# if_fetch_queue

if_fetch_queue/closeup.png
Window x 77 to 102, y 77 to 102 µm. Cells in gray, sequential cells in the stronger gray; small squares are vias.
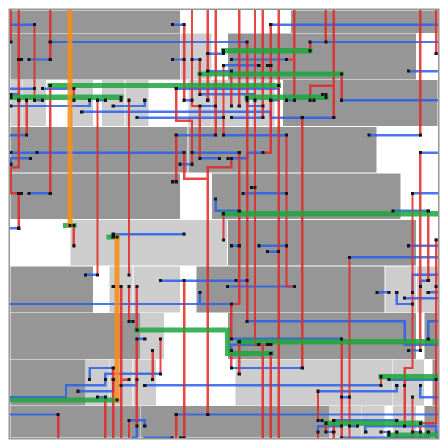

<file path="config.mk">
export PLATFORM = sky130hd
export DESIGN_NAME = if_fetch_queue
export DESIGN_NICKNAME = d
export VERILOG_FILES = /design/src/rtl/riscv_pkg.sv /design/src/rtl/sync_fifo.sv /design/src/rtl/if_fetch_queue.sv
export SDC_FILE = /design/constraint.sdc
export NUM_CORES = 1
export LEC_CHECK = 0
export ABC_AREA = 1
export ABC_CLOCK_PERIOD_IN_PS = 5000
export CORE_MARGIN = 4
export CORE_UTILIZATION = 50
export CTS_CLUSTER_DIAMETER = 150
export CTS_CLUSTER_SIZE = 14
export DETAILED_ROUTE_END_ITERATION = 8
export PLACE_DENSITY = 0.79
export SETUP_SLACK_MARGIN = 0.3
export SLEW_MARGIN = 20
export SYNTH_ARGS = -nofsm -noshare
export SYNTH_HDL_FRONTEND = slang
export SYNTH_SLANG_ARGS = --single-unit
</file>
<file path="constraint.sdc">
create_clock -name clk -period 5 [get_ports clk]
set_input_delay 0.5 -clock clk [delete_from_list [all_inputs] [get_ports clk]]
set_output_delay 0.5 -clock clk [all_outputs]
set_load 0.005 [all_outputs]
</file>
<file path="src/rtl/riscv_pkg.sv">
// Shared fetch-side types and constants for the RV32 front end.
package riscv_pkg;

  localparam int XLEN = 32;
  localparam logic [XLEN-1:0] RESET_PC_DEFAULT = 32'h0000_0000;
  localparam logic [XLEN-1:0] NOP_INST         = 32'h0000_0013;

  typedef struct packed {
    logic [XLEN-1:0] pc;
    logic [XLEN-1:0] inst;
  } fetch_entry_t;

endpackage

</file>
<file path="src/rtl/sync_fifo.sv">
// Single-clock FIFO with pointer/count bookkeeping and a synchronous clear.
// The head word is read combinationally from storage, so it holds while no pop occurs.
module sync_fifo #(
  parameter int WIDTH = 32,
  parameter int DEPTH = 4
) (
  input  logic                     clk,
  input  logic                     rst_n,
  input  logic                     clear_i,
  input  logic                     push_i,
  input  logic [WIDTH-1:0]         push_data_i,
  input  logic                     pop_i,
  output logic [WIDTH-1:0]         head_o,
  output logic [$clog2(DEPTH):0]   count_o
);

  localparam int AW = $clog2(DEPTH);
  localparam logic [AW-1:0] LAST_IDX = AW'(DEPTH - 1);
  localparam logic [AW:0]   CAPACITY = (AW + 1)'(DEPTH);

  logic [WIDTH-1:0] mem_q [DEPTH];
  logic [AW-1:0]    wr_ptr_q, wr_ptr_d;
  logic [AW-1:0]    rd_ptr_q, rd_ptr_d;
  logic [AW:0]      count_q, count_d;
  logic             do_push_s, do_pop_s;

  assign do_pop_s  = pop_i && (count_q != {(AW + 1){1'b0}});
  assign do_push_s = push_i && ((count_q != CAPACITY) || do_pop_s);

  // Pointer wrap is explicit so non power-of-two depths also work.
  always_comb begin
    wr_ptr_d = wr_ptr_q;
    rd_ptr_d = rd_ptr_q;
    count_d  = count_q;
    if (do_push_s) begin
      wr_ptr_d = (wr_ptr_q == LAST_IDX) ? {AW{1'b0}} : wr_ptr_q + AW'(1);
    end else begin
      wr_ptr_d = wr_ptr_q;
    end
    if (do_pop_s) begin
      rd_ptr_d = (rd_ptr_q == LAST_IDX) ? {AW{1'b0}} : rd_ptr_q + AW'(1);
    end else begin
      rd_ptr_d = rd_ptr_q;
    end
    if (do_push_s && !do_pop_s) begin
      count_d = count_q + (AW + 1)'(1);
    end else if (!do_push_s && do_pop_s) begin
      count_d = count_q - (AW + 1)'(1);
    end else begin
      count_d = count_q;
    end
  end

  always_ff @(posedge clk or negedge rst_n) begin
    if (!rst_n) begin
      wr_ptr_q <= {AW{1'b0}};
      rd_ptr_q <= {AW{1'b0}};
      count_q  <= {(AW + 1){1'b0}};
    end else if (clear_i) begin
      wr_ptr_q <= {AW{1'b0}};
      rd_ptr_q <= {AW{1'b0}};
      count_q  <= {(AW + 1){1'b0}};
    end else begin
      wr_ptr_q <= wr_ptr_d;
      rd_ptr_q <= rd_ptr_d;
      count_q  <= count_d;
    end
  end

  always_ff @(posedge clk) begin
    if (do_push_s && !clear_i) begin
      mem_q[wr_ptr_q] <= push_data_i;
    end
  end

  assign head_o  = mem_q[rd_ptr_q];
  assign count_o = count_q;

endmodule

</file>
<file path="src/rtl/if_fetch_queue.sv">
// Instruction-fetch front end: owns the PC, issues in-order imem requests and
// buffers {pc, inst} pairs for IF/ID; redirects flush and drop wrong-path responses.
module if_fetch_queue
  import riscv_pkg::*;
#(
  parameter int              DEPTH           = 4,
  parameter int              MAX_OUTSTANDING = 2,
  parameter logic [XLEN-1:0] RESET_PC        = RESET_PC_DEFAULT
) (
  input  logic            clk,
  input  logic            reset,
  output logic            imem_req_valid,
  input  logic            imem_req_ready,
  output logic [XLEN-1:0] imem_req_addr,
  input  logic            imem_rsp_valid,
  input  logic [XLEN-1:0] imem_rsp_inst,
  input  logic            redirect_valid,
  input  logic [XLEN-1:0] redirect_pc,
  output logic            out_valid,
  input  logic            out_ready,
  output logic [XLEN-1:0] out_pc,
  output logic [XLEN-1:0] out_inst
);

  localparam int CW = $clog2(DEPTH) + 1;
  localparam int TW = $clog2(MAX_OUTSTANDING) + 1;
  localparam int IW = $clog2(MAX_OUTSTANDING + 1);
  localparam int SW = CW + 1;
  localparam logic [IW-1:0] MAX_OUT_W = IW'(MAX_OUTSTANDING);
  localparam logic [TW-1:0] TAG_CAP   = TW'(MAX_OUTSTANDING);
  localparam logic [SW-1:0] DEPTH_W   = SW'(DEPTH);

  logic [XLEN-1:0] pc_q, pc_d;
  logic [IW-1:0]   inflight_q, inflight_d;
  logic [IW-1:0]   drop_q, drop_d;

  logic [CW-1:0]   entry_count_s;
  logic [TW-1:0]   tag_count_s;
  logic [XLEN-1:0] tag_head_s;
  fetch_entry_t    entry_in_s, entry_head_s;
  logic            req_fire_s, entry_push_s, entry_pop_s, rsp_drop_s;
  logic [SW-1:0]   occupancy_s;

  // Outstanding requests reserve a FIFO slot, so an accepted response can never overflow.
  assign occupancy_s    = SW'(inflight_q) + SW'(entry_count_s);
  assign imem_req_valid = reset && !redirect_valid && (inflight_q < MAX_OUT_W) &&
                          (occupancy_s < DEPTH_W) && (tag_count_s < TAG_CAP);
  assign imem_req_addr  = pc_q;
  assign req_fire_s     = imem_req_valid && imem_req_ready;

  assign rsp_drop_s   = imem_rsp_valid && (drop_q != {IW{1'b0}});
  assign entry_push_s = imem_rsp_valid && !rsp_drop_s && !redirect_valid &&
                        (tag_count_s != {TW{1'b0}});
  assign entry_in_s   = '{pc: tag_head_s, inst: imem_rsp_inst};

  assign out_valid   = reset && (entry_count_s != {CW{1'b0}}) && !redirect_valid;
  assign entry_pop_s = out_valid && out_ready;
  assign out_pc      = entry_head_s.pc;
  assign out_inst    = entry_head_s.inst;

  // Every response still in flight at a redirect is wrong-path and must be discarded.
  always_comb begin
    pc_d       = pc_q;
    inflight_d = inflight_q;
    drop_d     = drop_q;
    if (redirect_valid) begin
      pc_d       = {redirect_pc[XLEN-1:2], 2'b00};
      inflight_d = inflight_q - IW'(imem_rsp_valid);
      drop_d     = inflight_q - IW'(imem_rsp_valid);
    end else begin
      pc_d       = req_fire_s ? pc_q + 32'd4 : pc_q;
      inflight_d = inflight_q + IW'(req_fire_s) - IW'(imem_rsp_valid);
      drop_d     = rsp_drop_s ? drop_q - IW'(1) : drop_q;
    end
  end

  always_ff @(posedge clk or negedge reset) begin
    if (!reset) begin
      pc_q       <= RESET_PC;
      inflight_q <= {IW{1'b0}};
      drop_q     <= {IW{1'b0}};
    end else begin
      pc_q       <= pc_d;
      inflight_q <= inflight_d;
      drop_q     <= drop_d;
    end
  end

  sync_fifo #(
    .WIDTH ($bits(fetch_entry_t)),
    .DEPTH (DEPTH)
  ) u_entry_fifo (
    .clk         (clk),
    .rst_n       (reset),
    .clear_i     (redirect_valid),
    .push_i      (entry_push_s),
    .push_data_i (entry_in_s),
    .pop_i       (entry_pop_s),
    .head_o      (entry_head_s),
    .count_o     (entry_count_s)
  );

  sync_fifo #(
    .WIDTH (XLEN),
    .DEPTH (MAX_OUTSTANDING)
  ) u_tag_fifo (
    .clk         (clk),
    .rst_n       (reset),
    .clear_i     (redirect_valid),
    .push_i      (req_fire_s),
    .push_data_i (pc_q),
    .pop_i       (entry_push_s),
    .head_o      (tag_head_s),
    .count_o     (tag_count_s)
  );

endmodule

</file>
# ssb_sync_gen

**config.mk**
```make
export PLATFORM = sky130hd
export DESIGN_NAME = ssb_sync_gen
export DESIGN_NICKNAME = d
export VERILOG_FILES = /design/src/rtl/ssb_gen_pkg.sv /design/src/rtl/m_seq_lfsr.sv /design/src/rtl/ssb_sync_gen.sv
export SDC_FILE = /design/constraint.sdc
export NUM_CORES = 1
export LEC_CHECK = 0
export ABC_AREA = 1
export ABC_CLOCK_PERIOD_IN_PS = 26100
export CAP_MARGIN = 0
export CORE_AREA = 5 5 213 215
export DETAILED_ROUTE_END_ITERATION = 16
export DIE_AREA = 0 0 218 220
export PLACE_DENSITY_LB_ADDON = 0.2
export SLEW_MARGIN = 20
export SYNTH_ARGS = -nofsm -noshare
export SYNTH_HDL_FRONTEND = slang
export SYNTH_SLANG_ARGS = --single-unit
export TNS_END_PERCENT = 50
```
**constraint.sdc**
```tcl
create_clock -name clk_i -period 26.1 [get_ports clk_i]
set_input_delay 5.22 -clock clk_i [delete_from_list [all_inputs] [get_ports clk_i]]
set_output_delay 5.22 -clock clk_i [all_outputs]
set_load 0.005 [all_outputs]
```
**src/rtl/ssb_gen_pkg.sv**
```systemverilog
// Shared constants, LFSR tap masks/init vectors and FSM state type for the
// SSB generator.
package ssb_gen_pkg;

  localparam int SSB_SC     = 240;
  localparam int SEQ_LEN    = 127;
  localparam int SEQ_START  = 56;
  localparam int N_ID_1_MAX = 335;

  // Bit j of a mask/init vector corresponds to x(i+j); bit 0 is the output bit.
  localparam logic [6:0] PSS_TAPS  = 7'b0010001;
  localparam logic [6:0] PSS_INIT  = 7'b1110110;
  localparam logic [6:0] SSS0_TAPS = 7'b0010001;
  localparam logic [6:0] SSS0_INIT = 7'b0000001;
  localparam logic [6:0] SSS1_TAPS = 7'b0000011;
  localparam logic [6:0] SSS1_INIT = 7'b0000001;

  typedef enum logic [1:0] {
    ST_IDLE   = 2'd0,
    ST_GEN    = 2'd1,
    ST_STREAM = 2'd2
  } ssb_state_e;

  function automatic logic [6:0] mod127(input logic [7:0] s);
    logic [7:0] d;
    d = s - 8'd127;
    return (s >= 8'd127) ? d[6:0] : s[6:0];
  endfunction

endpackage

```
**src/rtl/m_seq_lfsr.sv**
```systemverilog
// 7-bit Fibonacci LFSR producing one m-sequence bit x(i) per enabled cycle.
module m_seq_lfsr #(
  parameter logic [6:0] TAPS = 7'b0010001,
  parameter logic [6:0] INIT = 7'b0000001
) (
  input  logic i_clk,
  input  logic i_rst,
  input  logic i_load,
  input  logic i_en,
  output logic o_bit
);

  logic [6:0] r_state;
  logic       w_fb;

  assign w_fb  = ^(r_state & TAPS);
  assign o_bit = r_state[0];

  always_ff @(posedge i_clk or posedge i_rst) begin
    if (i_rst) begin
      r_state <= INIT;
    end else if (i_load) begin
      r_state <= INIT;
    end else if (i_en) begin
      r_state <= {w_fb, r_state[6:1]};
    end
  end

endmodule

```
**src/rtl/ssb_sync_gen.sv**
```systemverilog
// NR SSB PSS/SSS frequency-domain generator, streamed in FFT-bin order.
// SSB_GEN_FULL_BLOCK_EN adds all-zero PBCH symbols 1 and 3.
module ssb_sync_gen
  import ssb_gen_pkg::*;
#(
  parameter int OUT_DW = 32,
  parameter int NFFT   = 256,
  parameter int AMP    = 2 ** (OUT_DW / 2 - 2)
) (
  input  logic              clk_i,
  input  logic              reset_i,
  input  logic [8:0]        N_id_1_i,
  input  logic [1:0]        N_id_2_i,
  input  logic              start_i,
  output logic              busy_o,
  output logic              error_o,
  output logic [OUT_DW-1:0] m_axis_out_tdata,
  output logic              m_axis_out_tvalid,
  input  logic              m_axis_out_tready,
  output logic              m_axis_out_tlast,
  output logic [1:0]        m_axis_out_tuser,
  output logic [1:0]        dbg_state_o
);

  localparam int HW   = OUT_DW / 2;
  localparam int BW   = $clog2(NFFT);
  localparam int HALF = SSB_SC / 2;

  localparam logic [BW-1:0] BIN_LO   = BW'(HALF);
  localparam logic [BW-1:0] BIN_HI   = BW'(NFFT - HALF);
  localparam logic [BW-1:0] BIN_LAST = BW'(NFFT - 1);
  localparam logic [7:0]    K_LO     = 8'(SEQ_START);
  localparam logic [7:0]    K_HI     = 8'(SEQ_START + SEQ_LEN - 1);
  localparam logic [HW-1:0] AMP_POS  = HW'(AMP);
  localparam logic [HW-1:0] AMP_NEG  = HW'(-AMP);

`ifdef SSB_GEN_FULL_BLOCK_EN
  localparam logic [1:0] SYM_LAST = 2'd3;
  localparam logic [1:0] SYM_STEP = 2'd1;
`else
  localparam logic [1:0] SYM_LAST = 2'd2;
  localparam logic [1:0] SYM_STEP = 2'd2;
`endif

  ssb_state_e r_state, w_state_next;

  logic [6:0]        r_cnt;
  logic [8:0]        r_n1;
  logic [1:0]        r_n2;
  logic [6:0]        r_pss_sh, r_m0, r_m1;
  logic [126:0]      r_pss, r_sss0, r_sss1;
  logic [BW-1:0]     r_bin;
  logic [1:0]        r_sym;
  logic              r_issued;
  logic              r_valid, r_last, r_error;
  logic [OUT_DW-1:0] r_data;
  logic [1:0]        r_user;

  logic w_ids_ok, w_accept, w_gen, w_load, w_final_hs;
  logic w_pss_bit, w_sss0_bit, w_sss1_bit;

  assign w_ids_ok   = (N_id_1_i <= 9'(N_ID_1_MAX)) && (N_id_2_i <= 2'd2);
  assign w_accept   = (r_state == ST_IDLE) && start_i && w_ids_ok;
  assign w_gen      = (r_state == ST_GEN);
  assign w_final_hs = r_valid && m_axis_out_tready && r_last && (r_user == SYM_LAST);
  // The output register refills on the same edge it drains, so bins stream gap-free.
  assign w_load     = (r_state == ST_STREAM) && !r_issued && (!r_valid || m_axis_out_tready);

  m_seq_lfsr #(.TAPS(PSS_TAPS), .INIT(PSS_INIT)) u_lfsr_pss (
    .i_clk(clk_i), .i_rst(reset_i), .i_load(w_accept), .i_en(w_gen), .o_bit(w_pss_bit)
  );
  m_seq_lfsr #(.TAPS(SSS0_TAPS), .INIT(SSS0_INIT)) u_lfsr_sss0 (
    .i_clk(clk_i), .i_rst(reset_i), .i_load(w_accept), .i_en(w_gen), .o_bit(w_sss0_bit)
  );
  m_seq_lfsr #(.TAPS(SSS1_TAPS), .INIT(SSS1_INIT)) u_lfsr_sss1 (
    .i_clk(clk_i), .i_rst(reset_i), .i_load(w_accept), .i_en(w_gen), .o_bit(w_sss1_bit)
  );

  always_ff @(posedge clk_i or posedge reset_i) begin
    if (reset_i) r_state <= ST_IDLE;
    else         r_state <= w_state_next;
  end

  always_comb begin
    w_state_next = r_state;
    unique case (r_state)
      ST_IDLE:   if (w_accept) w_state_next = ST_GEN;
      ST_GEN:    if (r_cnt == 7'(SEQ_LEN - 1)) w_state_next = ST_STREAM;
      ST_STREAM: if (w_final_hs) w_state_next = ST_IDLE;
      default:   w_state_next = ST_IDLE;
    endcase
  end

  // m0/m1 from N_id_1 using range compares in place of a divide by 112.
  logic [6:0] w_q15, w_n2x5, w_m0, w_m1, w_pss_sh;
  logic [8:0] w_sub, w_m1_full;
  always_comb begin
    w_q15 = 7'd0;
    w_sub = 9'd0;
    if (r_n1 >= 9'd224) begin
      w_q15 = 7'd30;
      w_sub = 9'd224;
    end else if (r_n1 >= 9'd112) begin
      w_q15 = 7'd15;
      w_sub = 9'd112;
    end
    w_n2x5    = (r_n2 == 2'd2) ? 7'd10 : ((r_n2 == 2'd1) ? 7'd5 : 7'd0);
    w_m0      = w_q15 + w_n2x5;
    w_m1_full = r_n1 - w_sub;
    w_m1      = w_m1_full[6:0];
    w_pss_sh  = (N_id_2_i == 2'd2) ? 7'd86 : ((N_id_2_i == 2'd1) ? 7'd43 : 7'd0);
  end

  logic [7:0]    w_k;
  logic          w_in_band, w_seq_sc, w_on, w_bit;
  logic [6:0]    w_n, w_idx_p, w_idx_0, w_idx_1;
  logic [HW-1:0] w_real;
  always_comb begin
    w_k       = 8'd0;
    w_in_band = 1'b0;
    w_on      = 1'b0;
    w_bit     = 1'b0;
    if (r_bin < BIN_LO) begin
      w_k       = 8'(r_bin) + 8'(HALF);
      w_in_band = 1'b1;
    end else if (r_bin >= BIN_HI) begin
      w_k       = 8'(r_bin - BIN_HI);
      w_in_band = 1'b1;
    end
    w_seq_sc = w_in_band && (w_k >= K_LO) && (w_k <= K_HI);
    w_n      = 7'(w_k - K_LO);
    w_idx_p  = mod127({1'b0, w_n} + {1'b0, r_pss_sh});
    w_idx_0  = mod127({1'b0, w_n} + {1'b0, r_m0});
    w_idx_1  = mod127({1'b0, w_n} + {1'b0, r_m1});
    if (w_seq_sc && (r_sym == 2'd0)) begin
      w_on  = 1'b1;
      w_bit = r_pss[w_idx_p];
    end else if (w_seq_sc && (r_sym == 2'd2)) begin
      w_on  = 1'b1;
      w_bit = r_sss0[w_idx_0] ^ r_sss1[w_idx_1];
    end
    w_real = w_on ? (w_bit ? AMP_NEG : AMP_POS) : '0;
  end

  always_ff @(posedge clk_i or posedge reset_i) begin
    if (reset_i) begin
      r_cnt    <= '0;
      r_n1     <= '0;
      r_n2     <= '0;
      r_pss_sh <= '0;
      r_m0     <= '0;
      r_m1     <= '0;
      r_pss    <= '0;
      r_sss0   <= '0;
      r_sss1   <= '0;
      r_bin    <= '0;
      r_sym    <= '0;
      r_issued <= 1'b0;
      r_valid  <= 1'b0;
      r_data   <= '0;
      r_last   <= 1'b0;
      r_user   <= '0;
      r_error  <= 1'b0;
    end else begin
      r_error <= (r_state == ST_IDLE) && start_i && !w_ids_ok;
      if (w_accept) begin
        r_n1     <= N_id_1_i;
        r_n2     <= N_id_2_i;
        r_pss_sh <= w_pss_sh;
        r_cnt    <= '0;
        r_bin    <= '0;
        r_sym    <= '0;
        r_issued <= 1'b0;
      end
      if (w_gen) begin
        r_cnt  <= r_cnt + 7'd1;
        r_pss  <= {w_pss_bit, r_pss[126:1]};
        r_sss0 <= {w_sss0_bit, r_sss0[126:1]};
        r_sss1 <= {w_sss1_bit, r_sss1[126:1]};
        r_m0   <= w_m0;
        r_m1   <= w_m1;
      end
      if (w_load) begin
        r_valid <= 1'b1;
        r_data  <= {{HW{1'b0}}, w_real};
        r_last  <= (r_bin == BIN_LAST);
        r_user  <= r_sym;
        if (r_bin == BIN_LAST) begin
          r_bin <= '0;
          if (r_sym == SYM_LAST) r_issued <= 1'b1;
          else                   r_sym    <= r_sym + SYM_STEP;
        end else begin
          r_bin <= r_bin + BW'(1);
        end
      end else if (r_valid && m_axis_out_tready) begin
        r_valid <= 1'b0;
        r_data  <= '0;
        r_last  <= 1'b0;
        r_user  <= '0;
      end
    end
  end

  assign busy_o            = (r_state != ST_IDLE);
  assign error_o           = r_error;
  assign m_axis_out_tdata  = r_data;
  assign m_axis_out_tvalid = r_valid;
  assign m_axis_out_tlast  = r_last;
  assign m_axis_out_tuser  = r_user;
  assign dbg_state_o       = r_state;

endmodule

```
ssb_sync_gen/util_map.png
(1 px per µm) The die is cut into 22 by 22 equal tiles; black is low, pale yellow is high, 0 to 100% covered.
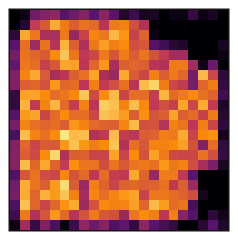
mean over tiles: 52%
fullest tile: 95%
emptiest ninth of the die: upper right
starting utilization of the core area: 54.1%
Finished Core Util: 58.8%
core area: 43,500 µm²

ssb_sync_gen/class_map.png
(1.5 px per µm) Fill, decap, tap and diode cells in gray.
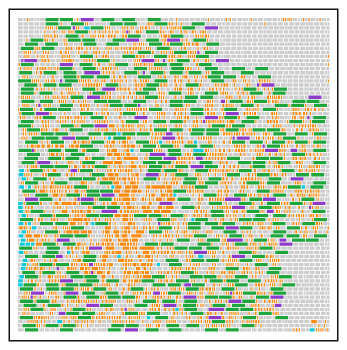
[orange] remaining logic cells | cells: 2,500
[green] registers | cells: 456
[purple] clock drivers and dummy loads | cells: 91
[cyan] remaining buffers and delay cells | cells: 45
Cell Rows: 77
share of cell area taken by flip-flops and latches: 44.6%

==> results.rst, ssb_sync_gen <==
Synthesis and place-and-route
=============================

.. list-table::
   :header-rows: 1

   * - Metric
     - Value
   * - Crit Reg-Reg Endpoint
     - m_axis_out_tdata[15]$_DFFE_PP0P_
   * - Antenna violation net count after detailed routing
     - 0
   * - Floorplan die height
     - about 220 µm
   * - Pleak
     - 0.0131 µW
   * - Met1 capacity usage during global routing
     - 32.5%
   * - Status
     - finished clean
   * - Maximum net fanout on the critical path
     - 4
   * - Layout Skew
     - 0.0183 ns
   * - Overall overflow remaining after global route
     - 0
   * - Global routing met3 resource utilization
     - 3.79%
   * - Number of DRC markers in iteration 0
     - about 2,000
   * - Post-synth tally of flip-flops with integrated enable
     - 0
   * - Post-route minimum period
     - ~7 ns
   * - Bufs and invs on worst path
     - 2
   * - Main combinational cell family by area after synthesis
     - simple AND/OR/NAND/NOR gates
   * - Crit start category
     - flop
   * - Largest cell class
     - sequential cells
-- ssb_sync_gen: sequential cells by signal, summed over array words and instances (netlist names), 2 cells and up --
| register | cells |
|---|---|
| dbg_state_o | 2 |
| r_m1 | 7 |
| u_lfsr_sss1.r_state | 7 |
| r_sss1 | 127 |
| r_n1 | 9 |
| u_lfsr_sss0.r_state | 7 |
| r_pss_sh | 3 |
| r_bin | 8 |
| r_sym | 2 |
| r_pss | 127 |
| r_sss0 | 127 |
| r_n2 | 2 |
| r_cnt | 7 |
| m_axis_out_tdata | 2 |
| r_m0 | 6 |
| m_axis_out_tuser | 2 |
| u_lfsr_pss.r_state | 7 |
-- ssb_sync_gen: power by group through the flow --
stage / Clock [µW] / Sequential, µW / Combinational, µW
2_1_floorplan: 0 / 908 / 1520
3_5_place_dp: 0 / 932 / 1980
4_1_cts: 737 / 922 / 1990
5_1_grt: 770 / 939 / 2230
6_report: 721 / 923 / 2000
3_3_place_gp: 0 / 930 / 1960
if_fetch_queue/class_map.png
(2 px per µm) Fill, decap, tap and diode cells in gray.
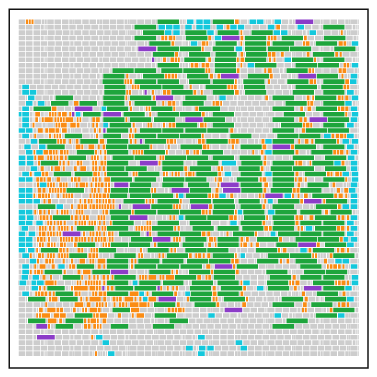
[orange] remaining logic cells | cells: 850
[green] registers | cells: 353
[purple] clock drivers and dummy loads | cells: 40
[cyan] remaining buffers and delay cells | cells: 177
Finished Core Util: 60.4%
post-route design area: 17,300 µm²
Cell Rows: 62
share of cell area taken by flip-flops and latches: 59.9%
core area: 28,700 µm²

if_fetch_queue/clock_nets.png
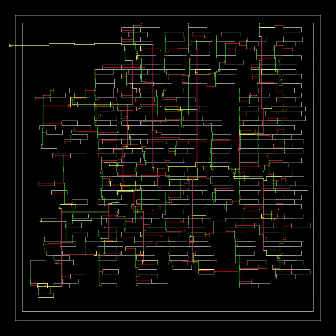
clock buffer count from CTS: 29
clk_buf instances: 38
TritonCTS sink count: 353
clock latency on the worst-skew pair: 0.55 ns
clock group power: 2010 µW

## Picture notes: if_fetch_queue/closeup.png
[blue] M1
[red] M2
[green] M3
[orange] M4
sequential cells in the window: 13
cells with their middle in the window: 36
netlist names of flops here include: u_entry_fifo.mem_q (11), u_tag_fifo.mem_q (2)
most frequent: edfxtp_1 (13), nand2_1 (10), nor2_1 (5)

==> results.rst, if_fetch_queue <==
Synthesis and place-and-route
=============================

.. list-table::
   :header-rows: 1

   * - Metric
     - Value
   * - Status
     - finished clean
   * - Combinational-cell power consumption
     - approximately 1300 µW
   * - Top cells excl fill/tap
     - edfxtp_1 (308), nand2_1 (271), nor2_1 (179)
   * - Number of maximum-capacitance constraint violations
     - 0
   * - Crit start category
     - flop
   * - Most repeated cell in the gate-level netlist after synthesis
     - edfxtp_1
   * - Maximum number of pins on one net before global-route repair
     - 102
   * - Post-synth tally of flip-flops with integrated enable
     - 308
   * - Max Clk Rate
     - 276 MHz
   * - # Cells Yosys
     - 1,261
   * - Power density relative to cell area
     - 396 nW/µm²
   * - Floorplan die height
     - 179 µm
   * - Logic gate share of total power
     - 18.5%
   * - Via density
     - 5.46
   * - Top post-synthesis cells by area
     - edfxtp_1 (64%), dfrtp_1 (7.7%), nand2_1 (7.0%)
   * - Dpl ws
     - 1.63 ns
   * - Gate Count Post-Synth
     - 1,261
   * - Bufs and invs on worst path
     - 2
   * - Area added between synthesis and finish
     - 19.1%
   * - Final weighted congestion of routability-driven global placement
     - roughly 0.9
   * - Global-route wire length before repair
     - 50.2 mm
   * - Data arrival time of the critical path
     - 3.12 ns
   * - Flop+latch power
     - roughly 3600 µW
   * - Clock share of power
     - 29.3%
   * - Final HPWL from detailed placement
     - around 20 mm
   * - Starting utilization of the core area
     - between 50% and 60%
   * - TritonCTS clock tree
     - yes
   * - Kind of end point of the critical path
     - output pin
## if_fetch_queue: metal layers
layer	GRT usage [%]	vias to the layer above	share of wire, %
met5	0	-	0
met4	5.79	0	2.4
met3	2.37	58	6.9
met2	33.2	410	48
met1	27.4	4717	42
li1	-	4670	-
## if_fetch_queue: cell type report
class	instances	area (µm²)
fill	2194	11400
sequential	353	10400
multi-input combinational	780	3670
timing repair buffer	177	1740
clock buffer	38	759
tap	384	480
inverter	70	264
clock inverter	2	36.3
## if_fetch_queue: kinds of logic after synthesis
| family | share of synthesized area (%) |
|---|---|
| AND/OR/NAND/NOR | 14.4 |
| adder cells (fa/ha/maj) | 1.08 |
| AND-OR/OR-AND | 8.56 |
| other | 0.0258 |
| flip-flops | 71.3 |
| XOR/XNOR | 0.903 |
| buffers and inverters | 3.73 |
## if_fetch_queue: registers in the layout, indices dropped and copies added, names as in the netlist
signal                 cells
u_entry_fifo.count_o       3
u_entry_fifo.mem_q       248
u_tag_fifo.count_o         2
inflight_q                 2
u_entry_fifo.wr_ptr_q      2
u_tag_fifo.wr_ptr_q        1
u_entry_fifo.rd_ptr_q      2
drop_q                     2
u_tag_fifo.rd_ptr_q        1
imem_req_addr             30
u_tag_fifo.mem_q          60

==> notes/layouts.md <==
Pictures saved along the way, in no particular order.

Clock wires, drivers and flops.
image #1
(3 px per µm)
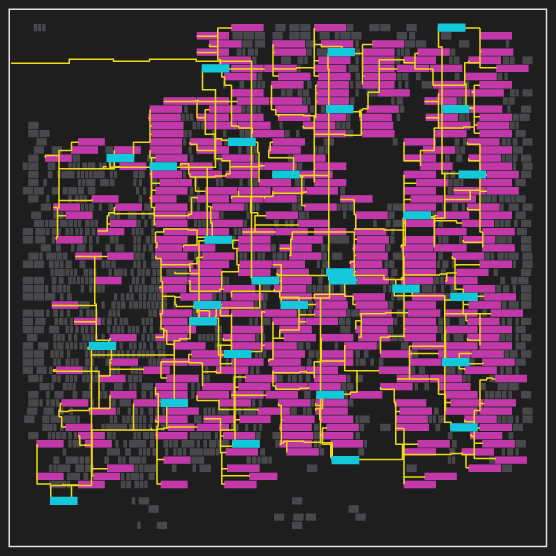
image #2
(2 px per µm)
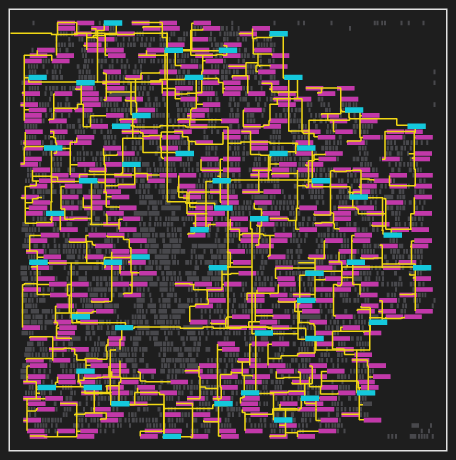
ssb_sync_gen is image #2.
if_fetch_queue is image #1.


# fetch_step_ctrl_flat

fetch_step_ctrl_flat/class_map.png
(4 px per µm) Fill, decap, tap and diode cells in gray.
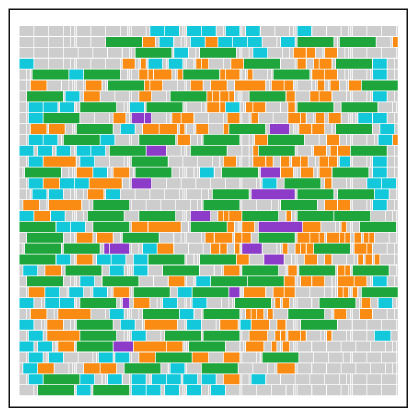

<file path="src/rtl/fetch_step_ctrl_if.sv">
// ROM read bus between the fetch controller (master) and the instruction ROM (slave).
interface fetch_step_ctrl_if #(
    parameter int ADDR_W = 6
);
    logic              Rom_en;
    logic [ADDR_W-1:0] Rom_addr;
    logic [31:0]       Inst_code;

    modport master (output Rom_en, output Rom_addr, input Inst_code);
    modport slave  (input Rom_en, input Rom_addr, output Inst_code);
endinterface

</file>
<file path="src/rtl/fetch_step_ctrl.sv">
// Instruction-fetch sequencer: debounced button or free-run ticks each trigger
// exactly one ROM read, one instruction capture and one PC+4 update.
module fetch_step_ctrl #(
    parameter int DEB_CNT = 16,
    parameter int RUN_DIV = 1024,
    parameter int ADDR_W  = 6,
    parameter int ROM_LAT = 1
) (
    input  logic              Clk,
    input  logic              Rst,
    input  logic              Button,
    input  logic              Run,
    input  logic [1:0]        Select,
    fetch_step_ctrl_if.master rom,
    output logic [31:0]       PC,
    output logic [31:0]       Inst_reg,
    output logic [7:0]        LED,
    output logic              Busy
);
    localparam int DEB_W = $clog2(DEB_CNT + 1);
    localparam int RUN_W = $clog2(RUN_DIV + 1);
    localparam logic [DEB_W-1:0] DEB_LAST = DEB_W'(DEB_CNT - 1);
    localparam logic [RUN_W-1:0] RUN_LAST = RUN_W'(RUN_DIV - 1);
    localparam logic [1:0]       LAT_LOAD = 2'(ROM_LAT - 1);

    typedef enum logic [1:0] {IDLE, FETCH, WAIT, CAPTURE} state_t;

    state_t           state;
    state_t           state_n;
    logic             btn_meta;
    logic             btn_s;
    logic             btn_db;
    logic             btn_db_q;
    logic [DEB_W-1:0] deb_cnt;
    logic [RUN_W-1:0] run_cnt;
    logic [1:0]       wait_cnt;
    logic             rom_en;
    logic             btn_rise;
    logic             run_tick;
    logic             step;

    // Two-flop synchroniser for the asynchronous push-button.
    always_ff @(posedge Clk or negedge Rst) begin
        if (!Rst) begin
            btn_meta <= 1'b0;
            btn_s    <= 1'b0;
        end else begin
            btn_meta <= Button;
            btn_s    <= btn_meta;
        end
    end

    // Debounce: the level only follows btn_s after DEB_CNT consecutive disagreeing cycles.
    always_ff @(posedge Clk or negedge Rst) begin
        if (!Rst) begin
            deb_cnt  <= '0;
            btn_db   <= 1'b0;
            btn_db_q <= 1'b0;
        end else begin
            btn_db_q <= btn_db;
            if (btn_s != btn_db) begin
                if (deb_cnt == DEB_LAST) begin
                    btn_db  <= btn_s;
                    deb_cnt <= '0;
                end else begin
                    deb_cnt <= deb_cnt + 1'b1;
                end
            end else begin
                deb_cnt <= '0;
            end
        end
    end

    // Free-run divider, parked at zero whenever Run is low so a half-count is forgotten.
    always_ff @(posedge Clk or negedge Rst) begin
        if (!Rst) begin
            run_cnt <= '0;
        end else if (!Run) begin
            run_cnt <= '0;
        end else if (run_cnt == RUN_LAST) begin
            run_cnt <= '0;
        end else begin
            run_cnt <= run_cnt + 1'b1;
        end
    end

    assign btn_rise = btn_db & ~btn_db_q;
    assign run_tick = Run && (run_cnt == RUN_LAST);
    assign step     = Run ? run_tick : btn_rise;

    // FSM state register.
    always_ff @(posedge Clk or negedge Rst) begin
        if (!Rst) begin
            state <= IDLE;
        end else begin
            state <= state_n;
        end
    end

    // Next-state and ROM strobe; steps outside IDLE are simply not looked at.
    always_comb begin
        state_n = state;
        rom_en  = 1'b0;
        case (state)
            IDLE:    if (step) state_n = FETCH;
            FETCH: begin
                rom_en  = 1'b1;
                state_n = WAIT;
            end
            WAIT:    if (wait_cnt == 2'd0) state_n = CAPTURE;
            CAPTURE: state_n = IDLE;
            default: state_n = IDLE;
        endcase
    end

    // ROM latency counter, loaded on the strobe and run down while waiting.
    always_ff @(posedge Clk or negedge Rst) begin
        if (!Rst) begin
            wait_cnt <= 2'd0;
        end else if (state == FETCH) begin
            wait_cnt <= LAT_LOAD;
        end else if (state == WAIT && wait_cnt != 2'd0) begin
            wait_cnt <= wait_cnt - 2'd1;
        end
    end

    // Capture the instruction and advance the PC (32-bit wrap) in CAPTURE only.
    always_ff @(posedge Clk or negedge Rst) begin
        if (!Rst) begin
            PC       <= 32'd0;
            Inst_reg <= 32'd0;
        end else if (state == CAPTURE) begin
            Inst_reg <= rom.Inst_code;
            PC       <= PC + 32'd4;
        end
    end

    // Registered LED byte mux, refreshed every cycle.
    always_ff @(posedge Clk or negedge Rst) begin
        if (!Rst) begin
            LED <= 8'd0;
        end else begin
            case (Select)
                2'd0:    LED <= Inst_reg[7:0];
                2'd1:    LED <= Inst_reg[15:8];
                2'd2:    LED <= Inst_reg[23:16];
                default: LED <= Inst_reg[31:24];
            endcase
        end
    end

    assign rom.Rom_en   = rom_en;
    assign rom.Rom_addr = PC[ADDR_W+1:2];
    assign Busy         = (state != IDLE);
endmodule

</file>
<file path="src/flat_wrapper.sv">
// flat-port wrapper written by rule: the top's interface ports become plain ports
module fetch_step_ctrl_flat 
#(
    parameter int DEB_CNT = 16,
    parameter int RUN_DIV = 1024,
    parameter int ADDR_W  = 6,
    parameter int ROM_LAT = 1
)
  (Clk, Rst, Button, Run, Select, PC, Inst_reg, LED, Busy, rom_Rom_en, rom_Rom_addr, rom_Inst_code);
  fetch_step_ctrl_if #(.ADDR_W(ADDR_W)) rom_i ();
  input  logic Clk;
  input  logic Rst;
  input  logic Button;
  input  logic Run;
  input  logic [1:0] Select;
  output logic [31:0] PC;
  output logic [31:0] Inst_reg;
  output logic [7:0] LED;
  output logic Busy;
  output wire logic [$bits(rom_i.Rom_en)-1:0] rom_Rom_en;
  output wire logic [$bits(rom_i.Rom_addr)-1:0] rom_Rom_addr;
  input wire logic [$bits(rom_i.Inst_code)-1:0] rom_Inst_code;
  assign rom_Rom_en = rom_i.Rom_en;
  assign rom_Rom_addr = rom_i.Rom_addr;
  assign rom_i.Inst_code = rom_Inst_code;
  fetch_step_ctrl #(.DEB_CNT(DEB_CNT), .RUN_DIV(RUN_DIV), .ADDR_W(ADDR_W), .ROM_LAT(ROM_LAT)) u_core (.Clk(Clk), .Rst(Rst), .Button(Button), .Run(Run), .Select(Select), .rom(rom_i), .PC(PC), .Inst_reg(Inst_reg), .LED(LED), .Busy(Busy));
endmodule
</file>
<file path="config.mk">
export PLATFORM = sky130hd
export DESIGN_NAME = fetch_step_ctrl_flat
export DESIGN_NICKNAME = d
export VERILOG_FILES = /design/src/rtl/fetch_step_ctrl_if.sv /design/src/rtl/fetch_step_ctrl.sv /design/src/flat_wrapper.sv
export SDC_FILE = /design/constraint.sdc
export NUM_CORES = 1
export LEC_CHECK = 0
export ABC_AREA = 0
export CAP_MARGIN = 25
export CORE_MARGIN = 2
export CORE_UTILIZATION = 45
export CTS_CLUSTER_SIZE = 16
export DETAILED_ROUTE_END_ITERATION = 7
export HOLD_SLACK_MARGIN = 0.02
export PLACE_DENSITY = 0.77
export SLEW_MARGIN = 40
export SYNTH_ARGS = -nofsm -noshare
export SYNTH_HDL_FRONTEND = slang
export SYNTH_SLANG_ARGS = --single-unit
</file>
<file path="constraint.sdc">
create_clock -name Clk -period 4.5 [get_ports Clk]
set_input_delay 0.9 -clock Clk [delete_from_list [all_inputs] [get_ports Clk]]
set_output_delay 0.9 -clock Clk [all_outputs]
set_load 0.01 [all_outputs]
</file>
# ram_burst_master

<file path="src/rtl/ram_bus_pkg.sv">
// ram_bus_pkg
//    Shared definitions for the RAM burst master and its read-back checker:
//    default bus widths, the burst FSM state encoding and a saturating
//    counter helper.
//    Optional feature macro used by importers: BURST_VERIFY_EN.
package ram_bus_pkg;

   localparam int ADDR_W_DEF  = 8;
   localparam int DATA_W_DEF  = 32;
   localparam int LEN_W_DEF   = 8;
   localparam int ERR_CNT_W   = 8;

   typedef enum logic [2:0] {
      ST_IDLE  = 3'd0,
      ST_REQ   = 3'd1,
      ST_WRITE = 3'd2,
      ST_READ  = 3'd3,
      ST_DRAIN = 3'd4,
      ST_DONE  = 3'd5
   } burst_state_e;

   // Increment that sticks at all-ones instead of wrapping to zero.
   function automatic logic [ERR_CNT_W-1:0] sat_inc(input logic [ERR_CNT_W-1:0] v);
      logic [ERR_CNT_W-1:0] r;
      if (v == {ERR_CNT_W{1'b1}}) begin
         r = v;
      end else begin
         r = v + {{(ERR_CNT_W-1){1'b0}}, 1'b1};
      end
      return r;
   endfunction

endpackage

</file>
<file path="src/rtl/ram_burst_checker.sv">
// ram_burst_checker
//    One-cycle-delayed compare pipeline for the read-back phase. An accepted
//    read beat captures its expected data and address; on the following cycle
//    the returned read data is compared. Mismatches set a sticky error flag,
//    bump a saturating counter and record the address of the first bad word.
// Ports:
//    clk, reset_n        clock, synchronous active-low reset
//    clear               start of a new burst: drop pending compare, clear errors
//    beat_valid          a read beat is accepted on this edge
//    beat_addr/beat_data address and expected data of that beat
//    rd_data             bus read data (valid one cycle after an accepted beat)
//    err, err_cnt, first_err_addr   error status outputs (registered)
module ram_burst_checker
   import ram_bus_pkg::*;
#(
   parameter int ADDR_W = ADDR_W_DEF,
   parameter int DATA_W = DATA_W_DEF
) (
   input  logic                 clk,
   input  logic                 reset_n,
   input  logic                 clear,
   input  logic                 beat_valid,
   input  logic [ADDR_W-1:0]    beat_addr,
   input  logic [DATA_W-1:0]    beat_data,
   input  logic [DATA_W-1:0]    rd_data,
   output logic                 err,
   output logic [ERR_CNT_W-1:0] err_cnt,
   output logic [ADDR_W-1:0]    first_err_addr
);

   logic              pend_v_r;
   logic [ADDR_W-1:0] pend_addr_r;
   logic [DATA_W-1:0] pend_data_r;
   logic              mismatch_s;

   // Compare the data returned for the beat accepted on the previous edge.
   always_comb begin
      mismatch_s = 1'b0;
      if (pend_v_r && (rd_data != pend_data_r)) begin
         mismatch_s = 1'b1;
      end else begin
         mismatch_s = 1'b0;
      end
   end

   // Pending-beat pipeline and error bookkeeping.
   always_ff @(posedge clk) begin
      if (!reset_n) begin
         pend_v_r       <= 1'b0;
         pend_addr_r    <= '0;
         pend_data_r    <= '0;
         err            <= 1'b0;
         err_cnt        <= '0;
         first_err_addr <= '0;
      end else if (clear) begin
         pend_v_r       <= 1'b0;
         pend_addr_r    <= '0;
         pend_data_r    <= '0;
         err            <= 1'b0;
         err_cnt        <= '0;
         first_err_addr <= '0;
      end else begin
         // The pipeline keeps running through grant drops: data that arrives
         // after a drop still belongs to the beat accepted before it.
         pend_v_r    <= beat_valid;
         pend_addr_r <= beat_addr;
         pend_data_r <= beat_data;
         if (mismatch_s) begin
            err     <= 1'b1;
            err_cnt <= sat_inc(err_cnt);
            if (!err) begin
               first_err_addr <= pend_addr_r;
            end
         end
      end
   end

endmodule

</file>
<file path="src/rtl/ram_burst_master.sv">
// ram_burst_master
//    Bus master that writes an incrementing pattern (seed+i) to a burst of
//    consecutive word addresses (base_addr+i, wrapping) and, when the verify
//    feature is built in, reads the burst back and checks it.
//    Optional feature macro: BURST_VERIFY_EN (enables the READ/DRAIN verify
//    phase and the ram_burst_checker instance; without it err, err_cnt and
//    first_err_addr are tied to 0 and the FSM goes WRITE -> DONE).
// Ports:
//    clk, reset_n                 clock, synchronous active-low reset
//    start, base_addr, length, seed   burst launch and parameters (length 0 = no-op)
//    M_grant, M_din               bus grant and read data
//    M_req, M_wr, M_address, M_dout   bus request, write strobe, address, write data
//    busy, done                   activity flag, one-cycle completion pulse
//    err, err_cnt, first_err_addr read-back error status
module ram_burst_master
   import ram_bus_pkg::*;
#(
   parameter int ADDR_W = ADDR_W_DEF,
   parameter int DATA_W = DATA_W_DEF,
   parameter int LEN_W  = LEN_W_DEF
) (
   input  logic                 clk,
   input  logic                 reset_n,
   input  logic                 start,
   input  logic [ADDR_W-1:0]    base_addr,
   input  logic [LEN_W-1:0]     length,
   input  logic [DATA_W-1:0]    seed,
   input  logic                 M_grant,
   input  logic [DATA_W-1:0]    M_din,
   output logic                 M_req,
   output logic                 M_wr,
   output logic [ADDR_W-1:0]    M_address,
   output logic [DATA_W-1:0]    M_dout,
   output logic                 busy,
   output logic                 done,
   output logic                 err,
   output logic [ERR_CNT_W-1:0] err_cnt,
   output logic [ADDR_W-1:0]    first_err_addr
);

   burst_state_e      state_r;
   logic [LEN_W-1:0]  idx_r;
   logic [LEN_W-1:0]  len_r;
   logic [ADDR_W-1:0] base_r;
   logic [DATA_W-1:0] seed_r;

   logic [LEN_W-1:0]  next_idx_s;
   logic [ADDR_W-1:0] next_addr_s;
   logic [DATA_W-1:0] next_data_s;
   logic              last_beat_s;

   // Next-beat index, address and data, plus last-beat detect.
   always_comb begin
      next_idx_s  = idx_r + LEN_W'(1);
      next_addr_s = base_r + ADDR_W'(next_idx_s);
      next_data_s = seed_r + DATA_W'(next_idx_s);
      if (idx_r == (len_r - LEN_W'(1))) begin
         last_beat_s = 1'b1;
      end else begin
         last_beat_s = 1'b0;
      end
   end

   // Burst FSM; every bus/status output is registered here so it lines up
   // with the state it belongs to.
   always_ff @(posedge clk) begin
      if (!reset_n) begin
         state_r   <= ST_IDLE;
         idx_r     <= '0;
         len_r     <= '0;
         base_r    <= '0;
         seed_r    <= '0;
         M_req     <= 1'b0;
         M_wr      <= 1'b0;
         M_address <= '0;
         M_dout    <= '0;
         busy      <= 1'b0;
         done      <= 1'b0;
      end else begin
         case (state_r)
            ST_IDLE: begin
               done <= 1'b0;
               if (start) begin
                  base_r    <= base_addr;
                  len_r     <= length;
                  seed_r    <= seed;
                  idx_r     <= '0;
                  M_address <= base_addr;
                  M_dout    <= seed;
                  busy      <= 1'b1;
                  if (length == '0) begin
                     state_r <= ST_DONE;
                     done    <= 1'b1;
                  end else begin
                     state_r <= ST_REQ;
                     M_req   <= 1'b1;
                  end
               end else begin
                  busy <= 1'b0;
               end
            end
            ST_REQ: begin
               // Grant here only opens the burst; no beat is taken in REQ.
               if (M_grant) begin
                  state_r <= ST_WRITE;
                  M_wr    <= 1'b1;
               end
            end
            ST_WRITE: begin
               // Without grant everything holds, so the stalled beat is retried.
               if (M_grant) begin
                  if (last_beat_s) begin
`ifdef BURST_VERIFY_EN
                     state_r   <= ST_READ;
                     idx_r     <= '0;
                     M_wr      <= 1'b0;
                     M_address <= base_r;
                     M_dout    <= seed_r;
`else
                     state_r <= ST_DONE;
                     M_req   <= 1'b0;
                     M_wr    <= 1'b0;
                     done    <= 1'b1;
`endif
                  end else begin
                     idx_r     <= next_idx_s;
                     M_address <= next_addr_s;
                     M_dout    <= next_data_s;
                  end
               end
            end
            ST_READ: begin
               // M_dout carries the expected word so the checker can capture it.
               if (M_grant) begin
                  if (last_beat_s) begin
                     state_r <= ST_DRAIN;
                  end else begin
                     idx_r     <= next_idx_s;
                     M_address <= next_addr_s;
                     M_dout    <= next_data_s;
                  end
               end
            end
            ST_DRAIN: begin
               // One extra cycle so the last read word is compared.
               state_r <= ST_DONE;
               M_req   <= 1'b0;
               done    <= 1'b1;
            end
            ST_DONE: begin
               state_r <= ST_IDLE;
               done    <= 1'b0;
               busy    <= 1'b0;
            end
            default: begin
               state_r <= ST_IDLE;
               M_req   <= 1'b0;
               M_wr    <= 1'b0;
               busy    <= 1'b0;
               done    <= 1'b0;
            end
         endcase
      end
   end

`ifdef BURST_VERIFY_EN
   logic clear_s;
   logic beat_valid_s;

   assign clear_s      = (state_r == ST_IDLE) && start;
   assign beat_valid_s = (state_r == ST_READ) && M_req && M_grant;

   ram_burst_checker #(
      .ADDR_W (ADDR_W),
      .DATA_W (DATA_W)
   ) u_checker (
      .clk            (clk),
      .reset_n        (reset_n),
      .clear          (clear_s),
      .beat_valid     (beat_valid_s),
      .beat_addr      (M_address),
      .beat_data      (M_dout),
      .rd_data        (M_din),
      .err            (err),
      .err_cnt        (err_cnt),
      .first_err_addr (first_err_addr)
   );
`else
   // Read data has no consumer when the verify phase is not built.
   logic unused_din_s;
   assign unused_din_s   = ^M_din;
   assign err            = 1'b0;
   assign err_cnt        = '0;
   assign first_err_addr = '0;
`endif

endmodule

</file>
<file path="config.mk">
export PLATFORM = sky130hd
export DESIGN_NAME = ram_burst_master
export DESIGN_NICKNAME = d
export VERILOG_FILES = /design/src/rtl/ram_bus_pkg.sv /design/src/rtl/ram_burst_checker.sv /design/src/rtl/ram_burst_master.sv
export SDC_FILE = /design/constraint.sdc
export NUM_CORES = 1
export LEC_CHECK = 0
export CAP_MARGIN = 10
export CORE_MARGIN = 4
export CORE_UTILIZATION = 35
export CTS_CLUSTER_DIAMETER = 40
export CTS_CLUSTER_SIZE = 40
export DETAILED_ROUTE_END_ITERATION = 6
export PLACE_DENSITY_LB_ADDON = 0.2
export SETUP_SLACK_MARGIN = 0.3
export SKIP_LAST_GASP = 1
export SYNTH_ARGS = -nofsm -noshare
export SYNTH_HDL_FRONTEND = slang
export SYNTH_SLANG_ARGS = --single-unit
</file>
<file path="constraint.sdc">
create_clock -name clk -period 9.3 [get_ports clk]
set_input_delay 0.93 -clock clk [delete_from_list [all_inputs] [get_ports clk]]
set_output_delay 0.93 -clock clk [all_outputs]
set_load 0.02 [all_outputs]
</file>
# regfile_param

## src/rtl/regfile_param.sv

```systemverilog
// Parametrised register file: synchronous write, registered dual read with valid strobe,
// and a post-reset clear sweep. Optional same-edge write forwarding via WRITE_BYPASS_EN.
module regfile_param #(
   parameter int DATA_W   = 32,
   parameter int ADDR_W   = 5,
   parameter int ZERO_REG = 1
) (
   input  logic              clk,
   input  logic              rst,
   input  logic [ADDR_W-1:0] read_reg1,
   input  logic [ADDR_W-1:0] read_reg2,
   input  logic              rd_en,
   output logic [DATA_W-1:0] data_read1,
   output logic [DATA_W-1:0] data_read2,
   output logic              rd_valid,
   input  logic [ADDR_W-1:0] write_reg,
   input  logic [DATA_W-1:0] data_write,
   input  logic              reg_write,
   output logic              ready,
   output logic              wr_drop
);

   localparam int DEPTH = 2 ** ADDR_W;

   localparam logic [0:0] ST_CLEAR = 1'b0;
   localparam logic [0:0] ST_RUN   = 1'b1;

   logic [0:0]        state_q, state_d;
   logic [ADDR_W-1:0] clr_ptr_q, clr_ptr_d;
   logic              rd_valid_q;
   logic              wr_drop_q;

   logic              mem_we;
   logic [ADDR_W-1:0] mem_waddr;
   logic [DATA_W-1:0] mem_wdata;
   logic [DATA_W-1:0] regs_q [DEPTH];

   logic [ADDR_W-1:0] rd_addr [2];
   logic              run;

   assign run   = (state_q == ST_RUN);
   assign ready = run;

   // Clear pointer wraps back to 0 on the same edge that enters RUN.
   always_comb begin
      state_d   = state_q;
      clr_ptr_d = clr_ptr_q;
      if (state_q == ST_CLEAR) begin
         clr_ptr_d = clr_ptr_q + 1'b1;
         if (clr_ptr_q == {ADDR_W{1'b1}}) begin
            state_d = ST_RUN;
         end
      end
   end

   always_ff @(posedge clk) begin
      if (rst) begin
         state_q    <= ST_CLEAR;
         clr_ptr_q  <= '0;
         rd_valid_q <= 1'b0;
         wr_drop_q  <= 1'b0;
      end else begin
         state_q    <= state_d;
         clr_ptr_q  <= clr_ptr_d;
         rd_valid_q <= rd_en && run;
         wr_drop_q  <= reg_write && !run;
      end
   end

   // Single array write port shared by the clear sweep and user writes.
   always_comb begin
      mem_we    = 1'b0;
      mem_waddr = clr_ptr_q;
      mem_wdata = '0;
      if (!rst) begin
         if (state_q == ST_CLEAR) begin
            mem_we = 1'b1;
         end else if (reg_write && !((ZERO_REG != 0) && (write_reg == '0))) begin
            mem_we    = 1'b1;
            mem_waddr = write_reg;
            mem_wdata = data_write;
         end
      end
   end

   always_ff @(posedge clk) begin
      if (mem_we) begin
         regs_q[mem_waddr] <= mem_wdata;
      end
   end

   assign rd_addr[0] = read_reg1;
   assign rd_addr[1] = read_reg2;

   genvar gi;
   generate
      for (gi = 0; gi < 2; gi++) begin : g_rd
         logic              addr_zero;
         logic [DATA_W-1:0] rd_word;
         logic [DATA_W-1:0] rd_data_q;

         assign addr_zero = (ZERO_REG != 0) && (rd_addr[gi] == '0);
`ifdef WRITE_BYPASS_EN
         assign rd_word = addr_zero ? '0 :
                          (reg_write && (write_reg == rd_addr[gi])) ? data_write :
                          regs_q[rd_addr[gi]];
`else
         assign rd_word = addr_zero ? '0 : regs_q[rd_addr[gi]];
`endif

         always_ff @(posedge clk) begin
            if (rst) begin
               rd_data_q <= '0;
            end else if (rd_en && run) begin
               rd_data_q <= rd_word;
            end
         end
      end
   endgenerate

   assign data_read1 = g_rd[0].rd_data_q;
   assign data_read2 = g_rd[1].rd_data_q;
   assign rd_valid   = rd_valid_q;
   assign wr_drop    = wr_drop_q;

endmodule

```

## config.mk

```make
export PLATFORM = sky130hd
export DESIGN_NAME = regfile_param
export DESIGN_NICKNAME = d
export VERILOG_FILES = /design/src/rtl/regfile_param.sv
export SDC_FILE = /design/constraint.sdc
export NUM_CORES = 1
export LEC_CHECK = 0
export ABC_CLOCK_PERIOD_IN_PS = 13700
export CORE_MARGIN = 4
export CORE_UTILIZATION = 28
export CTS_CLUSTER_DIAMETER = 40
export DETAILED_ROUTE_END_ITERATION = 16
export SYNTH_ARGS = -nofsm -noshare
export SYNTH_HDL_FRONTEND = slang
export SYNTH_SLANG_ARGS = --single-unit
```

## constraint.sdc

```tcl
create_clock -name clk -period 13.7 [get_ports clk]
set_input_delay 2.74 -clock clk [delete_from_list [all_inputs] [get_ports clk]]
set_output_delay 2.74 -clock clk [all_outputs]
set_load 0.03 [all_outputs]
```

# tt_sweep_capture

$ cat src/rtl/tt_sweep_capture.sv
// Sweeps all 128 vectors of a 7-input function and captures its truth table.
// Optional onset counter output enabled by defining ONSET_COUNT_EN.
module tt_sweep_capture #(
    parameter int SAMPLE_LAT = 0
) (
    input  logic         clk,
    input  logic         rst_n,
    input  logic         start,
    input  logic         abort,
    input  logic [127:0] expected,
    output logic [6:0]   x,
    input  logic         f_in,
    output logic         busy,
    output logic         done,
    output logic [127:0] tt,
`ifdef ONSET_COUNT_EN
    output logic [7:0]   onset_cnt,
`endif
    output logic         match
);

    typedef enum logic [1:0] {
        IDLE,
        SWEEP,
        DRAIN
    } state_t;

    state_t         r_state;
    state_t         w_state_nxt;
    logic [127:0]   r_exp;
    logic [127:0]   r_tt;
    logic [127:0]   w_tt_upd;
    logic [6:0]     r_x;
    logic           r_done;
    logic           r_match;
    logic           w_cap_v;
    logic [6:0]     w_cap_idx;
    logic           w_accept;
    logic           w_kill;
    logic           w_last;
`ifdef ONSET_COUNT_EN
    logic [7:0]     r_onset;
`endif

    assign w_accept = (r_state == IDLE) && start && !abort;
    assign w_kill   = (r_state != IDLE) && abort;
    assign w_last   = w_cap_v && (w_cap_idx == 7'd127);

    // Capture point: the vector presented SAMPLE_LAT cycles ago.
    generate
        if (SAMPLE_LAT == 0) begin : g_nodly
            assign w_cap_v   = (r_state == SWEEP);
            assign w_cap_idx = r_x;
        end else begin : g_dly
            logic [SAMPLE_LAT-1:0] r_pv;
            logic [6:0]            r_pi [SAMPLE_LAT];

            always_ff @(posedge clk) begin
                if (!rst_n || w_kill) begin
                    r_pv <= '0;
                end else begin
                    r_pv[0] <= (r_state == SWEEP);
                    for (int i = 1; i < SAMPLE_LAT; i++) begin
                        r_pv[i] <= r_pv[i-1];
                    end
                end
            end

            always_ff @(posedge clk) begin
                r_pi[0] <= r_x;
                for (int i = 1; i < SAMPLE_LAT; i++) begin
                    r_pi[i] <= r_pi[i-1];
                end
            end

            assign w_cap_v   = r_pv[SAMPLE_LAT-1];
            assign w_cap_idx = r_pi[SAMPLE_LAT-1];
        end
    endgenerate

    always_comb begin
        w_tt_upd = r_tt;
        if (w_cap_v) begin
            w_tt_upd[w_cap_idx] = f_in;
        end
    end

    always_ff @(posedge clk) begin
        if (!rst_n) begin
            r_state <= IDLE;
        end else begin
            r_state <= w_state_nxt;
        end
    end

    always_comb begin
        w_state_nxt = r_state;
        unique case (r_state)
            IDLE: begin
                if (w_accept) w_state_nxt = SWEEP;
            end
            SWEEP: begin
                if (w_last) w_state_nxt = IDLE;
                else if (r_x == 7'd127) w_state_nxt = DRAIN;
            end
            DRAIN: begin
                if (w_last) w_state_nxt = IDLE;
            end
            default: w_state_nxt = IDLE;
        endcase
        if (w_kill) w_state_nxt = IDLE;
    end

    always_ff @(posedge clk) begin
        if (!rst_n) begin
            r_exp   <= '0;
            r_tt    <= '0;
            r_x     <= '0;
            r_done  <= 1'b0;
            r_match <= 1'b0;
`ifdef ONSET_COUNT_EN
            r_onset <= '0;
`endif
        end else begin
            r_done <= 1'b0;
            if (w_kill) begin
                r_x     <= '0;
                r_tt    <= '0;
                r_match <= 1'b0;
`ifdef ONSET_COUNT_EN
                r_onset <= '0;
`endif
            end else if (w_accept) begin
                r_exp   <= expected;
                r_x     <= '0;
                r_tt    <= '0;
                r_match <= 1'b0;
`ifdef ONSET_COUNT_EN
                r_onset <= '0;
`endif
            end else begin
                if (r_state == SWEEP && r_x != 7'd127) begin
                    r_x <= r_x + 7'd1;
                end
                if (w_cap_v) begin
                    r_tt <= w_tt_upd;
`ifdef ONSET_COUNT_EN
                    r_onset <= r_onset + {7'd0, f_in};
`endif
                end
                if (w_last) begin
                    r_x     <= '0;
                    r_done  <= 1'b1;
                    r_match <= (w_tt_upd == r_exp);
                end
            end
        end
    end

    assign x     = r_x;
    assign busy  = (r_state != IDLE);
    assign done  = r_done;
    assign tt    = r_tt;
    assign match = r_match;
`ifdef ONSET_COUNT_EN
    assign onset_cnt = r_onset;
`endif

endmodule
$ cat config.mk
export PLATFORM = sky130hd
export DESIGN_NAME = tt_sweep_capture
export DESIGN_NICKNAME = d
export VERILOG_FILES = /design/src/rtl/tt_sweep_capture.sv
export SDC_FILE = /design/constraint.sdc
export NUM_CORES = 1
export LEC_CHECK = 0
export CAP_MARGIN = 10
export CORE_MARGIN = 3
export CORE_UTILIZATION = 40
export DETAILED_ROUTE_END_ITERATION = 8
export PLACE_DENSITY_LB_ADDON = 0.05
export RECOVER_POWER = 25
export SETUP_SLACK_MARGIN = 0.2
export SKIP_CTS_REPAIR_TIMING = 1
export SLEW_MARGIN = 40
export SYNTH_ARGS = -nofsm -noshare
export SYNTH_HDL_FRONTEND = slang
export SYNTH_SLANG_ARGS = --single-unit
$ cat constraint.sdc
create_clock -name clk -period 6.5 [get_ports clk]
set_input_delay 1.3 -clock clk [delete_from_list [all_inputs] [get_ports clk]]
set_output_delay 1.3 -clock clk [all_outputs]
set_load 0.02 [all_outputs]
tt_sweep_capture/clock_nets.png
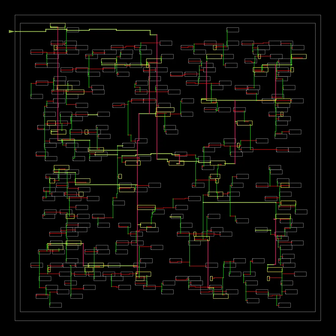
clk_buf instances: 43
clock latency on the worst-skew pair: 0.58 ns
flop count: 267
TritonCTS sink count: 267
Layout Skew: 0.0219 ns

tt_sweep_capture/clock_wires.png
(3 px per µm)
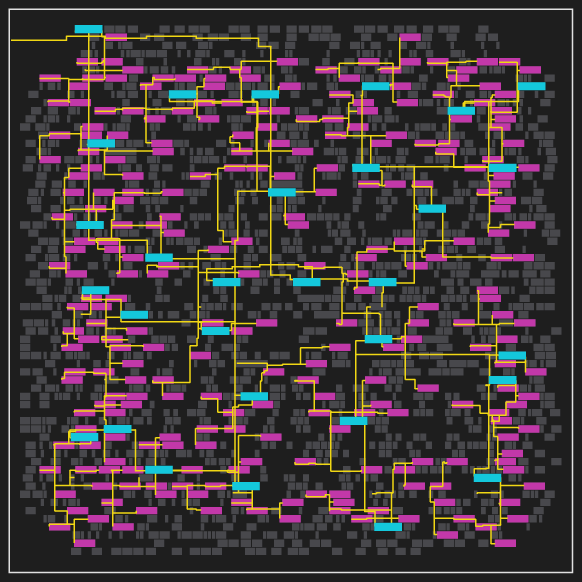
[magenta] flip-flops | count: 267
[cyan] clock-net drivers | count: 30
[yellow] clock wires | length: 3,560 µm
flops lie: all over the die

==> results.rst, tt_sweep_capture <==
Synthesis and place-and-route
=============================

.. list-table::
   :header-rows: 1

   * - Metric
     - Value
   * - Tightest Pin Transition
     - 4.73 ns
   * - Setup Total Neg Slack
     - 0 ns
   * - Origin of the critical flop-to-flop path
     - x[4]$_SDFFE_PP0P_
   * - Fill cell total of the finished layout
     - 3,039
   * - WL per Instance
     - between 20 and 25 µm
   * - Most used logic cell in the final layout
     - nand2_1
   * - RSZ-0062 raised after global routing
     - no
   * - Quantity of I/O buffers inserted on ports
     - 270
   * - Dpl ws
     - 1.56 ns
   * - Floorplan die height
     - 187 µm
   * - Period utilization
     - 73.5%
   * - Gate Count Post-Synth
     - 1,599
   * - Synth Area in Adders
     - 0.0952%
   * - Sequential standard cell area
     - 5350 µm²
   * - Number of remaining DRC errors
     - 0
   * - Cell Rows
     - 65
   * - Kind of end point of the critical path
     - flop
   * - Clock-cell share of area
     - 5.87%
   * - Synthesized flop and latch total
     - 267
   * - Status
     - finished with violations
   * - Number of max-slew violations in the final report
     - approximately 130
   * - Violated checks
     - capacitance limit, slew limit
   * - Top post-synthesis cells by area
     - dfxtp_1 (41%), nand2_1 (8.1%), a21boi_0 (7.3%)
   * - Number of maximum-capacitance constraint violations
     - 1
   * - Global routing met3 resource utilization
     - 4.42%
## tt_sweep_capture: worst paths after layout
path | cells past startpoint | end | slack, ns
min | 2 | r_exp[113]$_SDFFE_PN0P_ | 0.47
max reg2reg | 9 | match$_SDFFE_PP0P_ | 2.31
min reg2reg | 2 | r_exp[113]$_SDFFE_PN0P_ | 0.47
max | 3 | r_exp[123]$_SDFFE_PN0P_ | 1.72
## tt_sweep_capture: power breakdown
part           leakage [µW]  internal, µW  switching [µW]
combinational       0.00323           152             174
clock              0.000493          1030             707
sequential          0.00216          1670            47.7
## tt_sweep_capture: cells by family after synthesis
| kind of cell | after synthesis |
|---|---|
| adder cells (fa/ha/maj) | 1 |
| buffers and inverters | 161 |
| AND-OR/OR-AND | 368 |
| AND/OR/NAND/NOR | 695 |
| flip-flops | 267 |
| multiplexers | 68 |
| XOR/XNOR | 39 |
## tt_sweep_capture: worst max-delay path, cell delays in order
cell and delay, ns:
clkbuf_1 0.15, clkbuf_1 3.21, a21boi_0 0.35
## tt_sweep_capture: state kept, by name, indices dropped and copies added (netlist names)
name	cells
x	7
match	1
r_exp	128
done	1
r_state	2
tt	128
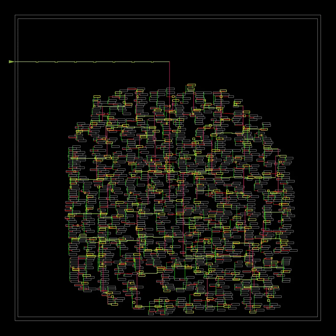
regfile_param/clock_nets.png
Layout Skew: 0.0296 ns
clock buffer count from CTS: 156

==> results.rst, regfile_param <==
Synthesis and place-and-route
=============================

.. list-table::
   :header-rows: 1

   * - Metric
     - Value
   * - Initial DRT Pass Iterations
     - 6
   * - Startpoint of the most critical hold path
     - data_read2[9]$_SDFFE_PP0P_
   * - Synth Area in Adders
     - 0.0497%
   * - Status
     - finished clean
   * - Chip area
     - between 150,000 and 200,000 µm²
   * - Number of buffers added for setup after CTS
     - 0
   * - Most used logic cell in the final layout
     - edfxtp_1
   * - Final HPWL from detailed placement
     - 95.7 mm
   * - Setup Total Neg Slack
     - 0 ns
   * - Number of nets in the layout
     - about 3,000
   * - Gate Count Post-Synth
     - 2,743
   * - List of cells traversed by the critical path
     - clkdlybuf4s50_1, nand3b_1, inv_2, buf_4, nand2_2, buf_4, o311ai_0
   * - Logic area
     - 17,400 µm²
   * - Compound-cell area share of the yosys netlist
     - 5.73%
   * - Final tally of hold violations
     - 0
   * - Uppermost layer routed
     - met5
regfile_param: synth_stat cells, drive strengths merged, types with 22 or more instances:
cell	n	area, µm²
o311ai	42	368
a211oi	26	195
a311o	22	220
nor2b	34	213
mux2i	361	3610
and4	64	561
and2	51	319
a221oi	42	368
nand2	24	90.1
a221o	22	220
a21boi	26	195
a22oi	128	961
a21o	23	173
edfxtp	1024	30700
buf	116	639
mux4	384	8650
nor2	35	131
clkbuf	115	432
dfxtp	72	1440
or2	42	263
regfile_param: power breakdown:
| part | internal (µW) | switching [µW] | total, µW |
|---|---|---|---|
| clock | 2570 | 1540 | 4110 |
| sequential | 3630 | 9.59 | 3640 |
| combinational | 167 | 233 | 399 |
| total | 6370 | 1780 | 8150 |
regfile_param: area by class of cell:
type	count	area share (%)
Multi-Input combinational cell	1410	29.0
Tap cell	2355	4.91
Clock inverter	102	2.04
Clock buffer	188	6.98
Inverter	6	0.0375
Sequential cell	1096	53.6
Timing Repair Buffer	233	3.46
regfile_param: state kept, by name (all words and copies together), names as in the netlist:
| signal | cells |
|---|---|
| rd_valid | 1 |
| data_read2 | 32 |
| data_read1 | 32 |
| ready | 1 |
| clr_ptr_q | 5 |
| wr_drop | 1 |
| regs_q | 1024 |
ram_burst_master/closeup.png
Window x 56 to 81, y 56 to 81 µm. Cells in gray, sequential cells in the stronger gray; small squares are vias.
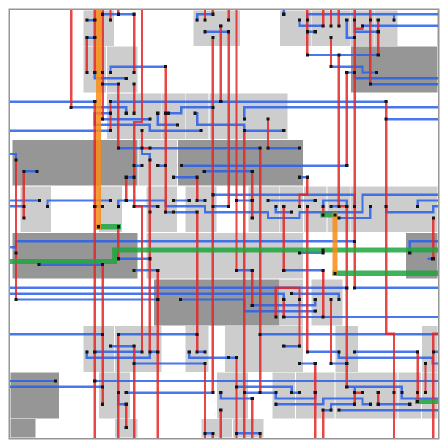
[orange] M4
[green] M3
[blue] M1
[red] M2
netlist names of flops here include: M_dout (2), seed_r (2)
most frequent: nand2_1 (9), dfxtp_1 (5), a21oi_1 (5)
cells with their middle in the window: 41
sequential cells in the window: 5

ram_burst_master/util_map.png
(2 px per µm) The die is cut into 14 by 14 equal tiles; black is low, pale yellow is high, 0 to 100% covered.
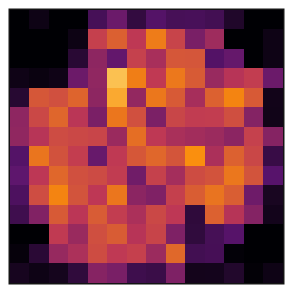
nearly empty tiles: 12%
fullest tile: 86%
tiles over 75% full: 1.5%
mean over tiles: 37%

==> results.rst, ram_burst_master <==
Synthesis and place-and-route
=============================

.. list-table::
   :header-rows: 1

   * - Metric
     - Value
   * - Number of remaining DRC errors
     - 0
   * - Final weighted congestion of routability-driven global placement
     - 0.772
   * - Most repeated cell in the gate-level netlist after synthesis
     - nand2_1
   * - Max Clk Rate
     - 258 MHz
   * - Crit Path Class
     - flop to flop
   * - Initial antenna violation count
     - 0
   * - Total stage count of the critical path
     - 11
   * - Clock share of power
     - 32.0%
   * - Maximum net fanout on the critical path
     - 12
   * - Cells on Worst Hold Path
     - 2
   * - Power density relative to cell area
     - 181 nW/µm²
   * - List of cells traversed by the critical path
     - ha_1, nand3_1, xnor2_1, ha_1, a21oi_1, o221ai_1, a21oi_1, nor3_1, xnor2_1, a211o_1, a21oi_1
   * - IR Drop Worst-Case VDD
     - ~0.11 mV
   * - Horizontal die dimension
     - roughly 140 µm
   * - Cell area reported after detailed placement
     - 6780 µm²
   * - Post-synth tally of flip-flops with integrated enable
     - 0
   * - Aggregate routed wire length
     - between 15 and 20 mm
   * - Status
     - finished clean
   * - Net switching fraction of the power
     - 31.7%
   * - Number of H-tree levels
     - 3
   * - Logic gate share of total power
     - 26.8%
## ram_burst_master: kinds of logic (layout without fill, tap and decap cells)
| family | after synthesis | in the layout |
|---|---|---|
| flops | 103 | 103 |
| compound gates | 201 | 201 |
| simple gates | 294 | 294 |
| buf+inv | 85 | 134 |
| other cells | 1 | 17 |
| mux | 3 | 3 |
| xor+xnor | 47 | 47 |
| fa+ha+maj | 19 | 19 |
## ram_burst_master: sequential cells by signal (all words and copies together) (netlist names), 3 cells and up
register	flops
idx_r	8
seed_r	32
M_address	8
M_dout	32
len_r	8
state_r	3
base_r	8
## ram_burst_master: routing by layer
| layer | track usage, % | wire length [µm] | share of wire, % | vias up |
|---|---|---|---|---|
| li1 | - | - | - | 2698 |
| met1 | 22.7 | 7340 | 47 | 2421 |
| met2 | 28.4 | 7350 | 47 | 104 |
| met3 | 4.45 | 858 | 5.5 | 13 |
| met4 | 4.54 | 186 | 1.2 | 0 |
| met5 | 0 | 0 | 0 | - |
## ram_burst_master: cell type report
cell class | count | area share, %
multi-input cells | 581 | 47.7
flip-flops and latches | 103 | 29.0
repair buffers | 101 | 14.0
well taps | 216 | 3.81
clock buffers | 11 | 3.42
clock inverters | 5 | 1.11
inverters | 17 | 0.899
fetch_step_ctrl_flat/clock_nets.png
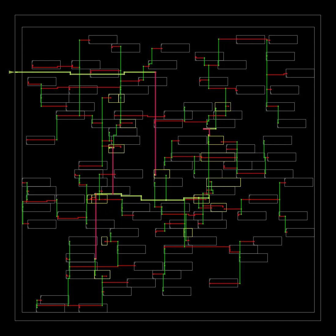
Layout Skew: 0.0112 ns
TritonCTS sink count: 94
clk_buf instances: 10

Notes on fetch_step_ctrl_flat/class_map.png above:
[orange] remaining logic cells | cells: 197
[green] registers | cells: 94
[cyan] remaining buffers and delay cells | cells: 117
[purple] clock drivers and dummy loads | cells: 16

==> results.rst, fetch_step_ctrl_flat <==
Synthesis and place-and-route
=============================

.. list-table::
   :header-rows: 1

   * - Metric
     - Value
   * - Global routing met3 resource utilization
     - about 7.7%
   * - Largest register FFs
     - 32
   * - Number of hold buffers added after CTS
     - 0
   * - Status
     - finished clean
   * - Core area
     - 8760 µm²
   * - Capturing element of the worst setup path
     - Busy
   * - Synthesized flop and latch total
     - approximately 94
   * - Finished Core Util
     - around 63%
   * - Uppermost layer routed
     - met4
   * - Logic gate share of total power
     - 37.7%
   * - Post-route minimum period
     - 2.55 ns
   * - M1 WL
     - 3.54 mm
   * - Yosys xor share
     - 8.82%
   * - Ranking of synthesized cells by instance count
     - dfrtp_1 (94), mux2_2 (34), xnor2_1 (30), nor2_1 (21), nand3_1 (14)
   * - Length of routed met2 wiring
     - 3.85 mm
   * - Clk root buf
     - clkbuf_8
   * - Number of DRC markers in iteration 0
     - 84
fetch_step_ctrl_flat: metrics by stage:
stage | std cells | power, µW
6_report | 532 | 2960
5_1_grt | 532 | 3130
4_1_cts | 532 | 3000
3_5_place_dp | 516 | 2390
3_3_place_gp | 516 | 2360
2_1_floorplan | 308 | 1780
fetch_step_ctrl_flat: layout make-up:
cell class / instances / share of cell area (%)
flip-flops and latches: 94 / 42.9
multi-input cells: 186 / 28.7
repair buffers: 117 / 21.3
well taps: 108 / 2.47
clock buffers: 10 / 2.33
clock inverters: 6 / 1.57
inverters: 11 / 0.753
fetch_step_ctrl_flat: critical path, stage by stage (launching register included):
cell and delay [ns]:
dfrtp_1 0.39, inv_1 0.08, ha_1 0.21, inv_1 0.08, clkdlybuf4s50_1 0.54
fetch_step_ctrl_flat: cells in the final DEF, fill, tap and decap left out, types with 3 or more instances in the layout:
master and count:
clkbuf_8 9, mux2_2 34, and3_1 4, nand4_1 9, inv_1 11, nand3_1 14, clkdlybuf4s50_1 114, nor2_1 21
nand2_1 12, dfrtp_1 94, xor2_1 11, xnor2_1 30, ha_1 8, nand4b_1 3, and2_1 6, and4_1 4
nor3_1 3, mux4_2 8


==> layout pictures side by side <==
Zoomed window.
(a)
Window x 81 to 106, y 81 to 106 µm. Cells in gray, sequential cells in the stronger gray; small squares are vias.
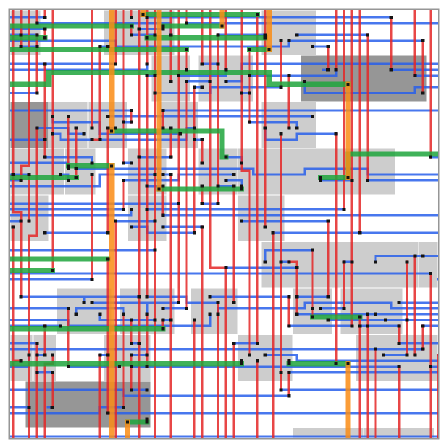
(b)
Window x 204 to 229, y 204 to 229 µm. Cells in gray, sequential cells in the stronger gray; small squares are vias.
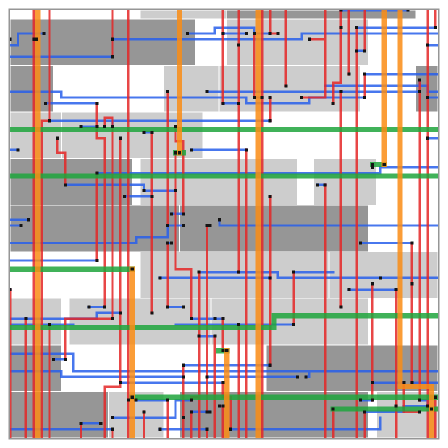
(c)
Window x 96 to 121, y 98 to 123 µm. Cells in gray, sequential cells in the stronger gray; small squares are vias.
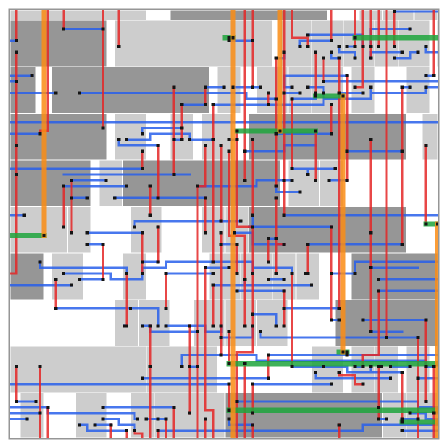
(d)
Window x 37 to 62, y 37 to 62 µm. Cells in gray, sequential cells in the stronger gray; small squares are vias.
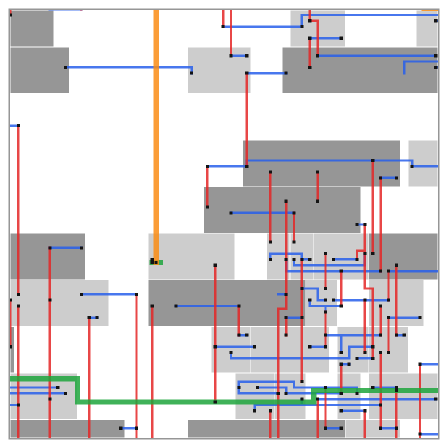
fetch_step_ctrl_flat: (d)
tt_sweep_capture: (a)
regfile_param: (b)
ssb_sync_gen: (c)

Key to (a):
[green] M3
[blue] M1
[orange] M4
[red] M2
cells with their middle in the window: 29
most frequent: nor4_1 (7), a22o_1 (3)
netlist names of flops here include: match (1), tt (1)
sequential cells in the window: 2


## Gallery

Clock wires, drivers and flops.
picture 1
(1.5 px per µm)
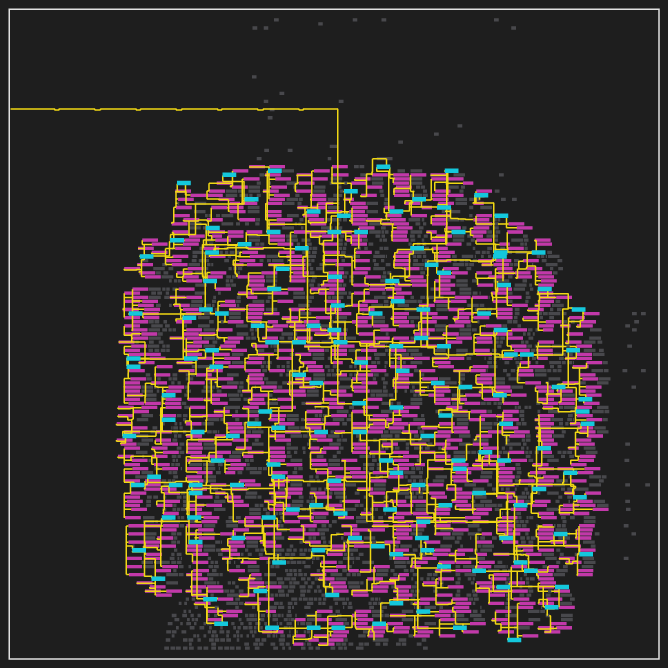
picture 2
(6 px per µm)
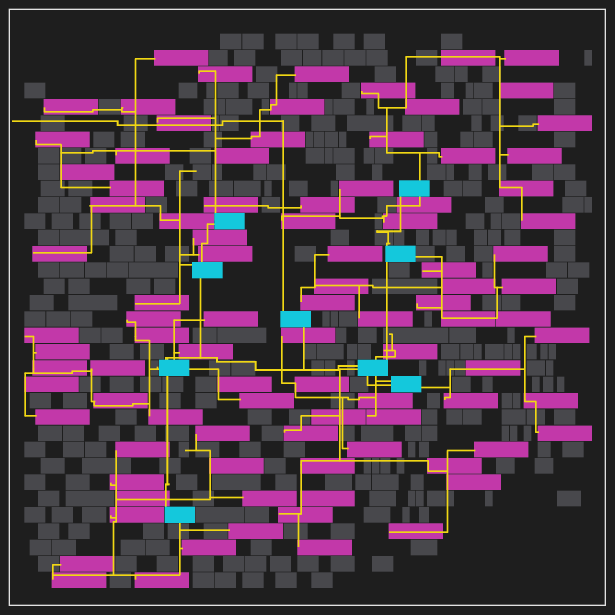
picture 3
(4 px per µm)
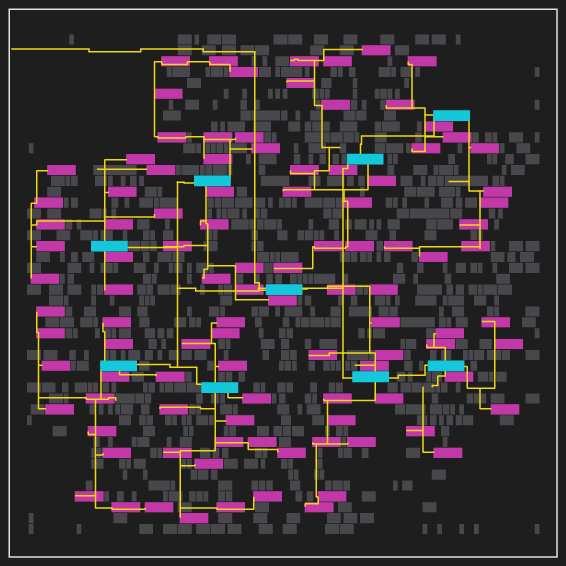
regfile_param -> picture 1
ram_burst_master -> picture 3
fetch_step_ctrl_flat -> picture 2
- smallest die: picture 2
- largest die: picture 1

Key to picture 2:
[magenta] flip-flops | count: 94
[cyan] clock-net drivers | count: 9
[yellow] clock wires | length: 1,120 µm
flops lie: all over the die
routed clock nets: 10

No activity file was given, so power comes from the tool's default toggle rates.
